######## adxl362_ctrl ########
Fig. 1: adxl362_ctrl, register map, names as in the netlist
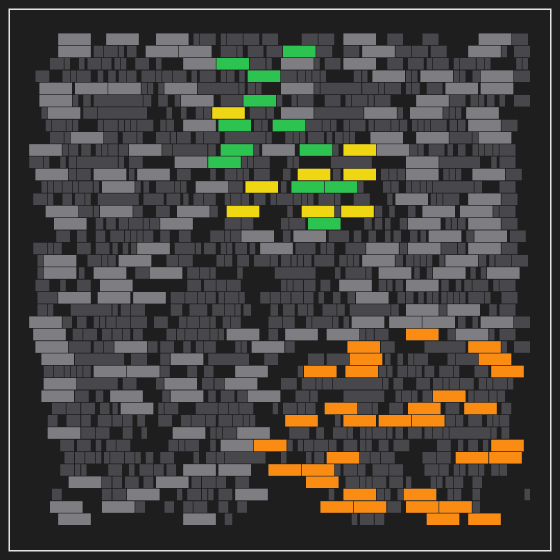

===== src/rtl/adxl362_ctrl.sv =====
`default_nettype none
// ============================================================================
// Module   : adxl362_ctrl
// Brief    : ADXL362 power-up configuration and periodic XYZ sample readout
//            driven through a byte-wise SPI engine.
// Revision : 1.0 - initial release
// ============================================================================
module adxl362_ctrl #(
  parameter int unsigned SYSCLK_FREQUENCY_HZ = 108000000,
  parameter int unsigned SAMPLE_PERIOD_CYC   = SYSCLK_FREQUENCY_HZ / 100,
  parameter int unsigned PWRUP_CYC           = SYSCLK_FREQUENCY_HZ / 200,
  parameter int unsigned GAP_CYC             = SYSCLK_FREQUENCY_HZ / 1000000,
  parameter int unsigned TIMEOUT_CYC         = 2048
) (
  input  logic        clk,
  input  logic        reset,
  output logic [7:0]  spi_data_in,
  output logic        spi_start,
  output logic        spi_hold_ss,
  input  logic [7:0]  spi_data_out,
  input  logic        spi_done,
  output logic [11:0] accel_x,
  output logic [11:0] accel_y,
  output logic [11:0] accel_z,
  output logic        data_valid,
  output logic        spi_error
);

  typedef enum logic [2:0] {
    S_PWRUP       = 3'd0,
    S_CFG         = 3'd1,
    S_GAP_CFG     = 3'd2,
    S_WAIT_SAMPLE = 3'd3,
    S_READ        = 3'd4,
    S_ERR_GAP     = 3'd5
  } state_t;

  state_t      r_state, w_state_next;
  logic [31:0] r_cnt, r_period, r_wait;
  logic [2:0]  r_idx, w_issue_idx;
  logic [7:0]  r_data_in, w_issue_byte;
  logic        r_busy, r_cfg_done, r_start, r_hold, r_dv, r_error;
  logic [7:0]  r_xl, r_yl, r_zl;
  logic [3:0]  r_xh, r_yh;
  logic [11:0] r_ax, r_ay, r_az;
  logic        w_byte_done, w_timeout, w_last, w_wrap, w_in_xfer, w_enter, w_issue;

  assign w_in_xfer   = (r_state == S_CFG) || (r_state == S_READ);
  assign w_byte_done = r_busy && spi_done;
  assign w_timeout   = r_busy && !spi_done && (r_wait == TIMEOUT_CYC - 1);
  assign w_last      = (r_state == S_CFG) ? (r_idx == 3'd2) : (r_idx == 3'd7);
  assign w_wrap      = r_cfg_done && (r_period == SAMPLE_PERIOD_CYC - 1);

  always_ff @(posedge clk) begin
    if (reset) r_state <= S_PWRUP;
    else       r_state <= w_state_next;
  end

  always_comb begin
    w_state_next = r_state;
    case (r_state)
      S_PWRUP:       if (r_cnt == PWRUP_CYC - 1) w_state_next = S_CFG;
      S_CFG:         if (w_timeout) w_state_next = S_ERR_GAP;
                     else if (w_byte_done && w_last) w_state_next = S_GAP_CFG;
      S_GAP_CFG:     if (r_cnt == GAP_CYC - 1) w_state_next = S_WAIT_SAMPLE;
      S_WAIT_SAMPLE: if (w_wrap) w_state_next = S_READ;
      S_READ:        if (w_timeout) w_state_next = S_ERR_GAP;
                     else if (w_byte_done && w_last) w_state_next = S_WAIT_SAMPLE;
      S_ERR_GAP:     if (r_cnt == GAP_CYC - 1)
                       w_state_next = r_cfg_done ? S_WAIT_SAMPLE : S_CFG;
      default:       w_state_next = S_PWRUP;
    endcase
  end

  // The first byte is launched on the transition itself; later bytes launch
  // straight off the previous byte's done to keep per-byte overhead at one cycle.
  assign w_enter     = !w_in_xfer && ((w_state_next == S_CFG) || (w_state_next == S_READ));
  assign w_issue     = w_enter || (w_byte_done && !w_last && !w_timeout);
  assign w_issue_idx = w_enter ? 3'd0 : r_idx + 3'd1;

  always_comb begin
    w_issue_byte = 8'h00;
    if (w_state_next == S_CFG) begin
      case (w_issue_idx)
        3'd0:    w_issue_byte = 8'h0A;
        3'd1:    w_issue_byte = 8'h2D;
        default: w_issue_byte = 8'h02;
      endcase
    end else begin
      case (w_issue_idx)
        3'd0:    w_issue_byte = 8'h0B;
        3'd1:    w_issue_byte = 8'h0E;
        default: w_issue_byte = 8'h00;
      endcase
    end
  end

  always_ff @(posedge clk) begin
    if (reset) begin
      r_cnt      <= '0;
      r_period   <= '0;
      r_wait     <= '0;
      r_idx      <= '0;
      r_data_in  <= '0;
      r_busy     <= 1'b0;
      r_cfg_done <= 1'b0;
      r_start    <= 1'b0;
      r_hold     <= 1'b0;
      r_dv       <= 1'b0;
      r_error    <= 1'b0;
      r_xl       <= '0;
      r_xh       <= '0;
      r_yl       <= '0;
      r_yh       <= '0;
      r_zl       <= '0;
      r_ax       <= '0;
      r_ay       <= '0;
      r_az       <= '0;
    end else begin
      r_cnt   <= (w_state_next != r_state) ? 32'd0 : r_cnt + 32'd1;
      r_start <= w_issue;
      r_error <= w_timeout;
      r_dv    <= 1'b0;
      // Period counter free-runs once configured; a wrap seen outside
      // WAIT_SAMPLE is simply lost.
      if (!r_cfg_done || w_wrap) r_period <= '0;
      else                       r_period <= r_period + 32'd1;
      if (r_state == S_CFG && w_state_next == S_GAP_CFG) r_cfg_done <= 1'b1;

      if (w_issue) begin
        r_idx     <= w_issue_idx;
        r_data_in <= w_issue_byte;
        r_busy    <= 1'b1;
        r_hold    <= 1'b1;
        r_wait    <= '0;
      end else begin
        if (r_busy) r_wait <= r_wait + 32'd1;
        if (w_byte_done || w_timeout) r_busy <= 1'b0;
        if ((w_byte_done && w_last) || w_timeout) r_hold <= 1'b0;
      end

      if (w_byte_done && r_state == S_READ) begin
        case (r_idx)
          3'd2: r_xl <= spi_data_out;
          3'd3: r_xh <= spi_data_out[3:0];
          3'd4: r_yl <= spi_data_out;
          3'd5: r_yh <= spi_data_out[3:0];
          3'd6: r_zl <= spi_data_out;
          3'd7: begin
            r_ax <= {r_xh, r_xl};
            r_ay <= {r_yh, r_yl};
            r_az <= {spi_data_out[3:0], r_zl};
            r_dv <= 1'b1;
          end
          default: ;
        endcase
      end
    end
  end

  assign spi_data_in = r_data_in;
  assign spi_start   = r_start;
  assign spi_hold_ss = r_hold;
  assign accel_x     = r_ax;
  assign accel_y     = r_ay;
  assign accel_z     = r_az;
  assign data_valid  = r_dv;
  assign spi_error   = r_error;

endmodule
`default_nettype wire

===== config.mk =====
export PLATFORM = sky130hd
export DESIGN_NAME = adxl362_ctrl
export DESIGN_NICKNAME = d
export VERILOG_FILES = /design/src/rtl/adxl362_ctrl.sv
export SDC_FILE = /design/constraint.sdc
export NUM_CORES = 1
export LEC_CHECK = 0
export ABC_AREA = 0
export CORE_MARGIN = 4
export CORE_UTILIZATION = 63
export CTS_CLUSTER_DIAMETER = 40
export CTS_CLUSTER_SIZE = 24
export DETAILED_ROUTE_END_ITERATION = 6
export PLACE_DENSITY_LB_ADDON = 0.12
export SLEW_MARGIN = 20
export SYNTH_ARGS = -nofsm -noshare
export SYNTH_HDL_FRONTEND = slang
export SYNTH_SLANG_ARGS = --single-unit

===== constraint.sdc =====
create_clock -name clk -period 5.58 [get_ports clk]
set_input_delay 1.116 -clock clk [delete_from_list [all_inputs] [get_ports clk]]
set_output_delay 1.116 -clock clk [all_outputs]
set_load 0.05 [all_outputs]

######## mem_bus_arbiter ########
$ cat src/rtl/mem_bus_arbiter.sv
// mem_bus_arbiter: shares the single 6502 CPU memory port between fetch, execute and OAM DMA.
// Latency: ack is combinational; the memory access is registered on the next edge; read data
//   and rvalid follow one edge after that (ack -> mem_en +1 -> rvalid/rdata +2).
// Backpressure: a request that is not acked is not stored; the requester holds its request
//   until it sees ack. halt freezes arbitration, while in-flight reads still complete.
//
// Ports:
//   phi1, reset_n (sync, active-low), halt
//   fetch_req/addr -> fetch_ack, fetch_rvalid
//   exec_req/we/addr/wdata -> exec_ack, exec_rvalid
//   dma_req/we/addr/wdata -> dma_ack, dma_rvalid
//   mem_en/we/addr/wdata (registered) and mem_rdata (same cycle as mem_en)
//   rdata (registered, shared), dma_busy (registered; state is not CPU)
module mem_bus_arbiter #(
  parameter int ADDR_WIDTH   = 16,
  parameter int REG_WIDTH    = 8,
  parameter int STARVE_LIMIT = 4
) (
  input  logic                  phi1,
  input  logic                  reset_n,
  input  logic                  halt,
  input  logic                  fetch_req,
  input  logic [ADDR_WIDTH-1:0] fetch_addr,
  output logic                  fetch_ack,
  output logic                  fetch_rvalid,
  input  logic                  exec_req,
  input  logic                  exec_we,
  input  logic [ADDR_WIDTH-1:0] exec_addr,
  input  logic [REG_WIDTH-1:0]  exec_wdata,
  output logic                  exec_ack,
  output logic                  exec_rvalid,
  input  logic                  dma_req,
  input  logic                  dma_we,
  input  logic [ADDR_WIDTH-1:0] dma_addr,
  input  logic [REG_WIDTH-1:0]  dma_wdata,
  output logic                  dma_ack,
  output logic                  dma_rvalid,
  output logic [REG_WIDTH-1:0]  rdata,
  output logic                  mem_en,
  output logic                  mem_we,
  output logic [ADDR_WIDTH-1:0] mem_addr,
  output logic [REG_WIDTH-1:0]  mem_wdata,
  input  logic [REG_WIDTH-1:0]  mem_rdata,
  output logic                  dma_busy
);

  localparam logic [1:0] ST_CPU   = 2'd0;
  localparam logic [1:0] ST_ALIGN = 2'd1;
  localparam logic [1:0] ST_DMA   = 2'd2;

  localparam logic [1:0] OWN_NONE  = 2'd0;
  localparam logic [1:0] OWN_FETCH = 2'd1;
  localparam logic [1:0] OWN_EXEC  = 2'd2;
  localparam logic [1:0] OWN_DMA   = 2'd3;

  localparam logic [3:0] LIMIT = 4'(STARVE_LIMIT);

  logic [1:0]            r_state;
  logic [1:0]            w_next_state;
  logic [3:0]            r_starve_cnt;
  logic                  w_starved;

  logic                  w_fetch_ack;
  logic                  w_exec_ack;
  logic                  w_dma_ack;
  logic                  w_any_ack;

  logic [ADDR_WIDTH-1:0] w_sel_addr;
  logic                  w_sel_we;
  logic [REG_WIDTH-1:0]  w_sel_wdata;
  logic [1:0]            w_sel_owner;

  logic                  r_mem_en;
  logic                  r_mem_we;
  logic [ADDR_WIDTH-1:0] r_mem_addr;
  logic [REG_WIDTH-1:0]  r_mem_wdata;
  // Owner of the access currently on the bus, so its read data is returned to the right port.
  logic [1:0]            r_owner;
  logic [REG_WIDTH-1:0]  r_rdata;
  logic                  r_fetch_rvalid;
  logic                  r_exec_rvalid;
  logic                  r_dma_rvalid;
  logic                  r_dma_busy;

  assign w_starved = (r_starve_cnt == LIMIT);

  // ---------------- FSM: state register ----------------
  always_ff @(posedge phi1) begin
    if (!reset_n) begin
      r_state <= ST_CPU;
    end else begin
      r_state <= w_next_state;
    end
  end

  // ---------------- FSM: next state ----------------
  always_comb begin
    w_next_state = r_state;
    if (!halt) begin
      case (r_state)
        ST_CPU:   if (dma_req) w_next_state = ST_ALIGN;
        // ALIGN always lasts exactly one unhalted cycle, even if dma_req has already dropped.
        ST_ALIGN: w_next_state = ST_DMA;
        ST_DMA:   if (!dma_req) w_next_state = ST_CPU;
        default:  w_next_state = ST_CPU;
      endcase
    end
  end

  // ---------------- FSM: outputs (grants) ----------------
  always_comb begin
    w_fetch_ack = 1'b0;
    w_exec_ack  = 1'b0;
    w_dma_ack   = 1'b0;
    if (reset_n && !halt) begin
      case (r_state)
        ST_CPU: begin
          // A DMA request in CPU state steals the bus: nobody is granted in the request cycle.
          if (!dma_req) begin
            if (fetch_req && (w_starved || !exec_req)) begin
              w_fetch_ack = 1'b1;
            end else if (exec_req) begin
              w_exec_ack = 1'b1;
            end
          end
        end
        ST_DMA:  w_dma_ack = dma_req;
        default: ;
      endcase
    end
  end

  assign w_any_ack = w_fetch_ack | w_exec_ack | w_dma_ack;

  // Select the granted requester's access.
  always_comb begin
    w_sel_addr  = fetch_addr;
    w_sel_we    = 1'b0;
    w_sel_wdata = '0;
    w_sel_owner = OWN_NONE;
    if (w_fetch_ack) begin
      w_sel_addr  = fetch_addr;
      w_sel_owner = OWN_FETCH;
    end else if (w_exec_ack) begin
      w_sel_addr  = exec_addr;
      w_sel_we    = exec_we;
      w_sel_wdata = exec_wdata;
      w_sel_owner = OWN_EXEC;
    end else if (w_dma_ack) begin
      w_sel_addr  = dma_addr;
      w_sel_we    = dma_we;
      w_sel_wdata = dma_wdata;
      w_sel_owner = OWN_DMA;
    end
  end

  // ---------------- Memory access and read return pipeline ----------------
  always_ff @(posedge phi1) begin
    if (!reset_n) begin
      r_mem_en       <= 1'b0;
      r_mem_we       <= 1'b0;
      r_mem_addr     <= '0;
      r_mem_wdata    <= '0;
      r_owner        <= OWN_NONE;
      r_rdata        <= '0;
      r_fetch_rvalid <= 1'b0;
      r_exec_rvalid  <= 1'b0;
      r_dma_rvalid   <= 1'b0;
      r_dma_busy     <= 1'b0;
    end else begin
      r_mem_en <= w_any_ack;
      if (w_any_ack) begin
        r_mem_we    <= w_sel_we;
        r_mem_addr  <= w_sel_addr;
        r_mem_wdata <= w_sel_wdata;
        r_owner     <= w_sel_owner;
      end else begin
        r_mem_we <= 1'b0;
      end

      // Read return is independent of halt so an access already on the bus always completes.
      r_fetch_rvalid <= r_mem_en && !r_mem_we && (r_owner == OWN_FETCH);
      r_exec_rvalid  <= r_mem_en && !r_mem_we && (r_owner == OWN_EXEC);
      r_dma_rvalid   <= r_mem_en && !r_mem_we && (r_owner == OWN_DMA);
      if (r_mem_en && !r_mem_we) begin
        r_rdata <= mem_rdata;
      end

      r_dma_busy <= (w_next_state != ST_CPU);
    end
  end

  // ---------------- Fetch anti-starvation counter ----------------
  always_ff @(posedge phi1) begin
    if (!reset_n) begin
      r_starve_cnt <= 4'd0;
    end else if (!halt) begin
      if (!fetch_req || w_fetch_ack) begin
        r_starve_cnt <= 4'd0;
      end else if (r_starve_cnt < LIMIT) begin
        r_starve_cnt <= r_starve_cnt + 4'd1;
      end
    end
  end

  assign fetch_ack    = w_fetch_ack;
  assign exec_ack     = w_exec_ack;
  assign dma_ack      = w_dma_ack;
  assign fetch_rvalid = r_fetch_rvalid;
  assign exec_rvalid  = r_exec_rvalid;
  assign dma_rvalid   = r_dma_rvalid;
  assign rdata        = r_rdata;
  assign mem_en       = r_mem_en;
  assign mem_we       = r_mem_we;
  assign mem_addr     = r_mem_addr;
  assign mem_wdata    = r_mem_wdata;
  assign dma_busy     = r_dma_busy;

endmodule

$ cat config.mk
export PLATFORM = sky130hd
export DESIGN_NAME = mem_bus_arbiter
export DESIGN_NICKNAME = d
export VERILOG_FILES = /design/src/rtl/mem_bus_arbiter.sv
export SDC_FILE = /design/constraint.sdc
export NUM_CORES = 1
export LEC_CHECK = 0
export CORE_AREA = 5 5 75 77
export CTS_CLUSTER_DIAMETER = 60
export CTS_CLUSTER_SIZE = 12
export DETAILED_ROUTE_END_ITERATION = 8
export DIE_AREA = 0 0 80 82
export HOLD_SLACK_MARGIN = 0.1
export PLACE_DENSITY_LB_ADDON = 0.25
export SKIP_CTS_REPAIR_TIMING = 1
export SKIP_LAST_GASP = 1
export SLEW_MARGIN = 15
export SYNTH_ARGS = -nofsm -noshare
export SYNTH_HDL_FRONTEND = slang
export SYNTH_SLANG_ARGS = --single-unit
$ cat constraint.sdc
create_clock -name phi1 -period 3.02 [get_ports phi1]
set_clock_uncertainty 0.05 [all_clocks]
set_input_delay 0.453 -clock phi1 [delete_from_list [all_inputs] [get_ports phi1]]
set_output_delay 0.453 -clock phi1 [all_outputs]
set_load 0.02 [all_outputs]
Fig. 2: mem_bus_arbiter, supply network
Pins as bars on the die edge.
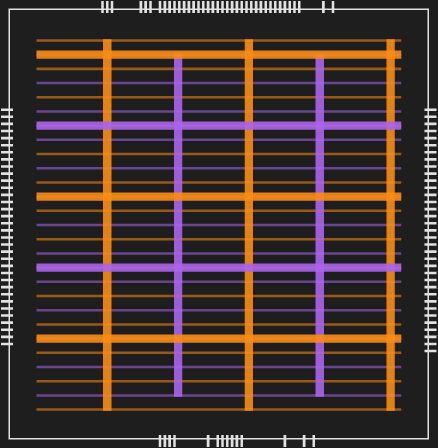
Orange marks VSS. Purple marks VDD.
121 signal pins sit on the boundary. 5 straps on met4. 27 met1 rails follow the rows. 5 straps on met5. The core has 26 rows.
core footprint: 4940 um2
Die X: 80 um

==> results.toml, mem_bus_arbiter <==
# generated from flow reports
[run_status]
status = "complete, no violations"

[cells_and_area]
drive_above_1_share = 0.0545
logic_area_um2 = 803
diodes = 0
finish.utilization = 0.655

[synthesis]
yosys_warnings = 0
async_flop_share = 0
syn_inst = 207

[setup_path]
end_kind = "output pin"
critical_path.max_fanout = 6
worstPathRequired_ns = 2.52
startpoint_type = "primary input"
critical_path.top_delay_family = "buffers and inverters"
crit_path_end = "fetch_ack"
rrSetupSlack_ns = 1.11

[pwr]
power_w = 0.00135
power_density_nw_per_um2 = 418

[global_route]
grt_pass1_wl_um = 8890
grt_pass1_vias = 1979

[clock_network]
cts_root_buf = "clkbuf_8"
clk_latency_ns = 0.29
h-tree-depth = 2

[placement]
port_buffers = 120

[sta]
fin_crit_sh = 0.915
whs_ns = 0.403
relSlewSlack = 0.523

[die]
row_count = 26

[route]
drt_wl_total_um = 5860
drtIter0Drc = 128
## mem_bus_arbiter: metal layers
metal  GRT usage  vias up  wire (um)
met5           0        -          0
met4      0.0507        0         81
met3      0.0702        7        613
met2       0.299       92       2850
met1       0.196      908       2310
li1            -      983          -
## mem_bus_arbiter: area by class of cell
type	instances	area share
multi-input combinational	132	0.248
clock inverter	3	0.0139
sequential	46	0.284
clock buffer	5	0.0212
inverter	18	0.0209
tap	70	0.0270
timing repair buffer	126	0.385
## mem_bus_arbiter: cell families after synthesis
group / share of synthesized area
fa+ha+maj: 0.0135
simple gates: 0.159
xor+xnor: 0.00473
mux: 0.00540
buf+inv: 0.0695
flops: 0.497
compound gates: 0.251
## mem_bus_arbiter: layout by cell type (no fill, tap or decap), types with 6 or more instances in the layout
cell type        count
a21oi_1             17
a222oi_1            14
a22oi_1             13
buf_4                6
clkdlybuf4s50_1    120
dfxtp_1             46
inv_1               17
nand2_1             29
nor2_1              21
o21ai_0              8
## mem_bus_arbiter: worst reg2reg max path: cells and delay by family (launching register included)
kind	cells	cell delay (ns)
AND/OR/NAND/NOR	3	0.33
adder cells (fa/ha/maj)	1	0.20
buffers and inverters	3	0.29
flip-flops	1	0.38
AND-OR/OR-AND	2	0.55
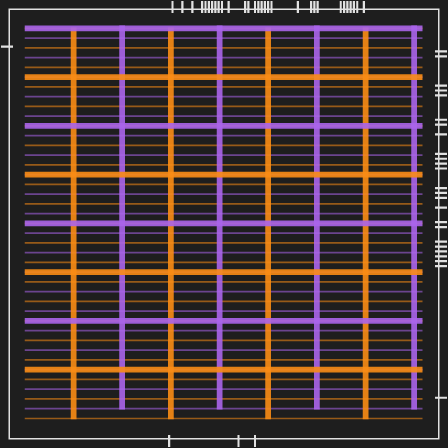
Fig. 3. Supply network (adxl362_ctrl).
Pins as bars on the die edge.
Purple marks VDD. Orange marks VSS.
The core has 40 rows. 41 met1 rails follow the rows. 8 straps on met4. 8 straps on met5.

Notes on Fig. 1 above:
Green marks accel_z, placed flops 12, where top middle. Orange marks r_period, placed flops 32. Yellow marks r_zl, placed flops 8.
fraction of area in registers: 0.399
Seq group: 0.00130 W

==> results.toml, adxl362_ctrl <==
# generated from flow reports
[sta]
rsz0062_at_grt = "no"
whs_ns = 0.452
slew_violations = 0
hold_violations = 0

[pwr]
internal_power_w = 0.00217
p_sw_w = 0.000509
combPwrFrac = 0.016
power_leader = "clock"

[placement]
placed_cell_area_um2 = 8400
dp_hpwl_um = 11500

[cells_and_area]
lay_top_cells = "181 x dfxtp_1, 132 x nand2_1, 128 x nor2_1, 65 x a21oi_1, 57 x xor2_1"
logic_area_um2 = 3930

[die]
initial_core_util = 0.648
die_h_um = 119

[run_status]
status = "complete, no violations"

[global_route]
grt_use_total = 0.241

[clock_network]
ctsHoldBuffers = 0
[adxl362_ctrl: state kept, by name, indices dropped and copies added (netlist names), 8 cells and up]
name / count
accel_x: 12
accel_y: 12
accel_z: 12
r_cnt: 32
r_period: 32
r_wait: 32
r_xl: 8
r_yl: 8
r_zl: 8
[adxl362_ctrl: synth_stat cells (all sizes together), types with 3 or more instances]
cell and count:
inv 15, mux2i 22, o21a 3, and4b 3, and4 11, a31oi 6, nand3 50, xor2 57
nor3 7, o21ai 5, clkbuf 30, and3 12, buf 11, a21oi 65, nand4 31, nand2 132
nor2 158, nor4b 8, dfxtp 181, and2 10, nor4 19, nand3b 3, nand2b 3, xnor2 32
or3 7, ha 9
[adxl362_ctrl: routing by layer]
layer	vias up	share of wire	track usage
met1	3073	0.43	0.288
met5	-	0	0
met2	167	0.51	0.425
met3	38	0.046	0.0503
met4	0	0.019	0.0916
li1	3189	-	-
[adxl362_ctrl: layout make-up]
class                           instances  area share
Sequential cell                       181       0.399
Multi-Input combinational cell        680       0.433
Clock inverter                          8      0.0185
Timing Repair Buffer                   60      0.0646
Clock buffer                           23      0.0559
Inverter                               15     0.00620
Tap cell                              168      0.0231

######## alu_arbiter ########
$ cat config.mk
export PLATFORM = sky130hd
export DESIGN_NAME = alu_arbiter
export DESIGN_NICKNAME = d
export VERILOG_FILES = /design/src/rtl/alu_pkg.sv /design/src/rtl/rr_arbiter2.sv /design/src/rtl/alu_arbiter.sv
export SDC_FILE = /design/constraint.sdc
export NUM_CORES = 1
export LEC_CHECK = 0
export ABC_CLOCK_PERIOD_IN_PS = 1800
export CAP_MARGIN = 20
export CORE_MARGIN = 2
export CORE_UTILIZATION = 41
export CTS_BUF_LIST = sky130_fd_sc_hd__clkbuf_4 sky130_fd_sc_hd__clkbuf_8
export DETAILED_ROUTE_END_ITERATION = 16
export PLACE_DENSITY = 0.81
export SYNTH_ARGS = -nofsm -noshare
export SYNTH_HDL_FRONTEND = slang
export SYNTH_SLANG_ARGS = --single-unit
$ cat constraint.sdc
create_clock -name CLK -period 1.8 [get_ports CLK]
set_input_delay 0.36 -clock CLK [delete_from_list [all_inputs] [get_ports CLK]]
set_output_delay 0.36 -clock CLK [all_outputs]
set_load 0.05 [all_outputs]
$ cat src/rtl/alu_pkg.sv
// Shared definitions for the ALU arbiter: opcodes, FSM state encoding and the
// opcode-to-settle-time mapping.
package alu_pkg;

  localparam logic [2:0] OP_FWD = 3'b000;
  localparam logic [2:0] OP_ADD = 3'b001;
  localparam logic [2:0] OP_AND = 3'b010;
  localparam logic [2:0] OP_OR  = 3'b011;

  typedef enum logic [1:0] {
    S_IDLE = 2'd0,
    S_EXEC = 2'd1,
    S_RESP = 2'd2
  } state_t;

  // Add needs the longer carry-chain settle time; every other valid op uses the short one.
  function automatic int unsigned op_wait(input logic [2:0] op,
                                          input int unsigned add_wait,
                                          input int unsigned logic_wait);
    return (op == OP_ADD) ? add_wait : logic_wait;
  endfunction

endpackage

$ cat src/rtl/rr_arbiter2.sv
// Two-input round-robin arbiter: on a tie the requester not served last wins.
module rr_arbiter2 (
  input  logic       clk,
  input  logic       rst_n,
  input  logic [1:0] req,
  input  logic       advance,
  output logic [1:0] grant
);

  logic prio;  // requester index preferred on the next tie

  assign grant = (req == 2'b11) ? (prio ? 2'b10 : 2'b01) : req;

  always_ff @(posedge clk or negedge rst_n) begin
    if (!rst_n) begin
      prio <= 1'b0;
    end else if (advance && (grant != 2'b00)) begin
      prio <= grant[0];
    end
  end

endmodule

$ cat src/rtl/alu_arbiter.sv
// Shares one combinational 8-bit ALU between two requesters: round-robin grant,
// registered ALU operands, fixed settle wait, then a tagged one-cycle response.
module alu_arbiter
  import alu_pkg::*;
#(
  parameter int unsigned WIDTH      = 8,
  parameter int unsigned ADD_WAIT   = 2,
  parameter int unsigned LOGIC_WAIT = 1
) (
  input  logic             CLK,
  input  logic             RESET_N,
  input  logic             REQ0,
  input  logic [2:0]       OP0,
  input  logic [WIDTH-1:0] A0,
  input  logic [WIDTH-1:0] B0,
  output logic             GNT0,
  input  logic             REQ1,
  input  logic [2:0]       OP1,
  input  logic [WIDTH-1:0] A1,
  input  logic [WIDTH-1:0] B1,
  output logic             GNT1,
  output logic [WIDTH-1:0] ALU_DATA1,
  output logic [WIDTH-1:0] ALU_DATA2,
  output logic [2:0]       ALU_SELECT,
  input  logic [WIDTH-1:0] ALU_RESULT,
  output logic             RESP_VALID,
  output logic             RESP_ID,
  output logic             RESP_ERR,
  output logic [WIDTH-1:0] RESP_DATA,
  output logic             BUSY
);

  localparam int unsigned MAX_WAIT = (ADD_WAIT > LOGIC_WAIT) ? ADD_WAIT : LOGIC_WAIT;
  localparam int unsigned CNT_W    = (MAX_WAIT < 2) ? 1 : $clog2(MAX_WAIT + 1);

  if (ADD_WAIT == 0 || LOGIC_WAIT == 0) begin : g_bad_wait
    $error("alu_arbiter: ADD_WAIT and LOGIC_WAIT must both be non-zero");
  end

  state_t           state;
  logic [CNT_W-1:0] cnt;
  logic [1:0]       grant;
  logic             advance;
  logic [2:0]       sel_op;
  logic [WIDTH-1:0] sel_a;
  logic [WIDTH-1:0] sel_b;

  assign advance = (state == S_IDLE) && (REQ0 || REQ1);
  assign sel_op  = grant[1] ? OP1 : OP0;
  assign sel_a   = grant[1] ? A1  : A0;
  assign sel_b   = grant[1] ? B1  : B0;
  assign BUSY    = (state != S_IDLE);

  rr_arbiter2 u_arb (
    .clk     (CLK),
    .rst_n   (RESET_N),
    .req     ({REQ1, REQ0}),
    .advance (advance),
    .grant   (grant)
  );

  // NOTE: every register here uses <= so all of them see pre-edge values of
  // each other; blocking = would make ordering inside the block matter.
  always_ff @(posedge CLK or negedge RESET_N) begin
    if (!RESET_N) begin
      state      <= S_IDLE;
      cnt        <= '0;
      GNT0       <= 1'b0;
      GNT1       <= 1'b0;
      ALU_DATA1  <= '0;
      ALU_DATA2  <= '0;
      ALU_SELECT <= '0;
      RESP_VALID <= 1'b0;
      RESP_ID    <= 1'b0;
      RESP_ERR   <= 1'b0;
      RESP_DATA  <= '0;
    end else begin
      GNT0       <= 1'b0;
      GNT1       <= 1'b0;
      RESP_VALID <= 1'b0;
      case (state)
        S_IDLE: begin
          if (advance) begin
            GNT0    <= grant[0];
            GNT1    <= grant[1];
            RESP_ID <= grant[1];
            if (sel_op[2]) begin
              // Unsupported opcode: answer at once and leave the ALU untouched.
              state      <= S_RESP;
              RESP_VALID <= 1'b1;
              RESP_ERR   <= 1'b1;
              RESP_DATA  <= '0;
            end else begin
              state      <= S_EXEC;
              ALU_DATA1  <= sel_a;
              ALU_DATA2  <= sel_b;
              ALU_SELECT <= sel_op;
              cnt        <= CNT_W'(op_wait(sel_op, ADD_WAIT, LOGIC_WAIT));
            end
          end
        end
        S_EXEC: begin
          cnt <= cnt - CNT_W'(1);
          if (cnt == CNT_W'(1)) begin
            state      <= S_RESP;
            RESP_VALID <= 1'b1;
            RESP_ERR   <= 1'b0;
            RESP_DATA  <= ALU_RESULT;
          end
        end
        S_RESP:  state <= S_IDLE;
        default: state <= S_IDLE;
      endcase
    end
  end

endmodule

######## gnrl_skid_buf ########
## src/rtl/gnrl_skid_buf_pkg.sv

```systemverilog
// gnrl_skid_buf_pkg: shared state encodings for the two-entry skid buffer
package gnrl_skid_buf_pkg;
  localparam logic [1:0] ST_EMPTY = 2'b00;
  localparam logic [1:0] ST_ONE   = 2'b01;
  localparam logic [1:0] ST_FULL  = 2'b11;
  typedef enum logic [1:0] {
    EMPTY = ST_EMPTY,
    ONE   = ST_ONE,
    FULL  = ST_FULL
  } skid_state_e;
endpackage

```

## src/rtl/gnrl_skid_buf_dff_arst.sv

```systemverilog
// gnrl_dff_arst: general flop with asynchronous active-low reset to RST_VAL
module gnrl_dff_arst #(
  parameter int               WIDTH   = 1,
  parameter logic [WIDTH-1:0] RST_VAL = '0
) (
  input  logic             clk,
  input  logic             rst_n,
  input  logic [WIDTH-1:0] d,
  output logic [WIDTH-1:0] q
);
  always_ff @(posedge clk or negedge rst_n)
    if (!rst_n) q <= RST_VAL;
    else        q <= d;
endmodule

```

## src/rtl/gnrl_skid_buf.sv

```systemverilog
// gnrl_skid_buf: two-entry registered valid/ready skid buffer.
// Optional synchronous flush port when GNRL_SKID_FLUSH_EN is defined.
module gnrl_skid_buf
  import gnrl_skid_buf_pkg::*;
#(
  parameter int   WIDTH   = 32,
  parameter logic RST_VAL = 1'b0
) (
  input  logic             clk,
  input  logic             rst_n,
  input  logic             in_valid,
  output logic             in_ready,
  input  logic [WIDTH-1:0] in_data,
  output logic             out_valid,
  input  logic             out_ready,
`ifdef GNRL_SKID_FLUSH_EN
  input  logic             flush,
`endif
  output logic [WIDTH-1:0] out_data
);
  logic [1:0]       state_q;
  skid_state_e      state, state_nxt;
  logic [WIDTH-1:0] main_q, skid_q, main_d, skid_d;
  logic             push, pop, main_en, skid_en;
  assign state     = skid_state_e'(state_q);
  assign in_ready  = ~state_q[1];
  assign out_valid = state_q[0];
  assign out_data  = main_q;
  assign push      = in_valid & in_ready;
  assign pop       = out_valid & out_ready;
  always_comb begin
    state_nxt = state;
    main_en   = 1'b0;
    skid_en   = 1'b0;
    case (state)
      EMPTY: begin
        main_en   = push;
        state_nxt = push ? ONE : EMPTY;
      end
      ONE: begin
        main_en   = push & pop;
        skid_en   = push & ~pop;
        state_nxt = (push & ~pop) ? FULL : (pop & ~push) ? EMPTY : ONE;
      end
      FULL: begin
        main_en   = pop;
        state_nxt = pop ? ONE : FULL;
      end
      default: state_nxt = EMPTY;
    endcase
`ifdef GNRL_SKID_FLUSH_EN
    // flush wins over any same-cycle push/pop and leaves payload untouched
    if (flush) begin
      state_nxt = EMPTY;
      main_en   = 1'b0;
      skid_en   = 1'b0;
    end
`endif
    main_d = main_en ? ((state == FULL) ? skid_q : in_data) : main_q;
    skid_d = skid_en ? in_data : skid_q;
  end
  gnrl_dff_arst #(.WIDTH(2), .RST_VAL(ST_EMPTY)) u_state (
    .clk(clk), .rst_n(rst_n), .d(state_nxt), .q(state_q)
  );
  gnrl_dff_arst #(.WIDTH(WIDTH), .RST_VAL({WIDTH{RST_VAL}})) u_main (
    .clk(clk), .rst_n(rst_n), .d(main_d), .q(main_q)
  );
  gnrl_dff_arst #(.WIDTH(WIDTH), .RST_VAL({WIDTH{RST_VAL}})) u_skid (
    .clk(clk), .rst_n(rst_n), .d(skid_d), .q(skid_q)
  );
endmodule

```

## config.mk

```make
export PLATFORM = sky130hd
export DESIGN_NAME = gnrl_skid_buf
export DESIGN_NICKNAME = d
export VERILOG_FILES = /design/src/rtl/gnrl_skid_buf_pkg.sv /design/src/rtl/gnrl_skid_buf_dff_arst.sv /design/src/rtl/gnrl_skid_buf.sv
export SDC_FILE = /design/constraint.sdc
export NUM_CORES = 1
export LEC_CHECK = 0
export ABC_AREA = 1
export CAP_MARGIN = 0
export CORE_ASPECT_RATIO = 1.4
export CORE_MARGIN = 1
export CORE_UTILIZATION = 35
export DETAILED_ROUTE_END_ITERATION = 8
export PLACE_DENSITY = 0.64
export SYNTH_ARGS = -nofsm -noshare
export SYNTH_HDL_FRONTEND = slang
export SYNTH_SLANG_ARGS = --single-unit
```

## constraint.sdc

```tcl
create_clock -name clk -period 2.38 [get_ports clk]
set_input_delay 0.595 -clock clk [delete_from_list [all_inputs] [get_ports clk]]
set_output_delay 0.595 -clock clk [all_outputs]
set_load 0.02 [all_outputs]
```

######## handshake_gather6 ########
## src/rtl/gather_pkg.sv

```systemverilog
// Shared constants and types for the six-lane stream gatherer.
package gather_pkg;

   localparam int GROUP_SIZE = 6;

   typedef logic [2:0] lane_idx_t;
   typedef logic [2:0] count_t;

endpackage

```

## src/rtl/handshake_gather6.sv

```systemverilog
// Packs a serial valid/ready word stream into six-lane bundles for the
// adder tree; short groups closed by i_last are zero-padded.
module handshake_gather6
   import gather_pkg::*;
#(
   parameter int DATA_WIDTH = 32
) (
   input  logic                  clk,
   input  logic                  rst,
   input  logic                  i_vld,
   input  logic [DATA_WIDTH-1:0] i_data,
   input  logic                  i_last,
   output logic                  o_rdy,
   output logic                  o_vld,
   input  logic                  i_rdy,
   output logic [DATA_WIDTH-1:0] o_a,
   output logic [DATA_WIDTH-1:0] o_b,
   output logic [DATA_WIDTH-1:0] o_c,
   output logic [DATA_WIDTH-1:0] o_d,
   output logic [DATA_WIDTH-1:0] o_e,
   output logic [DATA_WIDTH-1:0] o_f,
   output count_t                o_cnt
);

   localparam lane_idx_t LAST_IDX = lane_idx_t'(GROUP_SIZE - 1);

   logic [DATA_WIDTH-1:0] col_q  [GROUP_SIZE];
   logic [DATA_WIDTH-1:0] out_q  [GROUP_SIZE];
   logic [DATA_WIDTH-1:0] bundle [GROUP_SIZE];
   lane_idx_t             cnt_q;
   logic                  pend_q;
   logic                  take;
   logic                  done;
   logic                  out_free;
   logic                  load;

   assign o_rdy    = ~rst & ~pend_q;
   assign take     = i_vld & o_rdy;
   assign done     = take & (i_last | (cnt_q == LAST_IDX));
   assign out_free = ~o_vld | i_rdy;
   assign load     = out_free & (pend_q | done);

   // Lane cnt_q holds the completing word: bypassed live, or parked while pend.
   always_comb begin
      for (int k = 0; k < GROUP_SIZE; k++) begin
         bundle[k] = '0;
         if (lane_idx_t'(k) < cnt_q)
            bundle[k] = col_q[k];
         else if (lane_idx_t'(k) == cnt_q)
            bundle[k] = pend_q ? col_q[k] : i_data;
      end
   end

   always_ff @(posedge clk) begin
      if (rst) begin
         o_vld  <= 1'b0;
         o_cnt  <= '0;
         cnt_q  <= '0;
         pend_q <= 1'b0;
         for (int k = 0; k < GROUP_SIZE; k++) begin
            out_q[k] <= '0;
            col_q[k] <= '0;
         end
      end else begin
         if (take)
            col_q[cnt_q] <= i_data;

         if (load) begin
            o_vld  <= 1'b1;
            o_cnt  <= count_t'(cnt_q + 3'd1);
            cnt_q  <= '0;
            pend_q <= 1'b0;
            for (int k = 0; k < GROUP_SIZE; k++)
               out_q[k] <= bundle[k];
         end else begin
            if (i_rdy)
               o_vld <= 1'b0;
            if (done)
               pend_q <= 1'b1;
            else if (take)
               cnt_q <= cnt_q + 3'd1;
         end
      end
   end

   assign o_a = out_q[0];
   assign o_b = out_q[1];
   assign o_c = out_q[2];
   assign o_d = out_q[3];
   assign o_e = out_q[4];
   assign o_f = out_q[5];

endmodule

```

## config.mk

```make
export PLATFORM = sky130hd
export DESIGN_NAME = handshake_gather6
export DESIGN_NICKNAME = d
export VERILOG_FILES = /design/src/rtl/gather_pkg.sv /design/src/rtl/handshake_gather6.sv
export SDC_FILE = /design/constraint.sdc
export NUM_CORES = 1
export LEC_CHECK = 0
export ABC_AREA = 1
export CELL_PAD_IN_SITES_DETAIL_PLACEMENT = 0
export CELL_PAD_IN_SITES_GLOBAL_PLACEMENT = 2
export CORE_ASPECT_RATIO = 0.6
export CORE_MARGIN = 2
export CORE_UTILIZATION = 33
export CTS_BUF_LIST = sky130_fd_sc_hd__clkbuf_4 sky130_fd_sc_hd__clkbuf_8 sky130_fd_sc_hd__clkbuf_16
export DETAILED_ROUTE_END_ITERATION = 7
export MAX_ROUTING_LAYER = met4
export PLACE_DENSITY = 0.81
export SYNTH_ARGS = -nofsm -noshare
export SYNTH_HDL_FRONTEND = slang
export SYNTH_SLANG_ARGS = --single-unit
```

## constraint.sdc

```tcl
create_clock -name clk -period 15 [get_ports clk]
set_clock_uncertainty 0.1 [all_clocks]
set_input_delay 1.5 -clock clk [delete_from_list [all_inputs] [get_ports clk]]
set_output_delay 1.5 -clock clk [all_outputs]
set_load 0.02 [all_outputs]
```

Fig. 4: handshake_gather6, the clock network
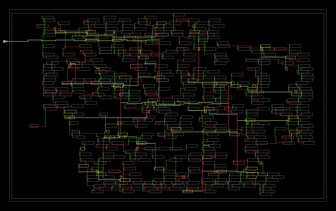
worst-skew pair later-pin latency: 0.56 ns
clk pwr: 0.00106 W
clk sink count: 392
number of flip-flops and latches: 392
TritonCTS Buffers: 41

==> results.toml, handshake_gather6 <==
# generated from flow reports
[cells_and_area]
clkbuf_count = 43
drive_above_1_share = 0.0592

[setup_path]
crit_cells = 10
cp_num_buf_inv = 4
slowest_delay_ns = 0.79
critPathKind = "primary input to register"

[clock_network]
cts_buffer_depth = 3
h-tree-depth = 2

[route]
dr.pass1.iters = 5

[pwr]
swShare = 0.235

[synthesis]
seq_area_frac_synth = 0.662
synth_cell_types = 27

[sta]
rsz0062_at_grt = "no"

[die]
initial_core_util = 0.335
die_h_um = 183

[run_status]
status = "complete, no violations"
handshake_gather6: cell usage in the layout, fill, tap and decap left out:
cell	n
nor2_4	5
nand3_4	2
buf_4	11
inv_8	1
bufinv_16	7
nor3_1	3
or2_2	1
inv_6	2
clkdlybuf4s50_1	233
nand2_2	12
nand3_1	37
inv_2	4
a21oi_4	2
ha_1	3
clkbuf_16	41
edfxtp_1	384
a21oi_1	96
o21ai_0	34
nor3_4	1
clkinv_2	6
dfxtp_2	1
nor2_1	416
nand2_4	3
nand3_2	1
inv_1	109
a22oi_1	96
clkinvlp_4	1
clkinv_1	14
dfxtp_4	1
nand4_1	3
nand2_1	394
dfxtp_1	6
nor2_2	11
clkbuf_4	2
handshake_gather6: layer usage:
layer | routed length, um | vias to the layer above | track usage
met1 | 25500 | 6393 | 0.291
met2 | 24500 | 501 | 0.298
met5 | 0 | - | -
li1 | - | 6170 | -
met3 | 4480 | 62 | 0.0389
met4 | 941 | 0 | 0.0410
handshake_gather6: registers in the layout (all words and copies together) (netlist names):
name,cells
pend_q,1
cnt_q,3
o_vld,1
col_q,192
o_cnt,3
out_q,192
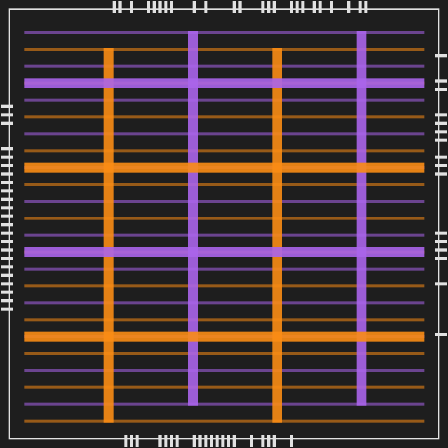
Fig. 5. Supply network (alu_arbiter).
Pins as bars on the die edge.
Orange marks VSS. Purple marks VDD.
4 straps on met5. 24 met1 rails follow the rows. The core has 23 rows.

==> results.toml, alu_arbiter <==
# generated from flow reports
[global_route]
grt_use_total = 0.191
grt_pass1_wl_um = 6670

[synthesis]
ys_cells = 162
async_flop_share = 1.00
mux_area_frac = 0.104
syn-cell-area_um2 = 1730
area_leaders = "dfrtp_1 52%, mux2i_1 10%, o21ai_0 6.1%"
seq_area_frac_synth = 0.522

[sta]
hold_violations = 0

[pwr]
clock_power_share = 0.132
ir_drop_mv = 1.02

[run_status]
status = "complete, no violations"

[route]
dr.pass1.iters = 4
wl_met1_um = 1780

[cells_and_area]
drive_above_1_share = 0.253
finish.utilization = 0.658

[placement]
gp_congestion = 0.867

[setup_path]
critical_path.max_fanout = 19
==> alu_arbiter: layout make-up <==
class	count	area [um2]
Fill cell	318	1380
Sequential cell	36	901
Timing Repair Buffer	91	828
Multi-Input combinational cell	114	746
Clock buffer	8	97.6
Tap cell	50	62.6
Inverter	4	17.5
==> alu_arbiter: stage by stage <==
| stage | total power [W] | setup slack, ns |
|---|---|---|
| after CTS | 0.00467 | 0.0560 |
| after floorplan | 0.00315 | 0.381 |
| final | 0.00464 | 0.145 |
| after detailed placement | 0.00405 | -0.176 |
| after global placement | 0.00399 | -0.121 |
| after global routing | 0.00491 | 0.0477 |
==> alu_arbiter: power groups by stage <==
stage          Combinational, W  Sequential (W)  Clock, W
6_report                0.00268         0.00135  0.000611
4_1_cts                 0.00269         0.00135  0.000625
2_1_floorplan          0.000814         0.00233         0
5_1_grt                 0.00286         0.00139  0.000654
3_3_place_gp            0.00264         0.00136         0
3_5_place_dp            0.00269         0.00136         0
==> alu_arbiter: repair_timing <==
| item | 4_1_cts | 5_1_grt |
|---|---|---|
| setup endpoints to repair | 1 | 7 |
| hold buffers | 0 | 0 |
| buffers inserted | 0 | 0 |
| resized | 1 | 2 |
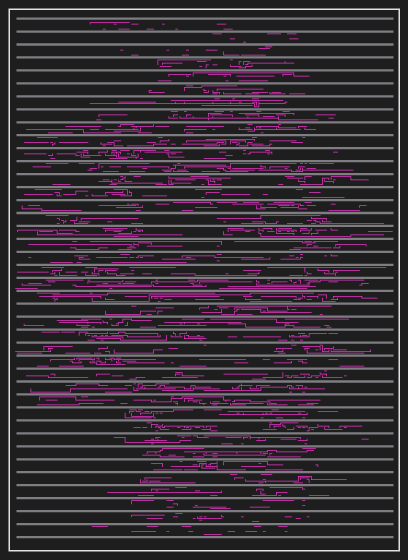
Fig. 6. Metal 1 (gnrl_skid_buf).
Supply wires on this layer in gray.
The layer carries 3430 um of wire. The wires run mostly horizontal.
total vias in the final route: 2784
final wirelength: 7940 um
met1 GRT Util: 0.231

==> results.toml, gnrl_skid_buf <==
# generated from flow reports
[global_route]
met3_usage = 0.0355
grt_max_degree = 37

[setup_path]
ff2ff_path_depth = 6
end_kind = "output pin"
crit_path_end = "in_ready"

[cells_and_area]
layout_top_cell_excl_fill_tap = "nand2_1"

[run_status]
status = "complete, no violations"

[hold_path]
hold_class = "primary input to asynchronous set/reset pin"

[route]
postRouteAntennaNets = 0

[pwr]
p_leak_nw = 2.14
seq_power_share = 0.407

[sta]
slew_violations = 0
worst_pin_slew_ns = 0.759

[synthesis]
floorplan.nets = 432

[clock_network]
h-tree-depth = 3
cts_setup_buffers = 0
==> gnrl_skid_buf: sequential cells by signal, indices dropped and copies added (netlist names) <==
| register | count |
|---|---|
| u_state.q | 2 |
| u_main.q | 32 |
| u_skid.q | 32 |
==> gnrl_skid_buf: layer usage <==
metal	vias to the layer above	part of all wire
met4	0	0.028
met1	1321	0.43
met3	16	0.040
met2	66	0.50
met5	-	0
li1	1381	-
==> gnrl_skid_buf: cell type report <==
type                    count  share of cell area
clock buffers              13              0.0631
inverters                   5             0.00455
multi-input cells         296               0.307
flip-flops and latches     66               0.401
well taps                 105              0.0319
repair buffers             80               0.192
==> gnrl_skid_buf: cell families after synthesis <==
logic type | synth area share
DFF | 0.533
buffers and inverters | 0.0578
and+or+nand+nor | 0.409
==> gnrl_skid_buf: worst max-delay path: stages (launching register included) <==
cell and delay, ns:
dfrtp_1 0.38, inv_2 0.07, clkdlybuf4s50_1 0.60
==> gnrl_skid_buf: synth_stat cells <==
cell type and n:
inv_2 4, nor2_8 1, nand2_4 2, buf_4 9, nand2_2 2, inv_1 1
nor2_1 1, nand2_1 194, nand3_1 96, buf_2 14, dfrtp_1 66, clkbuf_1 6

######## fetch_unit ########
Fig. 7: fetch_unit, metal 1
Supply wires on this layer in gray.
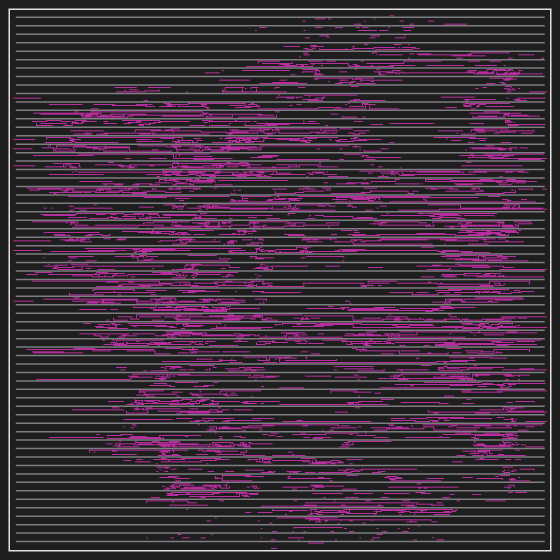

**src/rtl/mips_pkg.sv**
```systemverilog
// Shared definitions for the MIPS fetch front end: instruction constants and fetch FSM states.
package mips_pkg;

   localparam int unsigned INSTR_W   = 32;
   localparam logic [INSTR_W-1:0] NOP_INSTR = 32'h0000_0000;
   localparam int unsigned PC_INCR   = 4;

   typedef enum logic [1:0] {
      IDLE = 2'd0,
      REQ  = 2'd1,
      HOLD = 2'd2
   } fetch_state_e;

endpackage

```
**src/rtl/fetch_pc_seq.sv**
```systemverilog
// PC/nPC sequencer: owns the delay-slot PC pair and the pending-branch target,
// and steps both on every advance.
module fetch_pc_seq
   import mips_pkg::*;
#(
   parameter int unsigned        ADDR_W   = 32,
   parameter logic [ADDR_W-1:0]  RESET_PC = '0
) (
   input  logic              Clk,
   input  logic              Reset,
   input  logic              advance,
   input  logic              Branch_taken,
   input  logic [ADDR_W-1:0] Branch_target,
   output logic [ADDR_W-1:0] pc
);

   logic [ADDR_W-1:0] pc_q, pc_d;
   logic [ADDR_W-1:0] npc_q, npc_d;
   logic              pend_q, pend_d;
   logic [ADDR_W-1:0] pend_tgt_q, pend_tgt_d;

   always_comb begin
      pc_d       = pc_q;
      npc_d      = npc_q;
      pend_d     = pend_q;
      pend_tgt_d = pend_tgt_q;
      if (advance) begin
         // Old nPC is the delay slot; the redirect lands on the following fetch.
         pc_d   = npc_q;
         pend_d = 1'b0;
         if (Branch_taken) begin
            npc_d = Branch_target;
         end else if (pend_q) begin
            npc_d = pend_tgt_q;
         end else begin
            npc_d = npc_q + ADDR_W'(PC_INCR);
         end
      end else if (Branch_taken) begin
         pend_d     = 1'b1;
         pend_tgt_d = Branch_target;
      end
   end

   always_ff @(posedge Clk or negedge Reset) begin
      if (!Reset) begin
         pc_q       <= RESET_PC;
         npc_q      <= RESET_PC + ADDR_W'(PC_INCR);
         pend_q     <= 1'b0;
         pend_tgt_q <= '0;
      end else begin
         pc_q       <= pc_d;
         npc_q      <= npc_d;
         pend_q     <= pend_d;
         pend_tgt_q <= pend_tgt_d;
      end
   end

   assign pc = pc_q;

endmodule

```
**src/rtl/fetch_unit.sv**
```systemverilog
// Instruction-fetch stage feeding the IF/ID register over a req/ack memory handshake.
// Optional performance counters are enabled with FETCH_PERF_CNT_EN.
module fetch_unit
   import mips_pkg::*;
#(
   parameter int unsigned        ADDR_W   = 32,
   parameter logic [ADDR_W-1:0]  RESET_PC = '0
) (
   input  logic               Clk,
   input  logic               Reset,
   input  logic               Stall,
   input  logic               Branch_taken,
   input  logic [ADDR_W-1:0]  Branch_target,
   output logic               imem_req,
   output logic [ADDR_W-1:0]  imem_addr,
   input  logic               imem_ack,
   input  logic [INSTR_W-1:0] imem_rdata,
`ifdef FETCH_PERF_CNT_EN
   output logic [31:0]        Fetch_count,
   output logic [31:0]        Stall_count,
`endif
   output logic [INSTR_W-1:0] IF_Instr,
   output logic [ADDR_W-1:0]  IF_PC,
   output logic               IF_LE
);

   fetch_state_e       state_q, state_d;
   logic [INSTR_W-1:0] hold_instr_q;
   logic [ADDR_W-1:0]  hold_pc_q;
   logic               hold_we;
   logic               advance;
   logic [ADDR_W-1:0]  pc;

   fetch_pc_seq #(
      .ADDR_W   (ADDR_W),
      .RESET_PC (RESET_PC)
   ) u_pc_seq (
      .Clk           (Clk),
      .Reset         (Reset),
      .advance       (advance),
      .Branch_taken  (Branch_taken),
      .Branch_target (Branch_target),
      .pc            (pc)
   );

   always_comb begin
      state_d  = state_q;
      imem_req = 1'b0;
      advance  = 1'b0;
      hold_we  = 1'b0;
      IF_Instr = NOP_INSTR;
      IF_PC    = '0;
      case (state_q)
         IDLE: state_d = REQ;
         REQ: begin
            imem_req = 1'b1;
            if (imem_ack) begin
               if (!Stall) begin
                  advance  = 1'b1;
                  IF_Instr = imem_rdata;
                  IF_PC    = pc;
               end else begin
                  // Park the word so the request completes and is never reissued.
                  hold_we = 1'b1;
                  state_d = HOLD;
               end
            end
         end
         HOLD: begin
            IF_Instr = hold_instr_q;
            IF_PC    = hold_pc_q;
            if (!Stall) begin
               advance = 1'b1;
               state_d = REQ;
            end
         end
         default: state_d = IDLE;
      endcase
   end

   assign IF_LE     = advance;
   assign imem_addr = pc;

   always_ff @(posedge Clk or negedge Reset) begin
      if (!Reset) begin
         state_q      <= IDLE;
         hold_instr_q <= '0;
         hold_pc_q    <= '0;
      end else begin
         state_q <= state_d;
         if (hold_we) begin
            hold_instr_q <= imem_rdata;
            hold_pc_q    <= pc;
         end
      end
   end

`ifdef FETCH_PERF_CNT_EN
   logic [31:0] fetch_cnt_q, stall_cnt_q;

   always_ff @(posedge Clk or negedge Reset) begin
      if (!Reset) begin
         fetch_cnt_q <= '0;
         stall_cnt_q <= '0;
      end else begin
         if (advance) fetch_cnt_q <= fetch_cnt_q + 32'd1;
         if (Stall && (state_q == REQ || state_q == HOLD)) stall_cnt_q <= stall_cnt_q + 32'd1;
      end
   end

   assign Fetch_count = fetch_cnt_q;
   assign Stall_count = stall_cnt_q;
`endif

endmodule

```
**config.mk**
```make
export PLATFORM = sky130hd
export DESIGN_NAME = fetch_unit
export DESIGN_NICKNAME = d
export VERILOG_FILES = /design/src/rtl/mips_pkg.sv /design/src/rtl/fetch_pc_seq.sv /design/src/rtl/fetch_unit.sv
export SDC_FILE = /design/constraint.sdc
export NUM_CORES = 1
export LEC_CHECK = 0
export ABC_AREA = 0
export CAP_MARGIN = 5
export CORE_MARGIN = 1.5
export CORE_UTILIZATION = 28
export CTS_BUF_LIST = sky130_fd_sc_hd__clkbuf_8 sky130_fd_sc_hd__clkbuf_16
export DETAILED_ROUTE_END_ITERATION = 8
export GPL_TIMING_DRIVEN = 1
export PLACE_DENSITY = 0.5
export SLEW_MARGIN = 20
export SYNTH_ARGS = -nofsm -noshare
export SYNTH_HDL_FRONTEND = slang
export SYNTH_SLANG_ARGS = --single-unit
export TNS_END_PERCENT = 1
```
**constraint.sdc**
```tcl
create_clock -name Clk -period 5.1 [get_ports Clk]
set_input_delay 1.02 -clock Clk [delete_from_list [all_inputs] [get_ports Clk]]
set_output_delay 1.02 -clock Clk [all_outputs]
set_load 0.02 [all_outputs]
```
######## frame_tx_streamer_flat ########
--- src/rtl/frame_tx_streamer_pkg.sv ---
// Shared types and constants for the frame-buffer byte streamer.
package frame_tx_pkg;

  typedef enum logic [2:0] {
    IDLE,
    HEADER,
    FETCH,
    WAIT_RD,
    SEND,
    CKSUM,
    DONE
  } state_e;

  localparam logic [7:0] SYNC0 = 8'hAA;
  localparam logic [7:0] SYNC1 = 8'h55;

  // Operands are zero-extended by the caller, so the sum cannot overflow.
  function automatic logic [31:0] luma(input logic [31:0] r, input logic [31:0] g,
                                       input logic [31:0] b);
    return (r + (g << 1) + b) >> 2;
  endfunction

endpackage

--- src/rtl/frame_tx_streamer_if.sv ---
// Valid/ready byte stream from the streamer into the UART TX FIFO.
interface frame_tx_streamer_if #(
  parameter int DATA_WIDTH = 8
);
  logic [DATA_WIDTH-1:0] out_data;
  logic                  out_valid;
  logic                  out_ready;

  modport master (output out_data, output out_valid, input out_ready);
  modport slave  (input out_data, input out_valid, output out_ready);
endinterface

--- src/rtl/frame_tx_streamer_pixel_serializer.sv ---
// Splits one registered pixel word into bytes: all channels MSB-first, or a single luma byte.
module pixel_serializer
  import frame_tx_pkg::*;
#(
  parameter int DATA_WIDTH = 8,
  parameter int NUM_CH     = 3
) (
  input  logic                         clk,
  input  logic                         reset,
  input  logic                         clear,
  input  logic                         advance,
  input  logic                         gray,
  input  logic [DATA_WIDTH*NUM_CH-1:0] pix,
  output logic [DATA_WIDTH-1:0]        byte_data,
  output logic                         last_byte
);

  localparam int IDX_W = $clog2(NUM_CH + 1);

  logic [IDX_W-1:0]      byte_idx;
  logic [IDX_W-1:0]      idx_last;
  logic [DATA_WIDTH-1:0] rgb_byte;
  logic [DATA_WIDTH-1:0] gray_byte;

  assign idx_last  = gray ? '0 : IDX_W'(NUM_CH - 1);
  assign last_byte = (byte_idx == idx_last);

  always_ff @(posedge clk or negedge reset) begin
    if (!reset) begin
      byte_idx <= '0;
    end else if (clear) begin
      byte_idx <= '0;
    end else if (advance) begin
      byte_idx <= last_byte ? '0 : byte_idx + IDX_W'(1);
    end
  end

  always_comb begin
    rgb_byte = '0;
    for (int c = 0; c < NUM_CH; c++) begin
      if (IDX_W'(NUM_CH - 1 - c) == byte_idx) rgb_byte = pix[c*DATA_WIDTH +: DATA_WIDTH];
    end
  end

  if (NUM_CH == 3) begin : g_luma
    assign gray_byte = DATA_WIDTH'(luma(32'(pix[2*DATA_WIDTH +: DATA_WIDTH]),
                                        32'(pix[DATA_WIDTH +: DATA_WIDTH]),
                                        32'(pix[0 +: DATA_WIDTH])));
  end else begin : g_top_ch
    assign gray_byte = pix[(NUM_CH-1)*DATA_WIDTH +: DATA_WIDTH];
  end

  assign byte_data = gray ? gray_byte : rgb_byte;

endmodule

--- src/rtl/frame_tx_streamer.sv ---
// Frame-buffer to byte-stream sender with sync header, gray mode, abort and status.
// Optional trailing checksum byte when FRAME_TX_CKSUM_EN is defined.
module frame_tx_streamer
  import frame_tx_pkg::*;
#(
  parameter int DATA_WIDTH   = 8,
  parameter int NUM_CH       = 3,
  parameter int TOTAL_PIXELS = 176*240,
  parameter int ADDR_WIDTH   = $clog2(TOTAL_PIXELS),
  parameter bit HDR_EN       = 1'b1
) (
  input  logic                         clk,
  input  logic                         reset,
  input  logic                         start,
  input  logic                         abort,
  input  logic                         gray_mode,
  input  logic [DATA_WIDTH*NUM_CH-1:0] rData,
  output logic [ADDR_WIDTH-1:0]        rAddr,
  output logic                         oe,
  frame_tx_streamer_if.master          tx,
  output logic                         busy,
  output logic                         frame_done
);

  // state   | meaning
  // IDLE    | waiting for start
  // HEADER  | presenting sync bytes AA, 55
  // FETCH   | frame-buffer read issued for pix_cnt
  // WAIT_RD | read data returning, captured into pix_q
  // SEND    | serialising pix_q onto the byte stream
  // CKSUM   | presenting payload checksum (optional)
  // DONE    | one-cycle completion pulse

  localparam logic [ADDR_WIDTH-1:0] LAST_PIX = ADDR_WIDTH'(TOTAL_PIXELS - 1);

  state_e                       state;
  state_e                       state_nxt;
  logic [ADDR_WIDTH-1:0]        pix_cnt;
  logic [DATA_WIDTH*NUM_CH-1:0] pix_q;
  logic                         gray_q;
  logic                         hdr_sel;
  logic                         xfer;
  logic                         start_ok;
  logic                         pix_last;
  logic                         ser_last;
  logic [DATA_WIDTH-1:0]        ser_byte;

  assign xfer     = tx.out_valid && tx.out_ready;
  assign start_ok = (state == IDLE) && start && !abort;
  assign pix_last = (pix_cnt == LAST_PIX);
  assign rAddr    = pix_cnt;

  pixel_serializer #(
    .DATA_WIDTH (DATA_WIDTH),
    .NUM_CH     (NUM_CH)
  ) u_ser (
    .clk       (clk),
    .reset     (reset),
    .clear     (start_ok || abort),
    .advance   ((state == SEND) && xfer),
    .gray      (gray_q),
    .pix       (pix_q),
    .byte_data (ser_byte),
    .last_byte (ser_last)
  );

  always_ff @(posedge clk or negedge reset) begin
    if (!reset) state <= IDLE;
    else        state <= state_nxt;
  end

  always_comb begin
    state_nxt = state;
    case (state)
      IDLE:    if (start_ok) state_nxt = HDR_EN ? HEADER : FETCH;
      HEADER:  if (xfer && hdr_sel) state_nxt = FETCH;
      FETCH:   state_nxt = WAIT_RD;
      WAIT_RD: state_nxt = SEND;
      SEND: begin
        if (xfer && ser_last) begin
          if (pix_last) begin
`ifdef FRAME_TX_CKSUM_EN
            state_nxt = CKSUM;
`else
            state_nxt = DONE;
`endif
          end else begin
            state_nxt = FETCH;
          end
        end
      end
      CKSUM:   if (xfer) state_nxt = DONE;
      DONE:    state_nxt = IDLE;
      default: state_nxt = IDLE;
    endcase
    if (abort) state_nxt = IDLE;
  end

  always_ff @(posedge clk or negedge reset) begin
    if (!reset) begin
      pix_cnt <= '0;
      pix_q   <= '0;
      gray_q  <= 1'b0;
      hdr_sel <= 1'b0;
    end else begin
      if (start_ok) gray_q <= gray_mode;
      // Cleared on abort/done too, so an idle streamer always addresses pixel 0.
      if (start_ok || abort || state == DONE) begin
        pix_cnt <= '0;
      end else if (state == SEND && xfer && ser_last && !pix_last) begin
        pix_cnt <= pix_cnt + ADDR_WIDTH'(1);
      end
      if (start_ok || abort)          hdr_sel <= 1'b0;
      else if (state == HEADER && xfer) hdr_sel <= !hdr_sel;
      if (state == WAIT_RD) pix_q <= rData;
    end
  end

`ifdef FRAME_TX_CKSUM_EN
  logic [DATA_WIDTH-1:0] cksum;

  always_ff @(posedge clk or negedge reset) begin
    if (!reset)                        cksum <= '0;
    else if (start_ok)                 cksum <= '0;
    else if (state == SEND && xfer)    cksum <= cksum + ser_byte;
  end
`endif

  always_comb begin
    oe           = 1'b0;
    tx.out_valid = 1'b0;
    tx.out_data  = '0;
    busy         = 1'b1;
    frame_done   = 1'b0;
    case (state)
      IDLE:   busy = 1'b0;
      HEADER: begin
        tx.out_valid = 1'b1;
        tx.out_data  = hdr_sel ? DATA_WIDTH'(SYNC1) : DATA_WIDTH'(SYNC0);
      end
      FETCH:  oe = 1'b1;
      SEND: begin
        tx.out_valid = 1'b1;
        tx.out_data  = ser_byte;
      end
`ifdef FRAME_TX_CKSUM_EN
      CKSUM: begin
        tx.out_valid = 1'b1;
        tx.out_data  = cksum;
      end
`endif
      DONE: begin
        busy       = 1'b0;
        frame_done = 1'b1;
      end
      default: ;
    endcase
  end

endmodule

--- src/flat_wrapper.sv ---
// flat-port wrapper written by rule: the top's interface ports become plain ports
module frame_tx_streamer_flat import frame_tx_pkg::*;
#(
  parameter int DATA_WIDTH   = 8,
  parameter int NUM_CH       = 3,
  parameter int TOTAL_PIXELS = 176*240,
  parameter int ADDR_WIDTH   = $clog2(TOTAL_PIXELS),
  parameter bit HDR_EN       = 1'b1
)
  (clk, reset, start, abort, gray_mode, rData, rAddr, oe, busy, frame_done, tx_out_data, tx_out_valid, tx_out_ready);
  frame_tx_streamer_if #(.DATA_WIDTH(DATA_WIDTH)) tx_i ();
  input  logic clk;
  input  logic reset;
  input  logic start;
  input  logic abort;
  input  logic gray_mode;
  input  logic [DATA_WIDTH*NUM_CH-1:0] rData;
  output logic [ADDR_WIDTH-1:0] rAddr;
  output logic oe;
  output logic busy;
  output logic frame_done;
  output wire logic [$bits(tx_i.out_data)-1:0] tx_out_data;
  output wire logic [$bits(tx_i.out_valid)-1:0] tx_out_valid;
  input wire logic [$bits(tx_i.out_ready)-1:0] tx_out_ready;
  assign tx_out_data = tx_i.out_data;
  assign tx_out_valid = tx_i.out_valid;
  assign tx_i.out_ready = tx_out_ready;
  frame_tx_streamer #(.DATA_WIDTH(DATA_WIDTH), .NUM_CH(NUM_CH), .TOTAL_PIXELS(TOTAL_PIXELS), .ADDR_WIDTH(ADDR_WIDTH), .HDR_EN(HDR_EN)) u_core (.clk(clk), .reset(reset), .start(start), .abort(abort), .gray_mode(gray_mode), .rData(rData), .rAddr(rAddr), .oe(oe), .tx(tx_i), .busy(busy), .frame_done(frame_done));
endmodule
--- config.mk ---
export PLATFORM = sky130hd
export DESIGN_NAME = frame_tx_streamer_flat
export DESIGN_NICKNAME = d
export VERILOG_FILES = /design/src/rtl/frame_tx_streamer_pkg.sv /design/src/rtl/frame_tx_streamer_if.sv /design/src/rtl/frame_tx_streamer_pixel_serializer.sv /design/src/rtl/frame_tx_streamer.sv /design/src/flat_wrapper.sv
export SDC_FILE = /design/constraint.sdc
export NUM_CORES = 1
export LEC_CHECK = 0
export ABC_AREA = 1
export CAP_MARGIN = 20
export CORE_UTILIZATION = 55
export DETAILED_ROUTE_END_ITERATION = 6
export PLACE_DENSITY = 0.85
export SLEW_MARGIN = 20
export SYNTH_ARGS = -nofsm -noshare
export SYNTH_HDL_FRONTEND = slang
export SYNTH_SLANG_ARGS = --single-unit
--- constraint.sdc ---
create_clock -name clk -period 3.6 [get_ports clk]
set_input_delay 0.72 -clock clk [delete_from_list [all_inputs] [get_ports clk]]
set_output_delay 0.72 -clock clk [all_outputs]
set_load 0.02 [all_outputs]
Fig. 8: fetch_unit, pin map
Pins as bars across the die edge, other pins in gray.
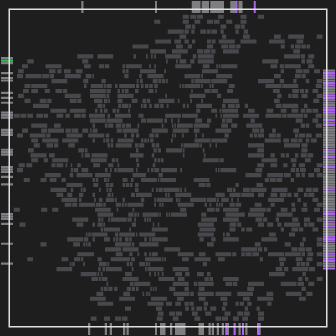
Purple marks imem_rdata, pins 32, direction input, edge 26 right, 4 bottom, 2 top. Green marks Reset, pins 1, direction input, edge left.
All pins by edge: 81 right, 31 bottom, 29 left, 26 top.

Notes on Fig. 7 above:
The wires run mostly horizontal. The longest straight run is 52.0 um. The layer holds 52% of the routed length.
met1 GRT Util: 0.244
total vias in the final route: 6420
final wirelength: 23100 um

==> results.toml, fetch_unit <==
# generated from flow reports
[run_status]
status = "complete, no violations"

[run]
warnings = 29

[sta]
worst_pin_slew_ns = 0.998
slew_violations = 0

[cells_and_area]
biggestCellCategory = "registers"
stdcell_count = 1317
finish.utilization = 0.375
lay_top_cells = "165 x clkdlybuf4s50_1, 162 x dfrtp_1, 113 x nand2_1, 96 x mux2_2, 79 x a22oi_1"

[placement]
placed_cell_area_um2 = 10200
dp_slack_ns = 0.841

[setup_path]
worstPathRequired_ns = 4.08
slowest_stage = "clkdlybuf4s50_1"
r2r-start = "state_q[0]"

[pwr]
combPwrFrac = 0.363

[route]
drcViolationCount = 0

[synthesis]
synth_cell_types = 52
floorplan.nets = 859
==> fetch_unit: sequential cells by signal, indices dropped and copies added (netlist names) <==
signal,count
u_pc_seq.pc,32
u_pc_seq.npc_q,32
state_q,2
hold_instr_q,32
u_pc_seq.pend_tgt_q,32
u_pc_seq.pend_q,1
hold_pc_q,32
==> fetch_unit: critical path, delay by kind of cell <==
kind | cells | cell delay, ns
compound gates | 1 | 0.15
simple gates | 3 | 0.50
buf+inv | 3 | 1.55
==> fetch_unit: power groups by stage <==
| stage | clock [W] | sequential, W | combinational, W |
|---|---|---|---|
| global placement | 0 | 0.00227 | 0.00206 |
| detailed placement | 0 | 0.00228 | 0.00208 |
| finish | 0.00134 | 0.00226 | 0.00205 |
| floorplan | 0 | 0.00223 | 0.00127 |
| global route | 0.00143 | 0.00234 | 0.00224 |
| CTS | 0.00138 | 0.00226 | 0.00208 |
==> fetch_unit: cells by family (layout without fill, tap and decap cells) <==
logic type                 Yosys count  count (layout)  synth area share
adders and majority gates            5               5           0.00767
muxes                               98              98             0.135
buffers and inverters               72             220            0.0388
and+or+nand+nor                    253             253             0.158
AOI/OAI and AO/OA                  194             194             0.160
DFF                                163             163             0.500
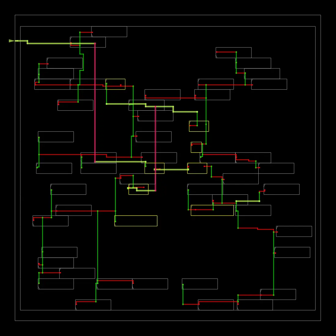
Fig. 9. The clock network (frame_tx_streamer_flat).
clk pwr: 0.000464 W
worst-skew pair later-pin latency: 0.30 ns
TritonCTS Buffers: 5
number of flip-flops and latches: 47
Clock Skew: 0.00616 ns

==> results.toml, frame_tx_streamer_flat <==
# generated from flow reports
[pwr]
power_density_nw_per_um2 = 803
swShare = 0.458
power_w = 0.00323
comb_cell_power_w = 0.00190
seq_cell_power_w = 0.000868
combPwrFrac = 0.588
power_leader = "combinational logic"

[synthesis]
yosys_most_used_dff = "dfrtp_1"
ys_sh_simple = 0.309
async_flop_share = 1.00
syn-cell-area_um2 = 3270
yosysChipArea_um2 = 3270
syn_area_per_cell_um2 = 7.81

[die]
die-area_um2 = 6260
initial_core_util = 0.583

[setup_path]
crit_chain = "fa_1, fa_1, nand3_1, nand3_1, nand2_1, nand2_1, nand2_1, nand3_1, nand2_1, nand2_1, dlygate4sd2_1"
crit_cells = 11
slowest_stage = "fa_1"
ff2ff_path_depth = 8
critical_path.top_delay_family = "adder cells"
cp.arrival_ns = 2.70
rrSetupSlack_ns = 1.61

[run_status]
status = "complete, no violations"

[route]
drt_wl_total_um = 7640

[global_route]
grt-ovfl-total = 0
grt_max_degree = 48
use_met1 = 0.370

[cells_and_area]
top_register = "u_core.pix_q"
==> frame_tx_streamer_flat: placed cells by master, fill, tap and decap left out, types with 2 or more instances in the layout <==
cell / n
a21oi_1: 17
inv_1: 40
o21ai_0: 15
dlymetal6s2s_1: 4
dlygate4sd2_1: 3
buf_4: 2
nand2_1: 128
or2_2: 2
a22oi_1: 2
bufinv_16: 2
nor2_4: 4
nor2_2: 2
nand4_1: 13
mux2_2: 21
clkbuf_8: 5
o211ai_1: 2
dfrtp_1: 47
nand2_2: 6
nand3_2: 3
ha_1: 11
xor2_1: 9
clkdlybuf4s50_1: 49
nor2_1: 37
nand3_1: 32
inv_2: 3
fa_1: 8
==> frame_tx_streamer_flat: timing repair <==
item / CTS / global route
hold buffers: 0 / 0
resized: 3 / 4
endpoints found under the setup margin: 3 / 4
==> frame_tx_streamer_flat: area by class of cell <==
type	count	area, um2
fill	441	1580
tap	72	90.1
clock inverter	3	67.6
multi-input combinational	318	1860
clock buffer	5	68.8
sequential	47	1180
inverter	46	176
timing repair buffer	58	582

## Gallery

Gate-type map.
(a)
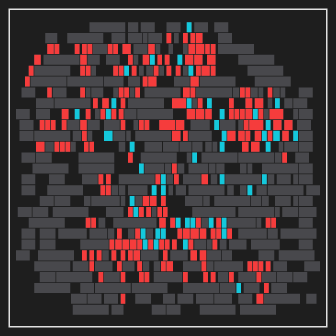
(b)
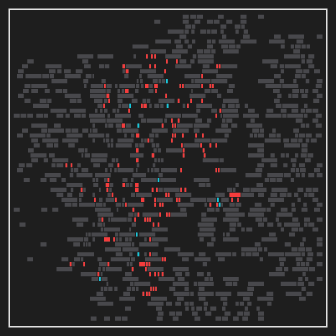
- (a) = frame_tx_streamer_flat
- (b) = fetch_unit
The one with the most cells is (b).


######## fwd_scoreboard ########
Fig. 10: fwd_scoreboard, supply network
Pins as bars on the die edge.
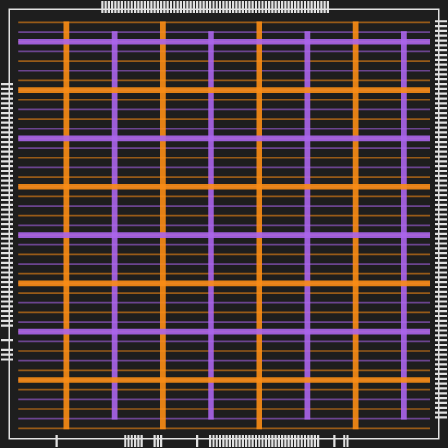

[config.mk]
export PLATFORM = sky130hd
export DESIGN_NAME = fwd_scoreboard
export DESIGN_NICKNAME = d
export VERILOG_FILES = /design/src/rtl/fwd_scoreboard.sv
export SDC_FILE = /design/constraint.sdc
export NUM_CORES = 1
export LEC_CHECK = 0
export CAP_MARGIN = 40
export CORE_MARGIN = 2
export CORE_UTILIZATION = 48
export DETAILED_ROUTE_END_ITERATION = 8
export GPL_ROUTABILITY_DRIVEN = 0
export PLACE_DENSITY = 0.87
export SYNTH_ARGS = -nofsm -noshare
export SYNTH_HDL_FRONTEND = slang
export SYNTH_SLANG_ARGS = --single-unit
[constraint.sdc]
create_clock -name clk -period 11.65 [get_ports clk]
set_input_delay 1.165 -clock clk [delete_from_list [all_inputs] [get_ports clk]]
set_output_delay 1.165 -clock clk [all_outputs]
set_load 0.02 [all_outputs]
[src/rtl/fwd_scoreboard.sv]
// fwd_scoreboard: operand bypass for the RV32I pipeline.
// Tracks in-flight register writes (entry 0 = EX, 1 = MEM, 2.. = later stages),
// resolves decode operands to the youngest in-flight value and raises stall for
// load-use hazards and slow memory reads.
module fwd_scoreboard #(
   parameter int XLEN  = 32,
   parameter int REGW  = 5,
   parameter int NSRC  = 2,
   parameter int DEPTH = 3
) (
   input  logic                 clk,
   input  logic                 rst_n,
   input  logic                 id_valid,
   input  logic [NSRC*REGW-1:0] id_rs,
   input  logic [NSRC*XLEN-1:0] id_rf_data,
   input  logic                 id_wen,
   input  logic [REGW-1:0]      id_rd,
   input  logic [1:0]           id_kind,
   input  logic [XLEN-1:0]      ex_result,
   input  logic [XLEN-1:0]      ex_pc4,
   input  logic [XLEN-1:0]      mem_rdata,
   input  logic                 mem_rvalid,
   input  logic                 flush,
   output logic                 stall,
   output logic [NSRC*XLEN-1:0] opnd,
   output logic [NSRC*4-1:0]    fwd_src
);

   localparam logic [1:0] K_LOAD = 2'd1;
   localparam logic [1:0] K_LINK = 2'd2;

   localparam logic [0:0] S_RUN     = 1'b0;
   localparam logic [0:0] S_MEMWAIT = 1'b1;

   // Entry state. Entry 0 carries no data (its value is still on the EX buses),
   // and only entries 0/1 need their kind: later entries are always resolved.
   logic [0:0]                 state;
   logic [DEPTH-1:0]           ent_v;
   logic [DEPTH-1:0][REGW-1:0] ent_rd;
   logic [1:0]                 ent_kind0, ent_kind1;
   logic [DEPTH-1:1]           ent_rdy;
   logic [DEPTH-1:1][XLEN-1:0] ent_data;

   // Effective value/readiness of each entry as seen from decode this cycle
   logic [DEPTH-1:0][XLEN-1:0] eff_val;
   logic [DEPTH-1:0]           eff_rdy;
   logic                       pend, freeze, luse_stall;
   logic [NSRC-1:0]            luse_v;

   // Entry values: EX from the EX buses, MEM bypasses arriving load data
   always_comb begin
      pend       = ent_v[1] & (ent_kind1 == K_LOAD) & ~ent_rdy[1];
      eff_val    = '0;
      eff_rdy    = '0;
      eff_val[0] = (ent_kind0 == K_LINK) ? ex_pc4 : ex_result;
      eff_rdy[0] = (ent_kind0 != K_LOAD);
      eff_val[1] = pend ? mem_rdata : ent_data[1];
      eff_rdy[1] = ent_rdy[1] | (pend & mem_rvalid);
      for (int k = 2; k < DEPTH; k++) begin
         eff_val[k] = ent_data[k];
         eff_rdy[k] = ent_rdy[k];
      end
   end

   // Per-operand youngest-match resolution
   for (genvar i = 0; i < NSRC; i++) begin : g_src
      logic [REGW-1:0] rs;
      logic            hit, sel_rdy;
      logic [XLEN-1:0] sel_val;
      logic [3:0]      sel_src;

      // Scan oldest to youngest so the youngest match overwrites the rest
      always_comb begin
         rs      = id_rs[i*REGW +: REGW];
         hit     = 1'b0;
         sel_rdy = 1'b0;
         sel_val = '0;
         sel_src = '0;
         for (int k = DEPTH-1; k >= 0; k--) begin
            if ((rs != '0) && ent_v[k] && (ent_rd[k] == rs)) begin
               hit     = 1'b1;
               sel_rdy = eff_rdy[k];
               sel_val = eff_val[k];
               sel_src = 4'(k + 1);
            end
         end
      end

      assign opnd[i*XLEN +: XLEN] = (hit & sel_rdy) ? sel_val : id_rf_data[i*XLEN +: XLEN];
      assign fwd_src[i*4 +: 4]    = (hit & sel_rdy) ? sel_src : 4'd0;
      assign luse_v[i]            = hit & ~sel_rdy;
   end

   // A pending load without data freezes the whole scoreboard
   assign freeze     = ((state == S_MEMWAIT) | pend) & ~mem_rvalid;
   assign luse_stall = id_valid & (|luse_v);
   assign stall      = freeze | luse_stall;

   // Scoreboard advance / freeze / bubble insertion
   always_ff @(posedge clk) begin
      if (!rst_n) begin
         state <= S_RUN;
         ent_v <= '0;
      end else begin
         state <= freeze ? S_MEMWAIT : S_RUN;
         if (!freeze) begin
            ent_v[1]    <= ent_v[0];
            ent_rd[1]   <= ent_rd[0];
            ent_kind1   <= ent_kind0;
            ent_rdy[1]  <= eff_rdy[0];
            ent_data[1] <= eff_val[0];
            for (int k = 2; k < DEPTH; k++) begin
               ent_v[k]    <= ent_v[k-1];
               ent_rd[k]   <= ent_rd[k-1];
               ent_rdy[k]  <= eff_rdy[k-1];
               ent_data[k] <= eff_val[k-1];
            end
            ent_v[0]  <= ~flush & ~luse_stall & id_valid & id_wen & (id_rd != '0);
            ent_rd[0] <= id_rd;
            ent_kind0 <= id_kind;
         end else if (flush) begin
            ent_v[0] <= 1'b0;
         end
      end
   end

endmodule
######## pulse_shaper ########
`src/rtl/pulse_shaper_pkg.sv`:
```
// pulse_shaper_pkg
// Shared constants, types and helpers for the polyphase interpolating
// pulse shaper: filter geometry, accumulator width, FSM state type, the
// RRC coefficient ROM and the round/saturate helper used by each rail.
// Retuning OSR/NT means regenerating COEF, which is laid out for them.
package pulse_shaper_pkg;

  localparam int OSR   = 4;                 // output samples per symbol
  localparam int NT    = 8;                 // taps per phase
  localparam int CW    = 16;                // coefficient width, Q1.15
  localparam int DW    = 16;                // sample / symbol width
  localparam int PW    = DW + CW;           // product width
  localparam int ACC_W = PW + $clog2(NT);   // accumulator width
  localparam int K_W   = $clog2(NT);
  // One extra bit so "all phases used" (ph == OSR) is representable.
  localparam int PH_W  = $clog2(OSR) + 1;

  typedef enum logic [1:0] {IDLE, MAC, DONE} state_t;

  // Root-raised-cosine, roll-off 0.35, 8-symbol span, peak ~0.79.
  // h[n] sits at t = (n - 16) / OSR symbols; indexed as h[k*OSR + ph].
  localparam logic signed [CW-1:0] COEF [OSR*NT] = '{
    16'sd49,     16'sd317,    16'sd226,    -16'sd226,
    -16'sd603,   -16'sd351,   16'sd608,    16'sd1550,
    16'sd1355,   -16'sd523,   -16'sd3208,  -16'sd4477,
    -16'sd2010,  16'sd4911,   16'sd14425,  16'sd22714,
    16'sd26000,  16'sd22714,  16'sd14425,  16'sd4911,
    -16'sd2010,  -16'sd4477,  -16'sd3208,  -16'sd523,
    16'sd1355,   16'sd1550,   16'sd608,    -16'sd351,
    -16'sd603,   -16'sd226,   16'sd226,    16'sd317
  };

  localparam logic signed [ACC_W-1:0] RND_HALF = ACC_W'(1) << (CW - 2);
  localparam logic signed [ACC_W-1:0] SAT_MAX  = (ACC_W'(1) << (DW - 1)) - ACC_W'(1);
  localparam logic signed [ACC_W-1:0] SAT_MIN  = -SAT_MAX - ACC_W'(1);

  // Q1.15 scaling back to sample units: round half up, then clamp.
  function automatic logic signed [DW-1:0] round_sat(input logic signed [ACC_W-1:0] acc);
    logic signed [ACC_W-1:0] r;
    r = (acc + RND_HALF) >>> (CW - 1);
    if (r > SAT_MAX)
      return SAT_MAX[DW-1:0];
    else if (r < SAT_MIN)
      return SAT_MIN[DW-1:0];
    else
      return r[DW-1:0];
  endfunction

endpackage

```
`src/rtl/pulse_shaper_mac_rail.sv`:
```
// fir_mac_rail
// One rail (I or Q) of the pulse shaper: symbol delay line, serial MAC
// accumulator and the registered, rounded/saturated output sample.
// Ports:
//   clk, rst      clock, synchronous active-high reset
//   push, din     shift din into d[0] (d[0] is the newest symbol)
//   acc_clr       clear the accumulator before a MAC sequence
//   mac_en, k     accumulate d[k] * coef this cycle
//   mac_last      final tap: register round_sat(acc + last product)
//   coef          coefficient for tap k at the current phase
//   dout          filtered sample, held until the next mac_last
module fir_mac_rail
  import pulse_shaper_pkg::*;
(
  input  logic                 clk,
  input  logic                 rst,
  input  logic                 push,
  input  logic signed [DW-1:0] din,
  input  logic                 acc_clr,
  input  logic                 mac_en,
  input  logic                 mac_last,
  input  logic [K_W-1:0]       k,
  input  logic signed [CW-1:0] coef,
  output logic signed [DW-1:0] dout
);

  logic signed [DW-1:0]    d [NT];
  logic signed [ACC_W-1:0] acc;
  logic signed [ACC_W-1:0] acc_nxt;
  logic signed [PW-1:0]    prod;

  always_comb begin
    prod    = d[k] * coef;
    acc_nxt = acc + ACC_W'(prod);
  end

  always_ff @(posedge clk) begin
    if (rst) begin
      for (int j = 0; j < NT; j++) d[j] <= '0;
      acc  <= '0;
      dout <= '0;
    end else begin
      if (push) begin
        d[0] <= din;
        for (int j = 1; j < NT; j++) d[j] <= d[j-1];
      end
      if (acc_clr)
        acc <= '0;
      else if (mac_en)
        acc <= acc_nxt;
      // The last product is folded in combinationally so the sample is
      // ready in the DONE cycle rather than one cycle later.
      if (mac_last)
        dout <= round_sat(acc_nxt);
    end
  end

endmodule

```
`src/rtl/pulse_shaper.sv`:
```
// pulse_shaper
// Polyphase interpolating FIR between the symbol generator and the DAC
// path. One den per symbol in, one filtered I/Q sample per ostb out,
// using one serial MAC per rail (NT cycles per output).
// Ports:
//   clk, rst           clock, synchronous active-high reset
//   den, i_in, q_in    symbol strobe and signed symbol levels
//   ostb               output-sample request
//   i_out, q_out       filtered samples, updated when o_valid pulses
//   o_valid            one-cycle output strobe
//   busy               MAC sequence in progress
//   ovf                sticky overrun (dropped ostb or overwritten symbol)
//
// state | meaning
// IDLE  | apply pending/new symbol or zero-stuff, start MAC on ostb
// MAC   | one tap per cycle on both rails, k = 0..NT-1
// DONE  | o_valid/sample visible; back to IDLE next cycle
module pulse_shaper
  import pulse_shaper_pkg::*;
(
  input  logic                 clk,
  input  logic                 rst,
  input  logic                 den,
  input  logic signed [DW-1:0] i_in,
  input  logic signed [DW-1:0] q_in,
  input  logic                 ostb,
  output logic signed [DW-1:0] i_out,
  output logic signed [DW-1:0] q_out,
  output logic                 o_valid,
  output logic                 busy,
  output logic                 ovf
);

  state_t               state;
  logic [K_W-1:0]       k;
  logic [PH_W-1:0]      ph;
  logic                 pend_v;
  logic signed [DW-1:0] pend_i;
  logic signed [DW-1:0] pend_q;

  logic                 idle, push_pend, push_den, push_zero, push;
  logic                 start, mac_en, mac_last;
  logic signed [DW-1:0] push_i, push_q;
  logic signed [CW-1:0] coef;

  always_comb begin
    idle      = (state == IDLE);
    push_pend = idle && pend_v;
    push_den  = idle && den && !pend_v;
    // All phases of d[0] consumed and nothing new: flush with a zero.
    push_zero = idle && ostb && !pend_v && !den && (ph == PH_W'(OSR));
    push      = push_pend || push_den || push_zero;
    push_i    = '0;
    push_q    = '0;
    if (push_pend) begin
      push_i = pend_i;
      push_q = pend_q;
    end else if (push_den) begin
      push_i = i_in;
      push_q = q_in;
    end
    start    = idle && ostb;
    mac_en   = (state == MAC);
    mac_last = mac_en && (k == K_W'(NT - 1));
    // OSR is a power of two, so k*OSR + ph is a plain concatenation.
    coef     = COEF[{k, ph[PH_W-2:0]}];
  end

  always_ff @(posedge clk) begin
    if (rst) begin
      state   <= IDLE;
      k       <= '0;
      ph      <= '0;
      pend_v  <= 1'b0;
      pend_i  <= '0;
      pend_q  <= '0;
      o_valid <= 1'b0;
      busy    <= 1'b0;
      ovf     <= 1'b0;
    end else begin
      o_valid <= 1'b0;
      case (state)
        IDLE: begin
          // The pending symbol takes this cycle's push; a den arriving in
          // the same cycle waits in the freed pending slot.
          if (pend_v) begin
            pend_v <= den;
            if (den) begin
              pend_i <= i_in;
              pend_q <= q_in;
            end
          end
          if (push) ph <= '0;
          if (ostb) begin
            k     <= '0;
            busy  <= 1'b1;
            state <= MAC;
          end
        end
        MAC: begin
          if (k == K_W'(NT - 1)) begin
            busy    <= 1'b0;
            o_valid <= 1'b1;
            ph      <= ph + 1'b1;
            state   <= DONE;
          end else begin
            k <= k + 1'b1;
          end
        end
        DONE:    state <= IDLE;
        default: state <= IDLE;
      endcase

      // Outside IDLE symbols are parked and requests are overruns; DONE
      // counts too, since an ostb there breaks the minimum spacing.
      if (state != IDLE) begin
        if (den) begin
          pend_v <= 1'b1;
          pend_i <= i_in;
          pend_q <= q_in;
          if (pend_v) ovf <= 1'b1;
        end
        if (ostb) ovf <= 1'b1;
      end
    end
  end

  fir_mac_rail u_rail_i (
    .clk      (clk),
    .rst      (rst),
    .push     (push),
    .din      (push_i),
    .acc_clr  (start),
    .mac_en   (mac_en),
    .mac_last (mac_last),
    .k        (k),
    .coef     (coef),
    .dout     (i_out)
  );

  fir_mac_rail u_rail_q (
    .clk      (clk),
    .rst      (rst),
    .push     (push),
    .din      (push_q),
    .acc_clr  (start),
    .mac_en   (mac_en),
    .mac_last (mac_last),
    .k        (k),
    .coef     (coef),
    .dout     (q_out)
  );

endmodule
```
`config.mk`:
```
export PLATFORM = sky130hd
export DESIGN_NAME = pulse_shaper
export DESIGN_NICKNAME = d
export VERILOG_FILES = /design/src/rtl/pulse_shaper_pkg.sv /design/src/rtl/pulse_shaper_mac_rail.sv /design/src/rtl/pulse_shaper.sv
export SDC_FILE = /design/constraint.sdc
export NUM_CORES = 2
export LEC_CHECK = 0
export ABC_AREA = 1
export CAP_MARGIN = 15
export CORE_UTILIZATION = 47
export CTS_CLUSTER_SIZE = 10
export DETAILED_ROUTE_END_ITERATION = 10
export PLACE_DENSITY_LB_ADDON = 0.12
export SLEW_MARGIN = 10
export SYNTH_ARGS = -nofsm -noshare
export SYNTH_HDL_FRONTEND = slang
export SYNTH_SLANG_ARGS = --single-unit
```
`constraint.sdc`:
```
create_clock -name clk -period 11.85 [get_ports clk]
set_input_delay 1.185 -clock clk [delete_from_list [all_inputs] [get_ports clk]]
set_output_delay 1.185 -clock clk [all_outputs]
set_load 0.05 [all_outputs]
```
######## ifetch_queue_flat ########
==> src/rtl/ifetch_queue_pkg.sv <==
// Shared types for the instruction-fetch queue: NOP encoding, state and entry layout.
package ifetch_queue_pkg;
  localparam logic [31:0] NOP = 32'h0000_0013;

  typedef enum logic [0:0] {RUN = 1'b0, FAULT = 1'b1} state_e;

  typedef struct packed {
    logic [31:0] inst;
    logic [31:0] pc;
    logic        fault;
  } entry_t;
endpackage

==> src/rtl/ifetch_queue_if.sv <==
// Fetch-side bus: redirect from execute, program-ROM port and decode handshake.
interface ifetch_queue_if;
  logic        redirect_valid;
  logic [31:0] redirect_target;
  logic        rom_en;
  logic [29:0] rom_addr;
  logic [31:0] rom_data;
  logic        inst_valid;
  logic        inst_ready;
  logic [31:0] inst;
  logic [31:0] inst_pc;
  logic        inst_fault;

  modport master (
    input  redirect_valid, redirect_target, rom_data, inst_ready,
    output rom_en, rom_addr, inst_valid, inst, inst_pc, inst_fault
  );
  modport slave (
    output redirect_valid, redirect_target, rom_data, inst_ready,
    input  rom_en, rom_addr, inst_valid, inst, inst_pc, inst_fault
  );
endinterface

==> src/rtl/ifetch_queue_fifo.sv <==
// Power-of-two FIFO of fetched entries; flush wins over pop, and a push coincident
// with a flush lands as the sole entry.
module ifetch_fifo
  import ifetch_queue_pkg::*;
#(
  parameter int DEPTH = 2
) (
  input  logic                     clk,
  input  logic                     rst,
  input  logic                     flush,
  input  logic                     push,
  input  entry_t                   push_data,
  input  logic                     pop,
  output entry_t                   head,
  output logic                     full,
  output logic                     empty,
  output logic [$clog2(DEPTH):0]   count
);
  localparam int AW = $clog2(DEPTH);
  localparam int CW = AW + 1;

  entry_t         mem [DEPTH];
  logic [AW-1:0]  rd_ptr, wr_ptr;

  always_ff @(posedge clk or negedge rst) begin
    if (!rst) begin
      rd_ptr <= '0;
      wr_ptr <= '0;
      count  <= '0;
    end else if (flush) begin
      rd_ptr <= '0;
      wr_ptr <= push ? AW'(1) : AW'(0);
      count  <= push ? CW'(1) : CW'(0);
    end else begin
      if (push) wr_ptr <= wr_ptr + AW'(1);
      if (pop)  rd_ptr <= rd_ptr + AW'(1);
      count <= count + CW'(push) - CW'(pop);
    end
  end

  always_ff @(posedge clk) begin
    if (push) mem[flush ? AW'(0) : wr_ptr] <= push_data;
  end

  assign head  = mem[rd_ptr];
  assign empty = (count == '0);
  assign full  = (count == CW'(DEPTH));
endmodule

==> src/rtl/ifetch_queue.sv <==
// Instruction fetch front end: credit-limited ROM requests, latency tracker,
// FIFO to decode, and a sticky fault marker for misaligned redirects.
module ifetch_queue
  import ifetch_queue_pkg::*;
#(
  parameter logic [31:0] RESET_PC = 32'h0000_0000,
  parameter int          DEPTH    = 2,
  parameter int          ROM_LAT  = 1
) (
  input logic            clk,
  input logic            rst,
  ifetch_queue_if.master bus
);
  localparam int CW = $clog2(DEPTH) + 1;
  localparam int SW = CW + 1;

  state_e                   state;
  logic [31:0]              pc;
  logic [ROM_LAT:1]         vld_pipe;
  logic [ROM_LAT:1][31:0]   pc_pipe;
  logic [CW-1:0]            q_count;
  logic [SW-1:0]            inflight;
  logic                     q_full, q_empty, push, pop, misaligned, in_run;
  entry_t                   q_head, push_data;

  always_comb begin
    inflight = '0;
    for (int k = 1; k <= ROM_LAT; k++) inflight += SW'(vld_pipe[k]);
  end

  assign misaligned = (bus.redirect_target[1:0] != 2'b00);
  assign in_run     = (state == RUN);

  // Credits count the registered queue occupancy, so a dequeue frees its slot a cycle later.
  assign bus.rom_en   = rst && in_run && !bus.redirect_valid && !q_full &&
                        (SW'(q_count) + inflight < SW'(DEPTH));
  assign bus.rom_addr = pc[31:2];

  // A misaligned redirect reuses the flush+push path to plant the fault marker.
  assign push      = bus.redirect_valid ? misaligned : (in_run && vld_pipe[ROM_LAT]);
  assign push_data = bus.redirect_valid ?
                     entry_t'{inst: NOP, pc: bus.redirect_target, fault: 1'b1} :
                     entry_t'{inst: bus.rom_data, pc: pc_pipe[ROM_LAT], fault: 1'b0};
  assign pop       = bus.inst_valid && bus.inst_ready && in_run;

  always_ff @(posedge clk or negedge rst) begin
    if (!rst) begin
      state    <= RUN;
      pc       <= RESET_PC;
      vld_pipe <= '0;
      pc_pipe  <= '0;
    end else if (bus.redirect_valid) begin
      state    <= misaligned ? FAULT : RUN;
      pc       <= bus.redirect_target;
      vld_pipe <= '0;
    end else begin
      if (bus.rom_en) pc <= pc + 32'd4;
      vld_pipe[1] <= bus.rom_en;
      pc_pipe[1]  <= pc;
      for (int k = 2; k <= ROM_LAT; k++) begin
        vld_pipe[k] <= vld_pipe[k-1];
        pc_pipe[k]  <= pc_pipe[k-1];
      end
    end
  end

  ifetch_fifo #(.DEPTH(DEPTH)) u_fifo (
    .clk       (clk),
    .rst       (rst),
    .flush     (bus.redirect_valid),
    .push      (push),
    .push_data (push_data),
    .pop       (pop),
    .head      (q_head),
    .full      (q_full),
    .empty     (q_empty),
    .count     (q_count)
  );

  assign bus.inst_valid = !q_empty;
  assign bus.inst       = q_empty ? 32'h0 : q_head.inst;
  assign bus.inst_pc    = q_empty ? 32'h0 : q_head.pc;
  assign bus.inst_fault = q_empty ? 1'b0  : q_head.fault;
endmodule

==> src/flat_wrapper.sv <==
// flat-port wrapper written by rule: the top's interface ports become plain ports
module ifetch_queue_flat import ifetch_queue_pkg::*;
#(
  parameter logic [31:0] RESET_PC = 32'h0000_0000,
  parameter int          DEPTH    = 2,
  parameter int          ROM_LAT  = 1
)
  (clk, rst, bus_redirect_valid, bus_redirect_target, bus_rom_data, bus_inst_ready, bus_rom_en, bus_rom_addr, bus_inst_valid, bus_inst, bus_inst_pc, bus_inst_fault);
  ifetch_queue_if bus_i ();
  input logic clk;
  input logic rst;
  input wire logic [$bits(bus_i.redirect_valid)-1:0] bus_redirect_valid;
  input wire logic [$bits(bus_i.redirect_target)-1:0] bus_redirect_target;
  input wire logic [$bits(bus_i.rom_data)-1:0] bus_rom_data;
  input wire logic [$bits(bus_i.inst_ready)-1:0] bus_inst_ready;
  output wire logic [$bits(bus_i.rom_en)-1:0] bus_rom_en;
  output wire logic [$bits(bus_i.rom_addr)-1:0] bus_rom_addr;
  output wire logic [$bits(bus_i.inst_valid)-1:0] bus_inst_valid;
  output wire logic [$bits(bus_i.inst)-1:0] bus_inst;
  output wire logic [$bits(bus_i.inst_pc)-1:0] bus_inst_pc;
  output wire logic [$bits(bus_i.inst_fault)-1:0] bus_inst_fault;
  assign bus_i.redirect_valid = bus_redirect_valid;
  assign bus_i.redirect_target = bus_redirect_target;
  assign bus_i.rom_data = bus_rom_data;
  assign bus_i.inst_ready = bus_inst_ready;
  assign bus_rom_en = bus_i.rom_en;
  assign bus_rom_addr = bus_i.rom_addr;
  assign bus_inst_valid = bus_i.inst_valid;
  assign bus_inst = bus_i.inst;
  assign bus_inst_pc = bus_i.inst_pc;
  assign bus_inst_fault = bus_i.inst_fault;
  ifetch_queue #(.RESET_PC(RESET_PC), .DEPTH(DEPTH), .ROM_LAT(ROM_LAT)) u_core (.clk(clk), .rst(rst), .bus(bus_i));
endmodule
==> config.mk <==
export PLATFORM = sky130hd
export DESIGN_NAME = ifetch_queue_flat
export DESIGN_NICKNAME = d
export VERILOG_FILES = /design/src/rtl/ifetch_queue_pkg.sv /design/src/rtl/ifetch_queue_if.sv /design/src/rtl/ifetch_queue_fifo.sv /design/src/rtl/ifetch_queue.sv /design/src/flat_wrapper.sv
export SDC_FILE = /design/constraint.sdc
export NUM_CORES = 1
export LEC_CHECK = 0
export CORE_MARGIN = 2
export CORE_UTILIZATION = 51
export CTS_BUF_LIST = sky130_fd_sc_hd__clkbuf_2 sky130_fd_sc_hd__clkbuf_4 sky130_fd_sc_hd__clkbuf_8
export CTS_CLUSTER_DIAMETER = 30
export DETAILED_ROUTE_END_ITERATION = 6
export HOLD_SLACK_MARGIN = 0.02
export PLACE_DENSITY = 0.85
export SYNTH_ARGS = -nofsm -noshare
export SYNTH_HDL_FRONTEND = slang
export SYNTH_SLANG_ARGS = --single-unit
==> constraint.sdc <==
create_clock -name clk -period 10.5 [get_ports clk]
set_input_delay 3.15 -clock clk [delete_from_list [all_inputs] [get_ports clk]]
set_output_delay 3.15 -clock clk [all_outputs]
set_load 0.005 [all_outputs]
######## gpr_wb_arbiter ########
===== src/rtl/gpr_wb_arbiter.sv =====
// GPR write-port arbiter: pipeline writeback has priority, a starvation guard protects the long-latency path.
// Optional pending-write scoreboard compiled in with `define GPR_WB_SCOREBOARD_EN.
module gpr_wb_arbiter #(
  parameter int STARVE_MAX = 4,
  parameter int CNT_W      = 4
) (
  input  logic        Clk,
  input  logic        Rst,
  input  logic        wb_we,
  input  logic [4:0]  wb_a3,
  input  logic [31:0] wb_wd,
  input  logic        ll_valid,
  input  logic [4:0]  ll_a3,
  input  logic [31:0] ll_wd,
  output logic        ll_ready,
  input  logic        ll_issue,
  input  logic [4:0]  ll_issue_a3,
  input  logic [4:0]  q_a1,
  input  logic [4:0]  q_a2,
  output logic        sb_busy1,
  output logic        sb_busy2,
  output logic        hold_req,
  output logic        rf_we,
  output logic [4:0]  rf_a3,
  output logic [31:0] rf_wd
);

  localparam logic [CNT_W-1:0] MAX_C = CNT_W'(STARVE_MAX);

  typedef enum logic {ST_IDLE, ST_WAIT} state_t;

  state_t           state_q, state_d;
  logic [CNT_W-1:0] cnt_q, cnt_d;
  logic             hold_q, hold_d;
  logic             wb_act;
  logic             blocked;

  // A write to $0 never occupies the port, so it cannot block the long-latency result.
  assign wb_act   = wb_we && (wb_a3 != 5'd0);
  assign ll_ready = ll_valid && !wb_act;
  assign blocked  = ll_valid && !ll_ready;
  assign hold_req = hold_q;

  always_comb begin
    rf_we = 1'b0;
    rf_a3 = 5'd0;
    rf_wd = 32'd0;
    if (wb_act) begin
      rf_we = 1'b1;
      rf_a3 = wb_a3;
      rf_wd = wb_wd;
    end else if (ll_valid) begin
      rf_we = 1'b1;
      rf_a3 = ll_a3;
      rf_wd = ll_wd;
    end
  end

  always_comb begin
    state_d = state_q;
    cnt_d   = cnt_q;
    hold_d  = hold_q;
    case (state_q)
      ST_IDLE: begin
        cnt_d  = '0;
        hold_d = 1'b0;
        if (blocked) begin
          state_d = ST_WAIT;
          cnt_d   = CNT_W'(1);
          hold_d  = (MAX_C == CNT_W'(1));
        end
      end
      ST_WAIT: begin
        if (blocked) begin
          if (cnt_q != MAX_C) begin
            cnt_d = cnt_q + CNT_W'(1);
          end
          hold_d = hold_q || (cnt_d == MAX_C);
        end else begin
          // Either accepted or the requester withdrew; both end the wait.
          state_d = ST_IDLE;
          cnt_d   = '0;
          hold_d  = 1'b0;
        end
      end
      default: begin
        state_d = ST_IDLE;
        cnt_d   = '0;
        hold_d  = 1'b0;
      end
    endcase
  end

  always_ff @(posedge Clk or posedge Rst) begin
    if (Rst) begin
      state_q <= ST_IDLE;
      cnt_q   <= '0;
      hold_q  <= 1'b0;
    end else begin
      state_q <= state_d;
      cnt_q   <= cnt_d;
      hold_q  <= hold_d;
    end
  end

`ifdef GPR_WB_SCOREBOARD_EN
  logic [31:0] busy_q, busy_d;

  // Set is applied after clear so a re-issue to the same register stays pending.
  always_comb begin
    busy_d = busy_q;
    if (ll_ready && (ll_a3 != 5'd0)) begin
      busy_d[ll_a3] = 1'b0;
    end
    if (ll_issue && (ll_issue_a3 != 5'd0)) begin
      busy_d[ll_issue_a3] = 1'b1;
    end
    busy_d[0] = 1'b0;
  end

  always_ff @(posedge Clk or posedge Rst) begin
    if (Rst) begin
      busy_q <= '0;
    end else begin
      busy_q <= busy_d;
    end
  end

  assign sb_busy1 = busy_q[q_a1] || (ll_issue && (ll_issue_a3 == q_a1) && (q_a1 != 5'd0));
  assign sb_busy2 = busy_q[q_a2] || (ll_issue && (ll_issue_a3 == q_a2) && (q_a2 != 5'd0));
`else
  logic unused_sb_inputs;
  assign unused_sb_inputs = ^{ll_issue, ll_issue_a3, q_a1, q_a2};
  assign sb_busy1 = 1'b0;
  assign sb_busy2 = 1'b0;
`endif

endmodule


===== config.mk =====
export PLATFORM = sky130hd
export DESIGN_NAME = gpr_wb_arbiter
export DESIGN_NICKNAME = d
export VERILOG_FILES = /design/src/rtl/gpr_wb_arbiter.sv
export SDC_FILE = /design/constraint.sdc
export NUM_CORES = 1
export LEC_CHECK = 0
export ABC_AREA = 1
export CELL_PAD_IN_SITES_DETAIL_PLACEMENT = 1
export CELL_PAD_IN_SITES_GLOBAL_PLACEMENT = 2
export CORE_AREA = 4 4 102 104
export CTS_CLUSTER_DIAMETER = 120
export DETAILED_ROUTE_END_ITERATION = 12
export DIE_AREA = 0 0 106 108
export PLACE_DENSITY = 0.86
export SLEW_MARGIN = 20
export SYNTH_ARGS = -nofsm -noshare
export SYNTH_HDL_FRONTEND = slang
export SYNTH_SLANG_ARGS = --single-unit

===== constraint.sdc =====
create_clock -name Clk -period 3.7 [get_ports Clk]
set_input_delay 0.74 -clock Clk [delete_from_list [all_inputs] [get_ports Clk]]
set_output_delay 0.74 -clock Clk [all_outputs]
set_load 0.1 [all_outputs]


==> notes/layouts.md <==
Pictures saved along the way, in no particular order.

Gate-type map.
panel A
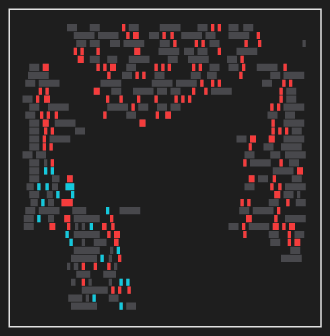
panel B
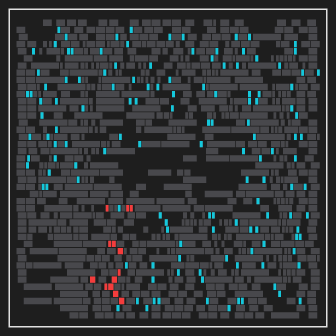
panel C
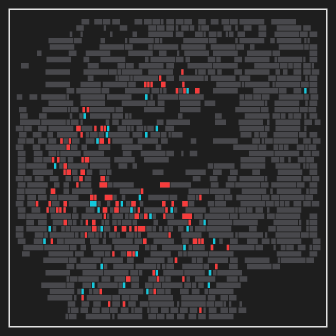
ifetch_queue_flat is panel C.
fwd_scoreboard is panel B.
gpr_wb_arbiter is panel A.
Of these, fewest cells: panel A

Fig. 11: pulse_shaper, register map, names as in the netlist
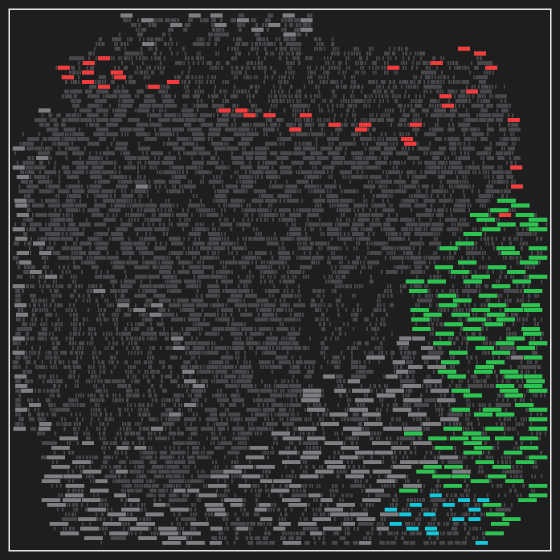
Red marks u_rail_q.acc, placed flops 35, where a horizontal strip, top. Green marks u_rail_q.d, placed flops 128. Cyan marks pend_q, placed flops 16, where bottom right.
Another 226 sequential cells are not colored.
utilization after layout: 0.513
Reg area: 10700 um2
fraction of area in registers: 0.223

==> results.toml, pulse_shaper <==
# generated from flow reports
[global_route]
grt_use_total = 0.267

[setup_path]
cp_common_cell = "inv_1"
startpoint_type = "register"
cp.arrival_ns = 11.15
r2r-start = "k[0]"
cp_num_buf_inv = 8

[route]
drtIter0Drc = 2630
dr.pass1.iters = 6
vias = 34600

[synthesis]
numSynthFlops = 405
async_flop_share = 0
ys_sh_simple = 0.194

[sta]
tns_ns = 0

[clock_network]
cts_buffers = 51

[run_status]
status = "complete, no violations"
## pulse_shaper: registers in the layout, summed over array words and instances, names as in the netlist, named ones only
register,flops
u_rail_i.acc,35
u_rail_q.acc,35
u_rail_i.dout,16
ovf,1
ph,3
u_rail_q.dout,16
o_valid,1
u_rail_i.d,128
state,2
k,3
pend_v,1
pend_i,16
u_rail_q.d,128
busy,1
pend_q,16
## pulse_shaper: per-layer routing
metal  GRT usage  share of wire
met5           0       0.000065
met4      0.0804          0.031
met3      0.0432          0.065
met2       0.421           0.45
met1       0.377           0.45
## pulse_shaper: cell usage in the layout, fill, tap and decap left out, types with 24 or more instances in the layout
cell	synthesis	routed
inv_1	1380	1379
a21oi_1	258	257
nand4_1	75	75
clkbuf_1	172	30
nand3_1	97	97
fa_1	620	620
nor2_2	32	34
nand2_2	44	44
clkbuf_16	0	51
clkdlybuf4s50_1	0	69
inv_2	23	24
xor2_1	39	39
edfxtp_1	256	256
dfxtp_1	149	147
nor2_1	787	783
ha_1	220	220
o211ai_1	43	43
o21ai_0	253	252
buf_4	0	49
nand2_1	928	927
## pulse_shaper: tightest hold or removal path, stage by stage (launching register included)
cell     delay, ns
dfxtp_1       0.31
inv_1         0.05
a21oi_1       0.05
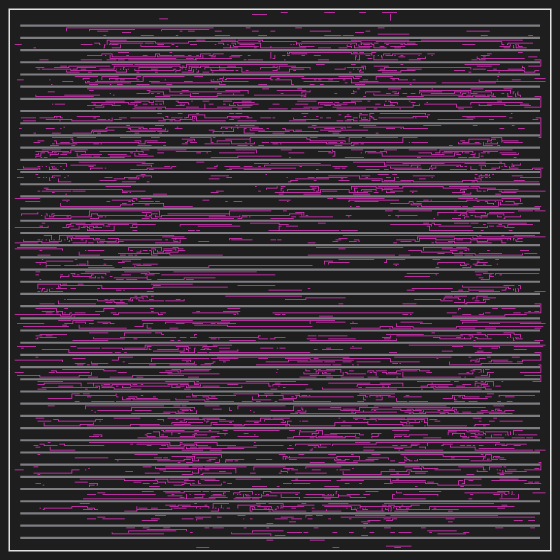
Fig. 12. Metal 1 (fwd_scoreboard).
Supply wires on this layer in gray.
The layer holds 40% of the routed length. The layer carries 8420 um of wire.
total vias in the final route: 6278
final wirelength: 21000 um

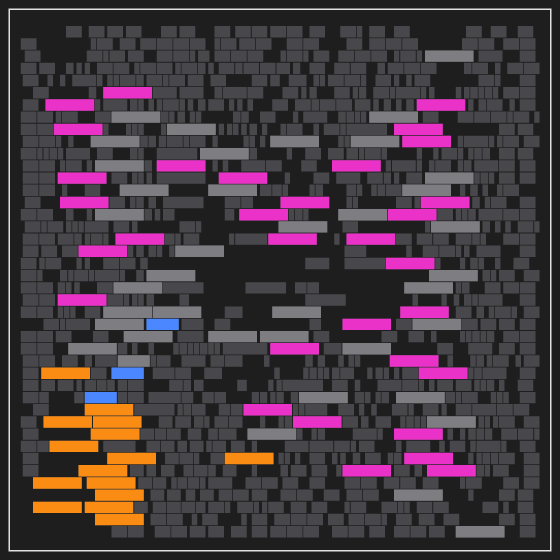
Fig. 13. Register map, names as in the netlist (fwd_scoreboard).
Magenta marks ent_data, placed flops 32. Orange marks ent_rd, placed flops 15, where bottom left. Blue marks ent_v, placed flops 3.
Another 39 sequential cells are not colored.

About Fig. 10:
Orange marks VSS. Purple marks VDD.
256 signal pins sit on the boundary. 8 straps on met4. The core has 42 rows.
Die X: 120 um

==> results.toml, fwd_scoreboard <==
# generated from flow reports
[setup_path]
critPathKind = "primary input to output pin"
slowest_stage = "mux2_2"
rrSetupSlack_ns = 9.01

[sta]
period_needed_ns = 6.39
rsz0062_at_grt = "no"

[die]
initial_core_util = 0.492
tap-cell-count = 176
fp.coreArea_um2 = 13200

[route]
dr.pass1.iters = 9
met3_length_um = 1840
wl_per_cell_um = 18.6

[run_status]
status = "complete, no violations"

[synthesis]
yosysChipArea_um2 = 6510
ys_sh_simple = 0.121
topCombFamilyByArea = "AND-OR/OR-AND gates"

[cells_and_area]
ff_count = 89
fin_area_um2 = 9480

[hold_path]
whs_path_depth = 0
==> fwd_scoreboard: cell families (layout without fill, tap and decap cells) <==
| group | after synthesis | count (layout) |
|---|---|---|
| buffers and inverters | 188 | 413 |
| and+or+nand+nor | 178 | 178 |
| AOI/OAI and AO/OA | 172 | 172 |
| DFF | 89 | 89 |
| muxes | 69 | 69 |
| xor gates and xnor gates | 27 | 27 |
| other | 1 | 4 |
==> fwd_scoreboard: state kept, by name, indices dropped and copies added (netlist names) <==
name       count
ent_data      32
state          1
ent_rd        15
eff_val       32
ent_kind1      2
ent_kind0      2
ent_v          3
ent_rdy        2
==> fwd_scoreboard: through the flow <==
step | util | instances
floorplan | - | 727
global placement | 0.685 | 1107
detailed placement | 0.693 | 1112
CTS | 0.716 | 1128
global route | 0.716 | 1128
finish | 0.716 | 1128
==> fwd_scoreboard: routing by layer <==
metal,vias to the layer above,GRT usage
li1,2990,-
met1,2933,0.359
met2,320,0.505
met3,35,0.0410
met4,0,0.0858
met5,-,0
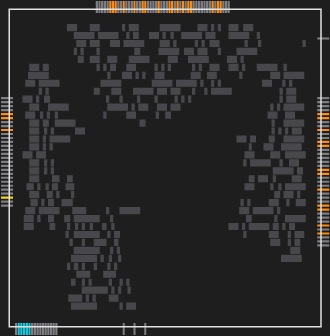
Fig. 14. Pin map (gpr_wb_arbiter).
Pins as bars across the die edge, other pins in gray.
Cyan marks ll_issue_a3, pins 5, direction input, edge bottom. Orange marks rf_wd, pins 32, direction output, edge 17 top, 12 right, 3 left. Yellow marks ll_valid, pins 1, direction input, edge left.
All pins by edge: 50 top, 39 right, 28 left, 19 bottom.

==> results.toml, gpr_wb_arbiter <==
# generated from flow reports
[run_status]
status = "complete, no violations"

[hold_path]
hp-start = "hold_req"

[cells_and_area]
diodes = 0
top_register = "cnt_q"
layout_top_cell_excl_fill_tap = "nand2_1"

[run]
cap_viol_max_count = 0

[global_route]
use_met1 = 0.0804

[synthesis]
numSynthFlops = 6

[setup_path]
cp_num_buf_inv = 3
crit_chain = "clkdlybuf4s50_1, nor2_1, nand4_1, nand2_2, nand2_4, clkinv_4, nand2_1, nand2_1, buf_12"

[sta]
fin_crit_sh = 0.846
rsz0062_at_grt = "no"

[placement]
placed_cell_area_um2 = 2570

[clock_network]
cts_tree = "built"
-- gpr_wb_arbiter: synth_stat cells --
cell type / count
nand2_1: 95
buf_12: 2
nand2_2: 20
nand2_4: 1
o22ai_1: 3
nand3_1: 2
buf_6: 1
buf_4: 2
a21oi_1: 2
nand4_1: 3
ha_1: 2
inv_1: 17
or2_2: 1
inv_2: 1
nor2_1: 11
conb_1: 1
dfrtp_1: 6
clkinv_4: 1
buf_2: 3
-- gpr_wb_arbiter: how the worst min path moves through the flow --
stage	end	cells past startpoint
floorplan	cnt_q[0]	3
global placement	hold_req	2
detailed placement	hold_req	2
CTS	hold_req	2
global route	hold_req	2
finish	hold_req	2
-- gpr_wb_arbiter: logic make-up after synthesis --
family          Yosys count  synth area share
flops                     6             0.161
compound gates            5            0.0308
other cells               1           0.00401
buf+inv                  27             0.169
simple gates            133             0.609
fa+ha+maj                 2            0.0268
-- gpr_wb_arbiter: final cells by class --
type / count / area (um2)
fill: 1168 / 6940
timing repair buffer: 118 / 1540
multi-input combinational: 142 / 631
tap: 133 / 166
sequential: 6 / 150
inverter: 19 / 76.3
clock buffer: 3 / 41.3
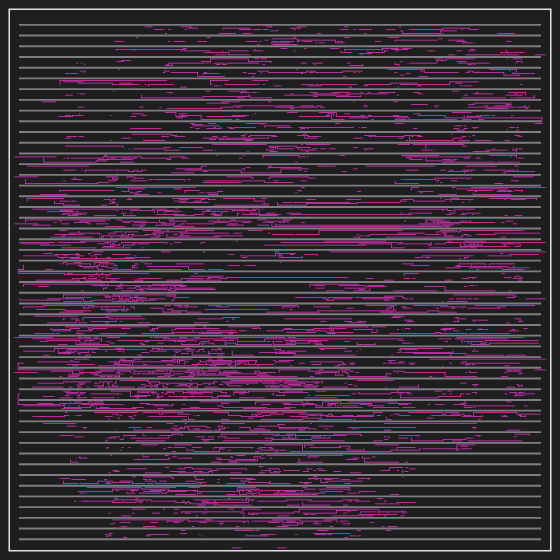
Fig. 15. Metal 1 (ifetch_queue_flat).
Supply wires on this layer in gray.
The layer carries 8290 um of wire. The wires run mostly horizontal. 800 nets have wire on it.
met1 GRT Util: 0.272
final wirelength: 18600 um
total vias in the final route: 5867

==> results.toml, ifetch_queue_flat <==
# generated from flow reports
[cells_and_area]
finish.utilization = 0.634
layout_top_cell_excl_fill_tap = "clkdlybuf4s50_1"
largest_reg_flops = 130

[hold_path]
hp-start = "u_core.pc_pipe[12]"
hold_end = "u_core.pc_pipe[12]"

[route]
wl_per_cell_um = 17.1
met3_length_um = 1140

[run]
cap_viol_max_count = 0

[sta]
fin_crit_sh = 0.822

[synthesis]
ys_sh_simple = 0.131
yosys_most_used_dff = "edfxtp_1"
edf_count = 130
top_cells_by_count = "130 x edfxtp_1, 82 x nor2_1, 72 x mux2i_1, 70 x dfrtp_1, 61 x nand2_1"
seq_area_frac_synth = 0.626

[setup_path]
cp_num_buf_inv = 3
r2r-start = "u_core.state"

[global_route]
grt-ovfl-total = 0
antenna_found_initial = 0
grt_max_degree = 81
grtUsageMet2 = 0.329

[run_status]
status = "complete, no violations"

[die]
initial_core_util = 0.522

[clock_network]
clock_sinks = 200
cts_setup_buffers = 0
==> ifetch_queue_flat: worst reg2reg max path: stages, from the launching register on <==
cell	delay [ns]
dfrtp_1	0.43
o31a_1	0.36
nor2_4	0.86
buf_4	0.55
==> ifetch_queue_flat: worst max-delay path by stage <==
stage | startpoint | to | slack [ns] | cells after the start
2_1_floorplan | bus_redirect_valid | bus_rom_en | 3.20 | 5
3_3_place_gp | bus_redirect_valid | bus_rom_en | 1.97 | 5
3_5_place_dp | bus_redirect_valid | bus_rom_en | 1.92 | 5
4_1_cts | bus_redirect_valid | bus_rom_en | 1.91 | 5
5_1_grt | bus_redirect_valid | bus_rom_en | 1.72 | 5
6_report | bus_redirect_valid | bus_rom_en | 1.87 | 5
==> ifetch_queue_flat: cell type report <==
cell class              instances  area (um2)
repair buffers                169        1670
clock inverters                14         125
clock buffers                  18         241
fillers                      1350        6330
well taps                     225         282
inverters                      33         129
multi-input cells             432        2860
flip-flops and latches        200        5660

######## ram_arbiter ########
==> src/rtl/ram_arbiter.sv <==
// Round-robin arbiter that sequences one single-word access at a time from two ports onto the shared RAM bus.
// Bus and strobes launch on the falling edge, so the RAM's clock-gated registers each see one clean pulse.
module ram_arbiter #(
  parameter int WIDTH = 16
) (
  input  logic             clk,
  input  logic             rst_n,
  input  logic             req0,
  input  logic             wr0,
  input  logic [WIDTH-1:0] addr0,
  input  logic [WIDTH-1:0] wdata0,
  output logic             done0,
  output logic [WIDTH-1:0] rdata0,
  input  logic             req1,
  input  logic             wr1,
  input  logic [WIDTH-1:0] addr1,
  input  logic [WIDTH-1:0] wdata1,
  output logic             done1,
  output logic [WIDTH-1:0] rdata1,
  output logic [WIDTH-1:0] bus_out,
  output logic             bus_oe,
  output logic             LDRAMD,
  output logic             LDRAM,
  output logic             we,
  input  logic [WIDTH-1:0] ram_q,
  output logic             busy
);

  typedef enum logic [1:0] {
    S_IDLE,
    S_ADDR,
    S_ACCESS,
    S_CAPTURE
  } state_t;

  state_t           r_state;
  logic             r_ptr;
  logic             r_port;
  logic             r_wr;
  logic [WIDTH-1:0] r_addr;
  logic [WIDTH-1:0] r_wdata;

  logic w_elig0;
  logic w_elig1;
  logic w_both;
  logic w_sel1;

  // A port whose done is showing is skipped, so dropping req on done never causes a repeat access.
  assign w_elig0 = req0 & ~done0;
  assign w_elig1 = req1 & ~done1;
  assign w_both  = w_elig0 & w_elig1;
  assign w_sel1  = w_both ? r_ptr : w_elig1;
  assign busy    = (r_state != S_IDLE);

  always_ff @(posedge clk or negedge rst_n) begin
    if (!rst_n) begin
      r_state <= S_IDLE;
      r_ptr   <= 1'b0;
      r_port  <= 1'b0;
      r_wr    <= 1'b0;
      r_addr  <= '0;
      r_wdata <= '0;
      done0   <= 1'b0;
      done1   <= 1'b0;
      rdata0  <= '0;
      rdata1  <= '0;
    end else begin
      done0 <= 1'b0;
      done1 <= 1'b0;
      case (r_state)
        S_IDLE: begin
          if (w_elig0 || w_elig1) begin
            r_port  <= w_sel1;
            r_wr    <= w_sel1 ? wr1 : wr0;
            r_addr  <= w_sel1 ? addr1 : addr0;
            r_wdata <= w_sel1 ? wdata1 : wdata0;
            if (w_both) begin
              r_ptr <= ~r_ptr;
            end
            r_state <= S_ADDR;
          end
        end
        S_ADDR:   r_state <= S_ACCESS;
        S_ACCESS: r_state <= S_CAPTURE;
        S_CAPTURE: begin
          r_state <= S_IDLE;
          if (r_port) begin
            done1 <= 1'b1;
            if (!r_wr) begin
              rdata1 <= ram_q;
            end
          end else begin
            done0 <= 1'b1;
            if (!r_wr) begin
              rdata0 <= ram_q;
            end
          end
        end
        default: r_state <= S_IDLE;
      endcase
    end
  end

  // Decoded from the state the next rising edge will act on, held across that edge's high phase.
  always_ff @(negedge clk or negedge rst_n) begin
    if (!rst_n) begin
      bus_out <= '0;
      bus_oe  <= 1'b0;
      LDRAMD  <= 1'b0;
      LDRAM   <= 1'b0;
      we      <= 1'b0;
    end else begin
      bus_out <= '0;
      bus_oe  <= 1'b0;
      LDRAMD  <= 1'b0;
      LDRAM   <= 1'b0;
      we      <= 1'b0;
      case (r_state)
        S_ADDR: begin
          bus_out <= r_addr;
          bus_oe  <= 1'b1;
          LDRAMD  <= 1'b1;
        end
        S_ACCESS: begin
          bus_out <= r_wdata;
          bus_oe  <= 1'b1;
          LDRAM   <= 1'b1;
          we      <= r_wr;
        end
        default: ;
      endcase
    end
  end

endmodule

==> config.mk <==
export PLATFORM = sky130hd
export DESIGN_NAME = ram_arbiter
export DESIGN_NICKNAME = d
export VERILOG_FILES = /design/src/rtl/ram_arbiter.sv
export SDC_FILE = /design/constraint.sdc
export NUM_CORES = 1
export LEC_CHECK = 0
export ABC_AREA = 0
export CAP_MARGIN = 10
export CORE_ASPECT_RATIO = 0.7
export CORE_MARGIN = 4
export CORE_UTILIZATION = 47
export DETAILED_ROUTE_END_ITERATION = 8
export PLACE_DENSITY_LB_ADDON = 0.15
export SLEW_MARGIN = 0
export SYNTH_ARGS = -nofsm -noshare
export SYNTH_HDL_FRONTEND = slang
export SYNTH_SLANG_ARGS = --single-unit
export TNS_END_PERCENT = 1
==> constraint.sdc <==
create_clock -name clk -period 1.95 [get_ports clk]
set_input_delay 0.39 -clock clk [delete_from_list [all_inputs] [get_ports clk]]
set_output_delay 0.39 -clock clk [all_outputs]
set_load 0.02 [all_outputs]
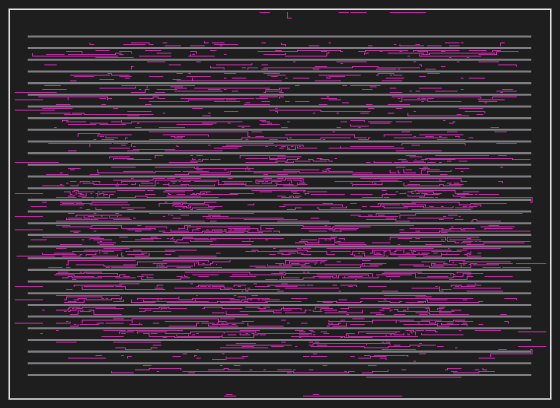
Fig. 16. Metal 1 (ram_arbiter).
Supply wires on this layer in gray.
The layer carries 5600 um of wire. 552 nets have wire on it. The longest straight run is 34.5 um.

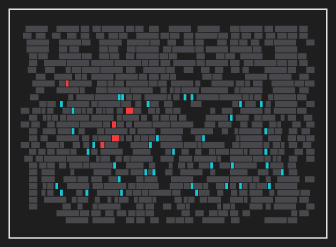
Fig. 17. Gate-type map (ram_arbiter).
Red marks nand cells, cells 5. Cyan marks inv cells, cells 36.
most instantiated logic cell after routing: clkdlybuf4s50_1
Final Instance Count excl. Fillers: 667
combinational fraction of the cell area: 0.306

==> results.toml <==
# generated from flow reports
[run_status]
status = "finished, violations left"
violations = "negative setup slack"

[global_route]
grt_use_total = 0.231
grt_pass1_wl_um = 21100
grt_max_degree = 39
antenna_found_initial = 0

[die]
die_h_um = 90.5
tap-cell-count = 124
die_x_um = 126
die-area_um2 = 11400

[cells_and_area]
ff_count = 91
logic_area_um2 = 2100
diodes = 0
biggestCellCategory = "registers"

[sta]
whs_ns = 0.489
fin_ws_ns = -0.299
setup_viol = 39

[synthesis]
syn_area_per_cell_um2 = 11.8
yosysChipArea_um2 = 4570
synth_cell_types = 28

[pwr]
internal_power_w = 0.00693
clock_power_share = 0.169
comb_cell_power_w = 0.00585
combPwrFrac = 0.528

[setup_path]
rr_endpoint = "bus_out[0]"
critPathKind = "register to output pin"
slowest_delay_ns = 0.42
crit_chain = "buf_6"
rrSetupSlack_ns = -0.29

[placement]
placed_cell_area_um2 = 6420
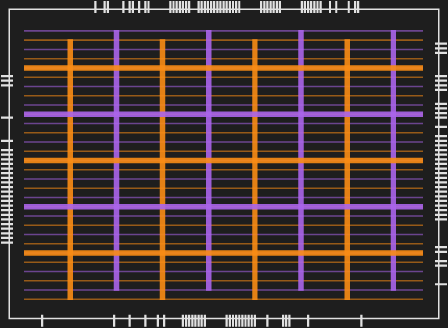
Fig. 18. Supply network (ram_arbiter).
Pins as bars on the die edge.
Purple marks VDD. Orange marks VSS.
141 signal pins sit on the boundary. 5 straps on met5. The core has 29 rows. 8 straps on met4. 30 met1 rails follow the rows.

## layout by cell type (no fill, tap or decap), drive strengths merged
cell / instances
nand2: 1
dlygate4sd2: 1
clkinvlp: 1
nor3: 1
nand3: 2
and3b: 33
nor2b: 19
xnor2: 1
buf: 59
nor2: 1
a21o: 1
or3b: 1
clkinv: 2
a22oi: 49
and2: 3
clkbuf: 9
ha: 5
mux2: 33
a41oi: 1
a221oi: 33
inv: 38
dfrtp: 71
clkdlybuf4s50: 118
nand2b: 2
dlygate4sd3: 1
dfrtn: 20
bufinv: 2
nor3b: 1
o21ai: 34
## kinds of logic (layout without fill, tap and decap cells)
family	Yosys count	in the layout	synth area share
AND-OR/OR-AND	118	118	0.226
flip-flops	91	91	0.499
buffers and inverters	75	231	0.0729
AND/OR/NAND/NOR	64	64	0.106
multiplexers	33	33	0.0814
adder cells (fa/ha/maj)	5	5	0.0137
XOR/XNOR	1	1	0.00192
## metal layers
metal	global-route usage	wire (um)	up-vias
li1	-	-	1724
met1	0.320	5600	1824
met2	0.363	6160	158
met3	0.0573	1040	16
met4	0.0661	222	0
met5	0	0	-


## Gallery

Supply network.
Pins as bars on the die edge.
image #1
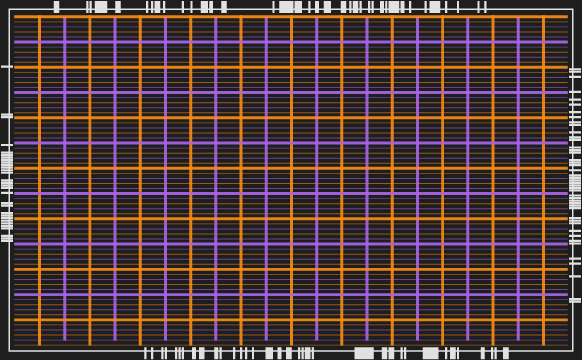
image #2
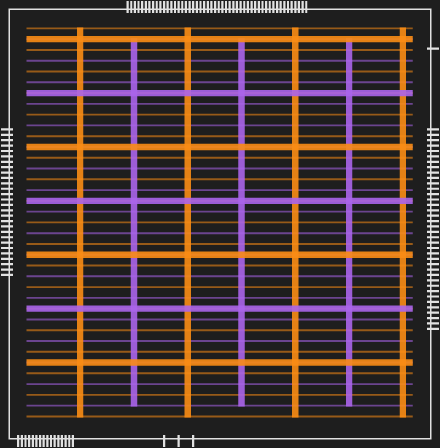
image #3
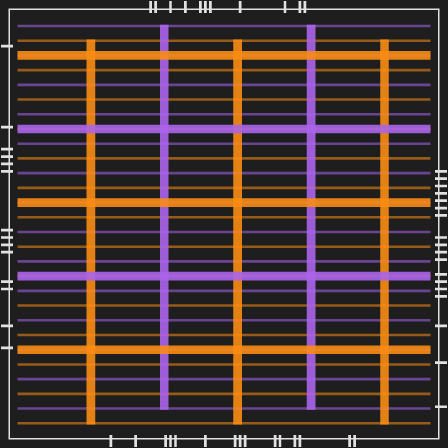
image #4
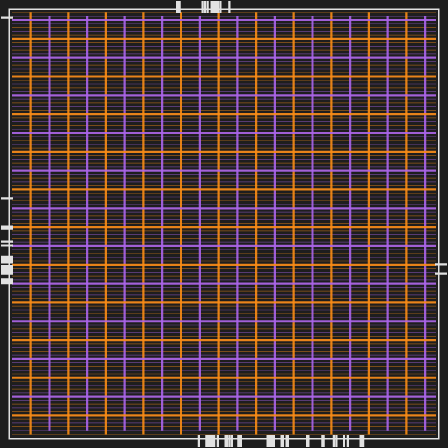
image #5
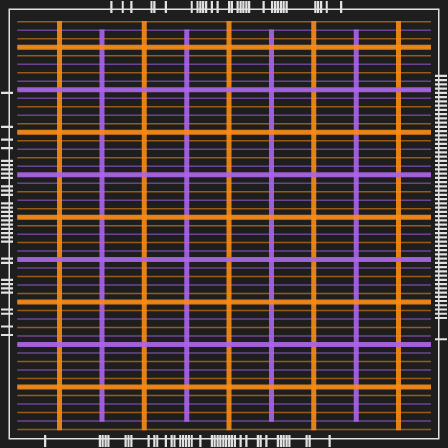
image #6
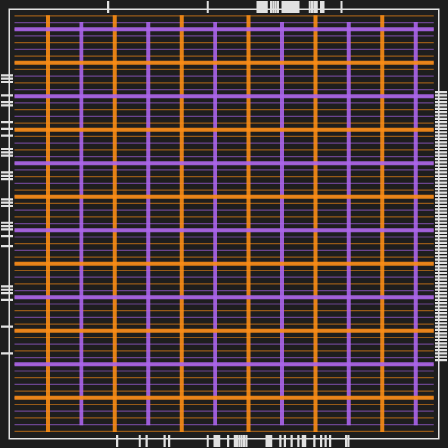
- fetch_unit = image #6
- handshake_gather6 = image #1
- frame_tx_streamer_flat = image #3
- gpr_wb_arbiter = image #2
- ifetch_queue_flat = image #5
- pulse_shaper = image #4

Key to image #5:
Orange marks VSS. Purple marks VDD.
49 met1 rails follow the rows. The core has 48 rows. 165 signal pins sit on the boundary.


==> layout pictures side by side <==
Metal 1.
Supply wires on this layer in gray.
picture 1
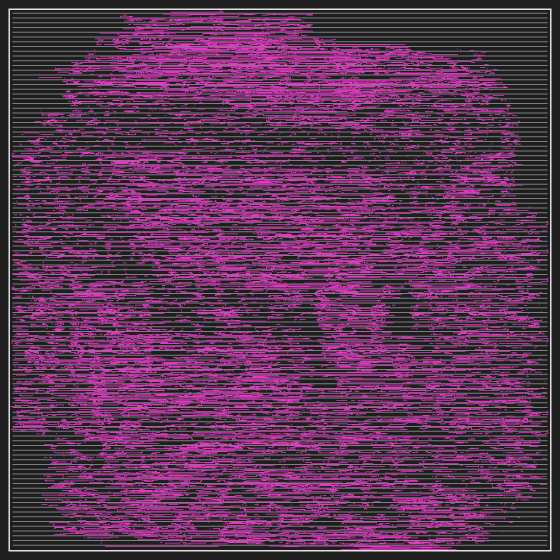
picture 2
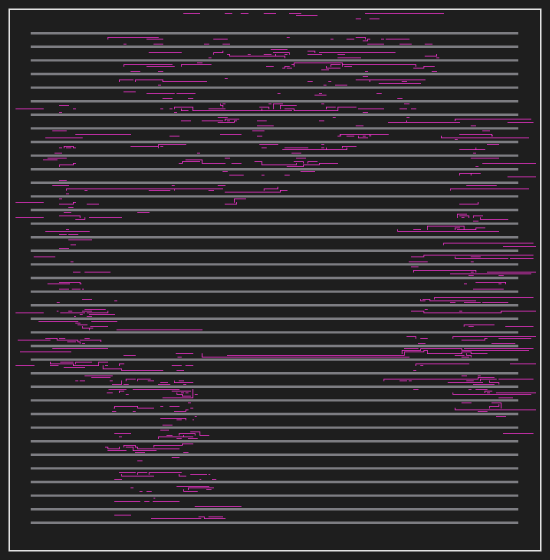
picture 3
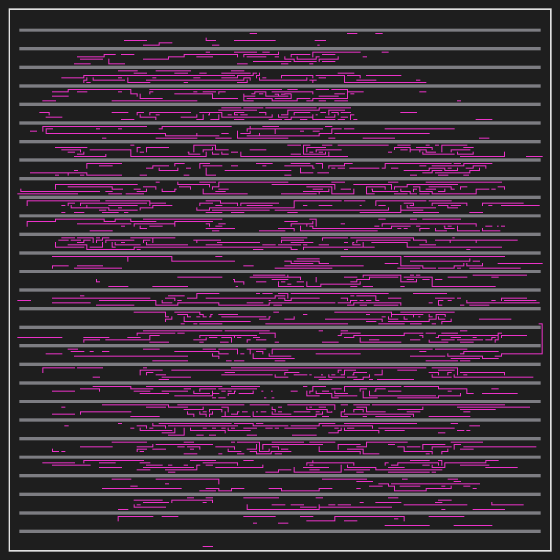
picture 4
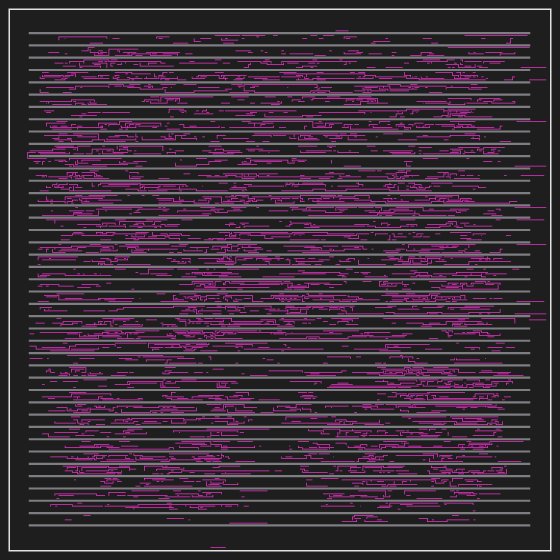
picture 5
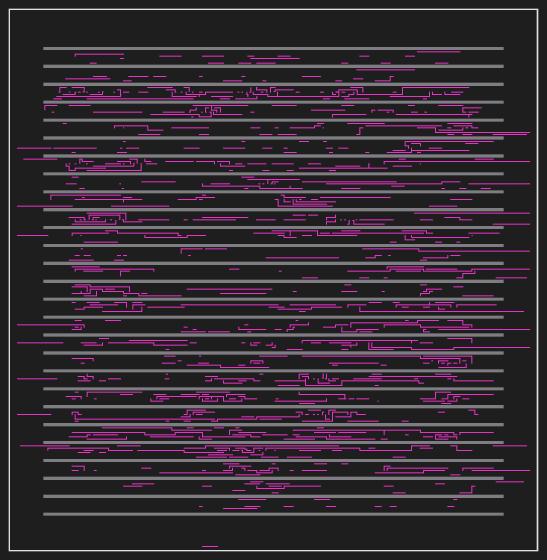
picture 6
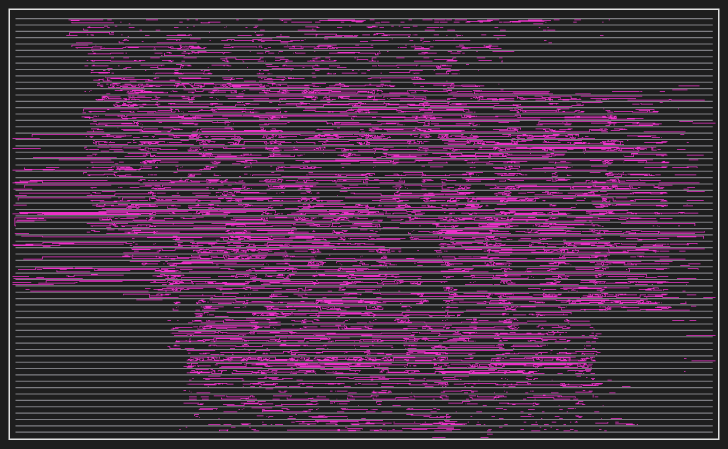
For mem_bus_arbiter, see picture 5.
For gpr_wb_arbiter, see picture 2.
For handshake_gather6, see picture 6.
For frame_tx_streamer_flat, see picture 3.
For pulse_shaper, see picture 1.
For adxl362_ctrl, see picture 4.

Key to picture 5:
The wires run mostly horizontal. The longest straight run is 24.8 um. The layer carries 2310 um of wire. 356 nets have wire on it.

Power figures rest on the tool's default switching activity, not on a simulated workload.
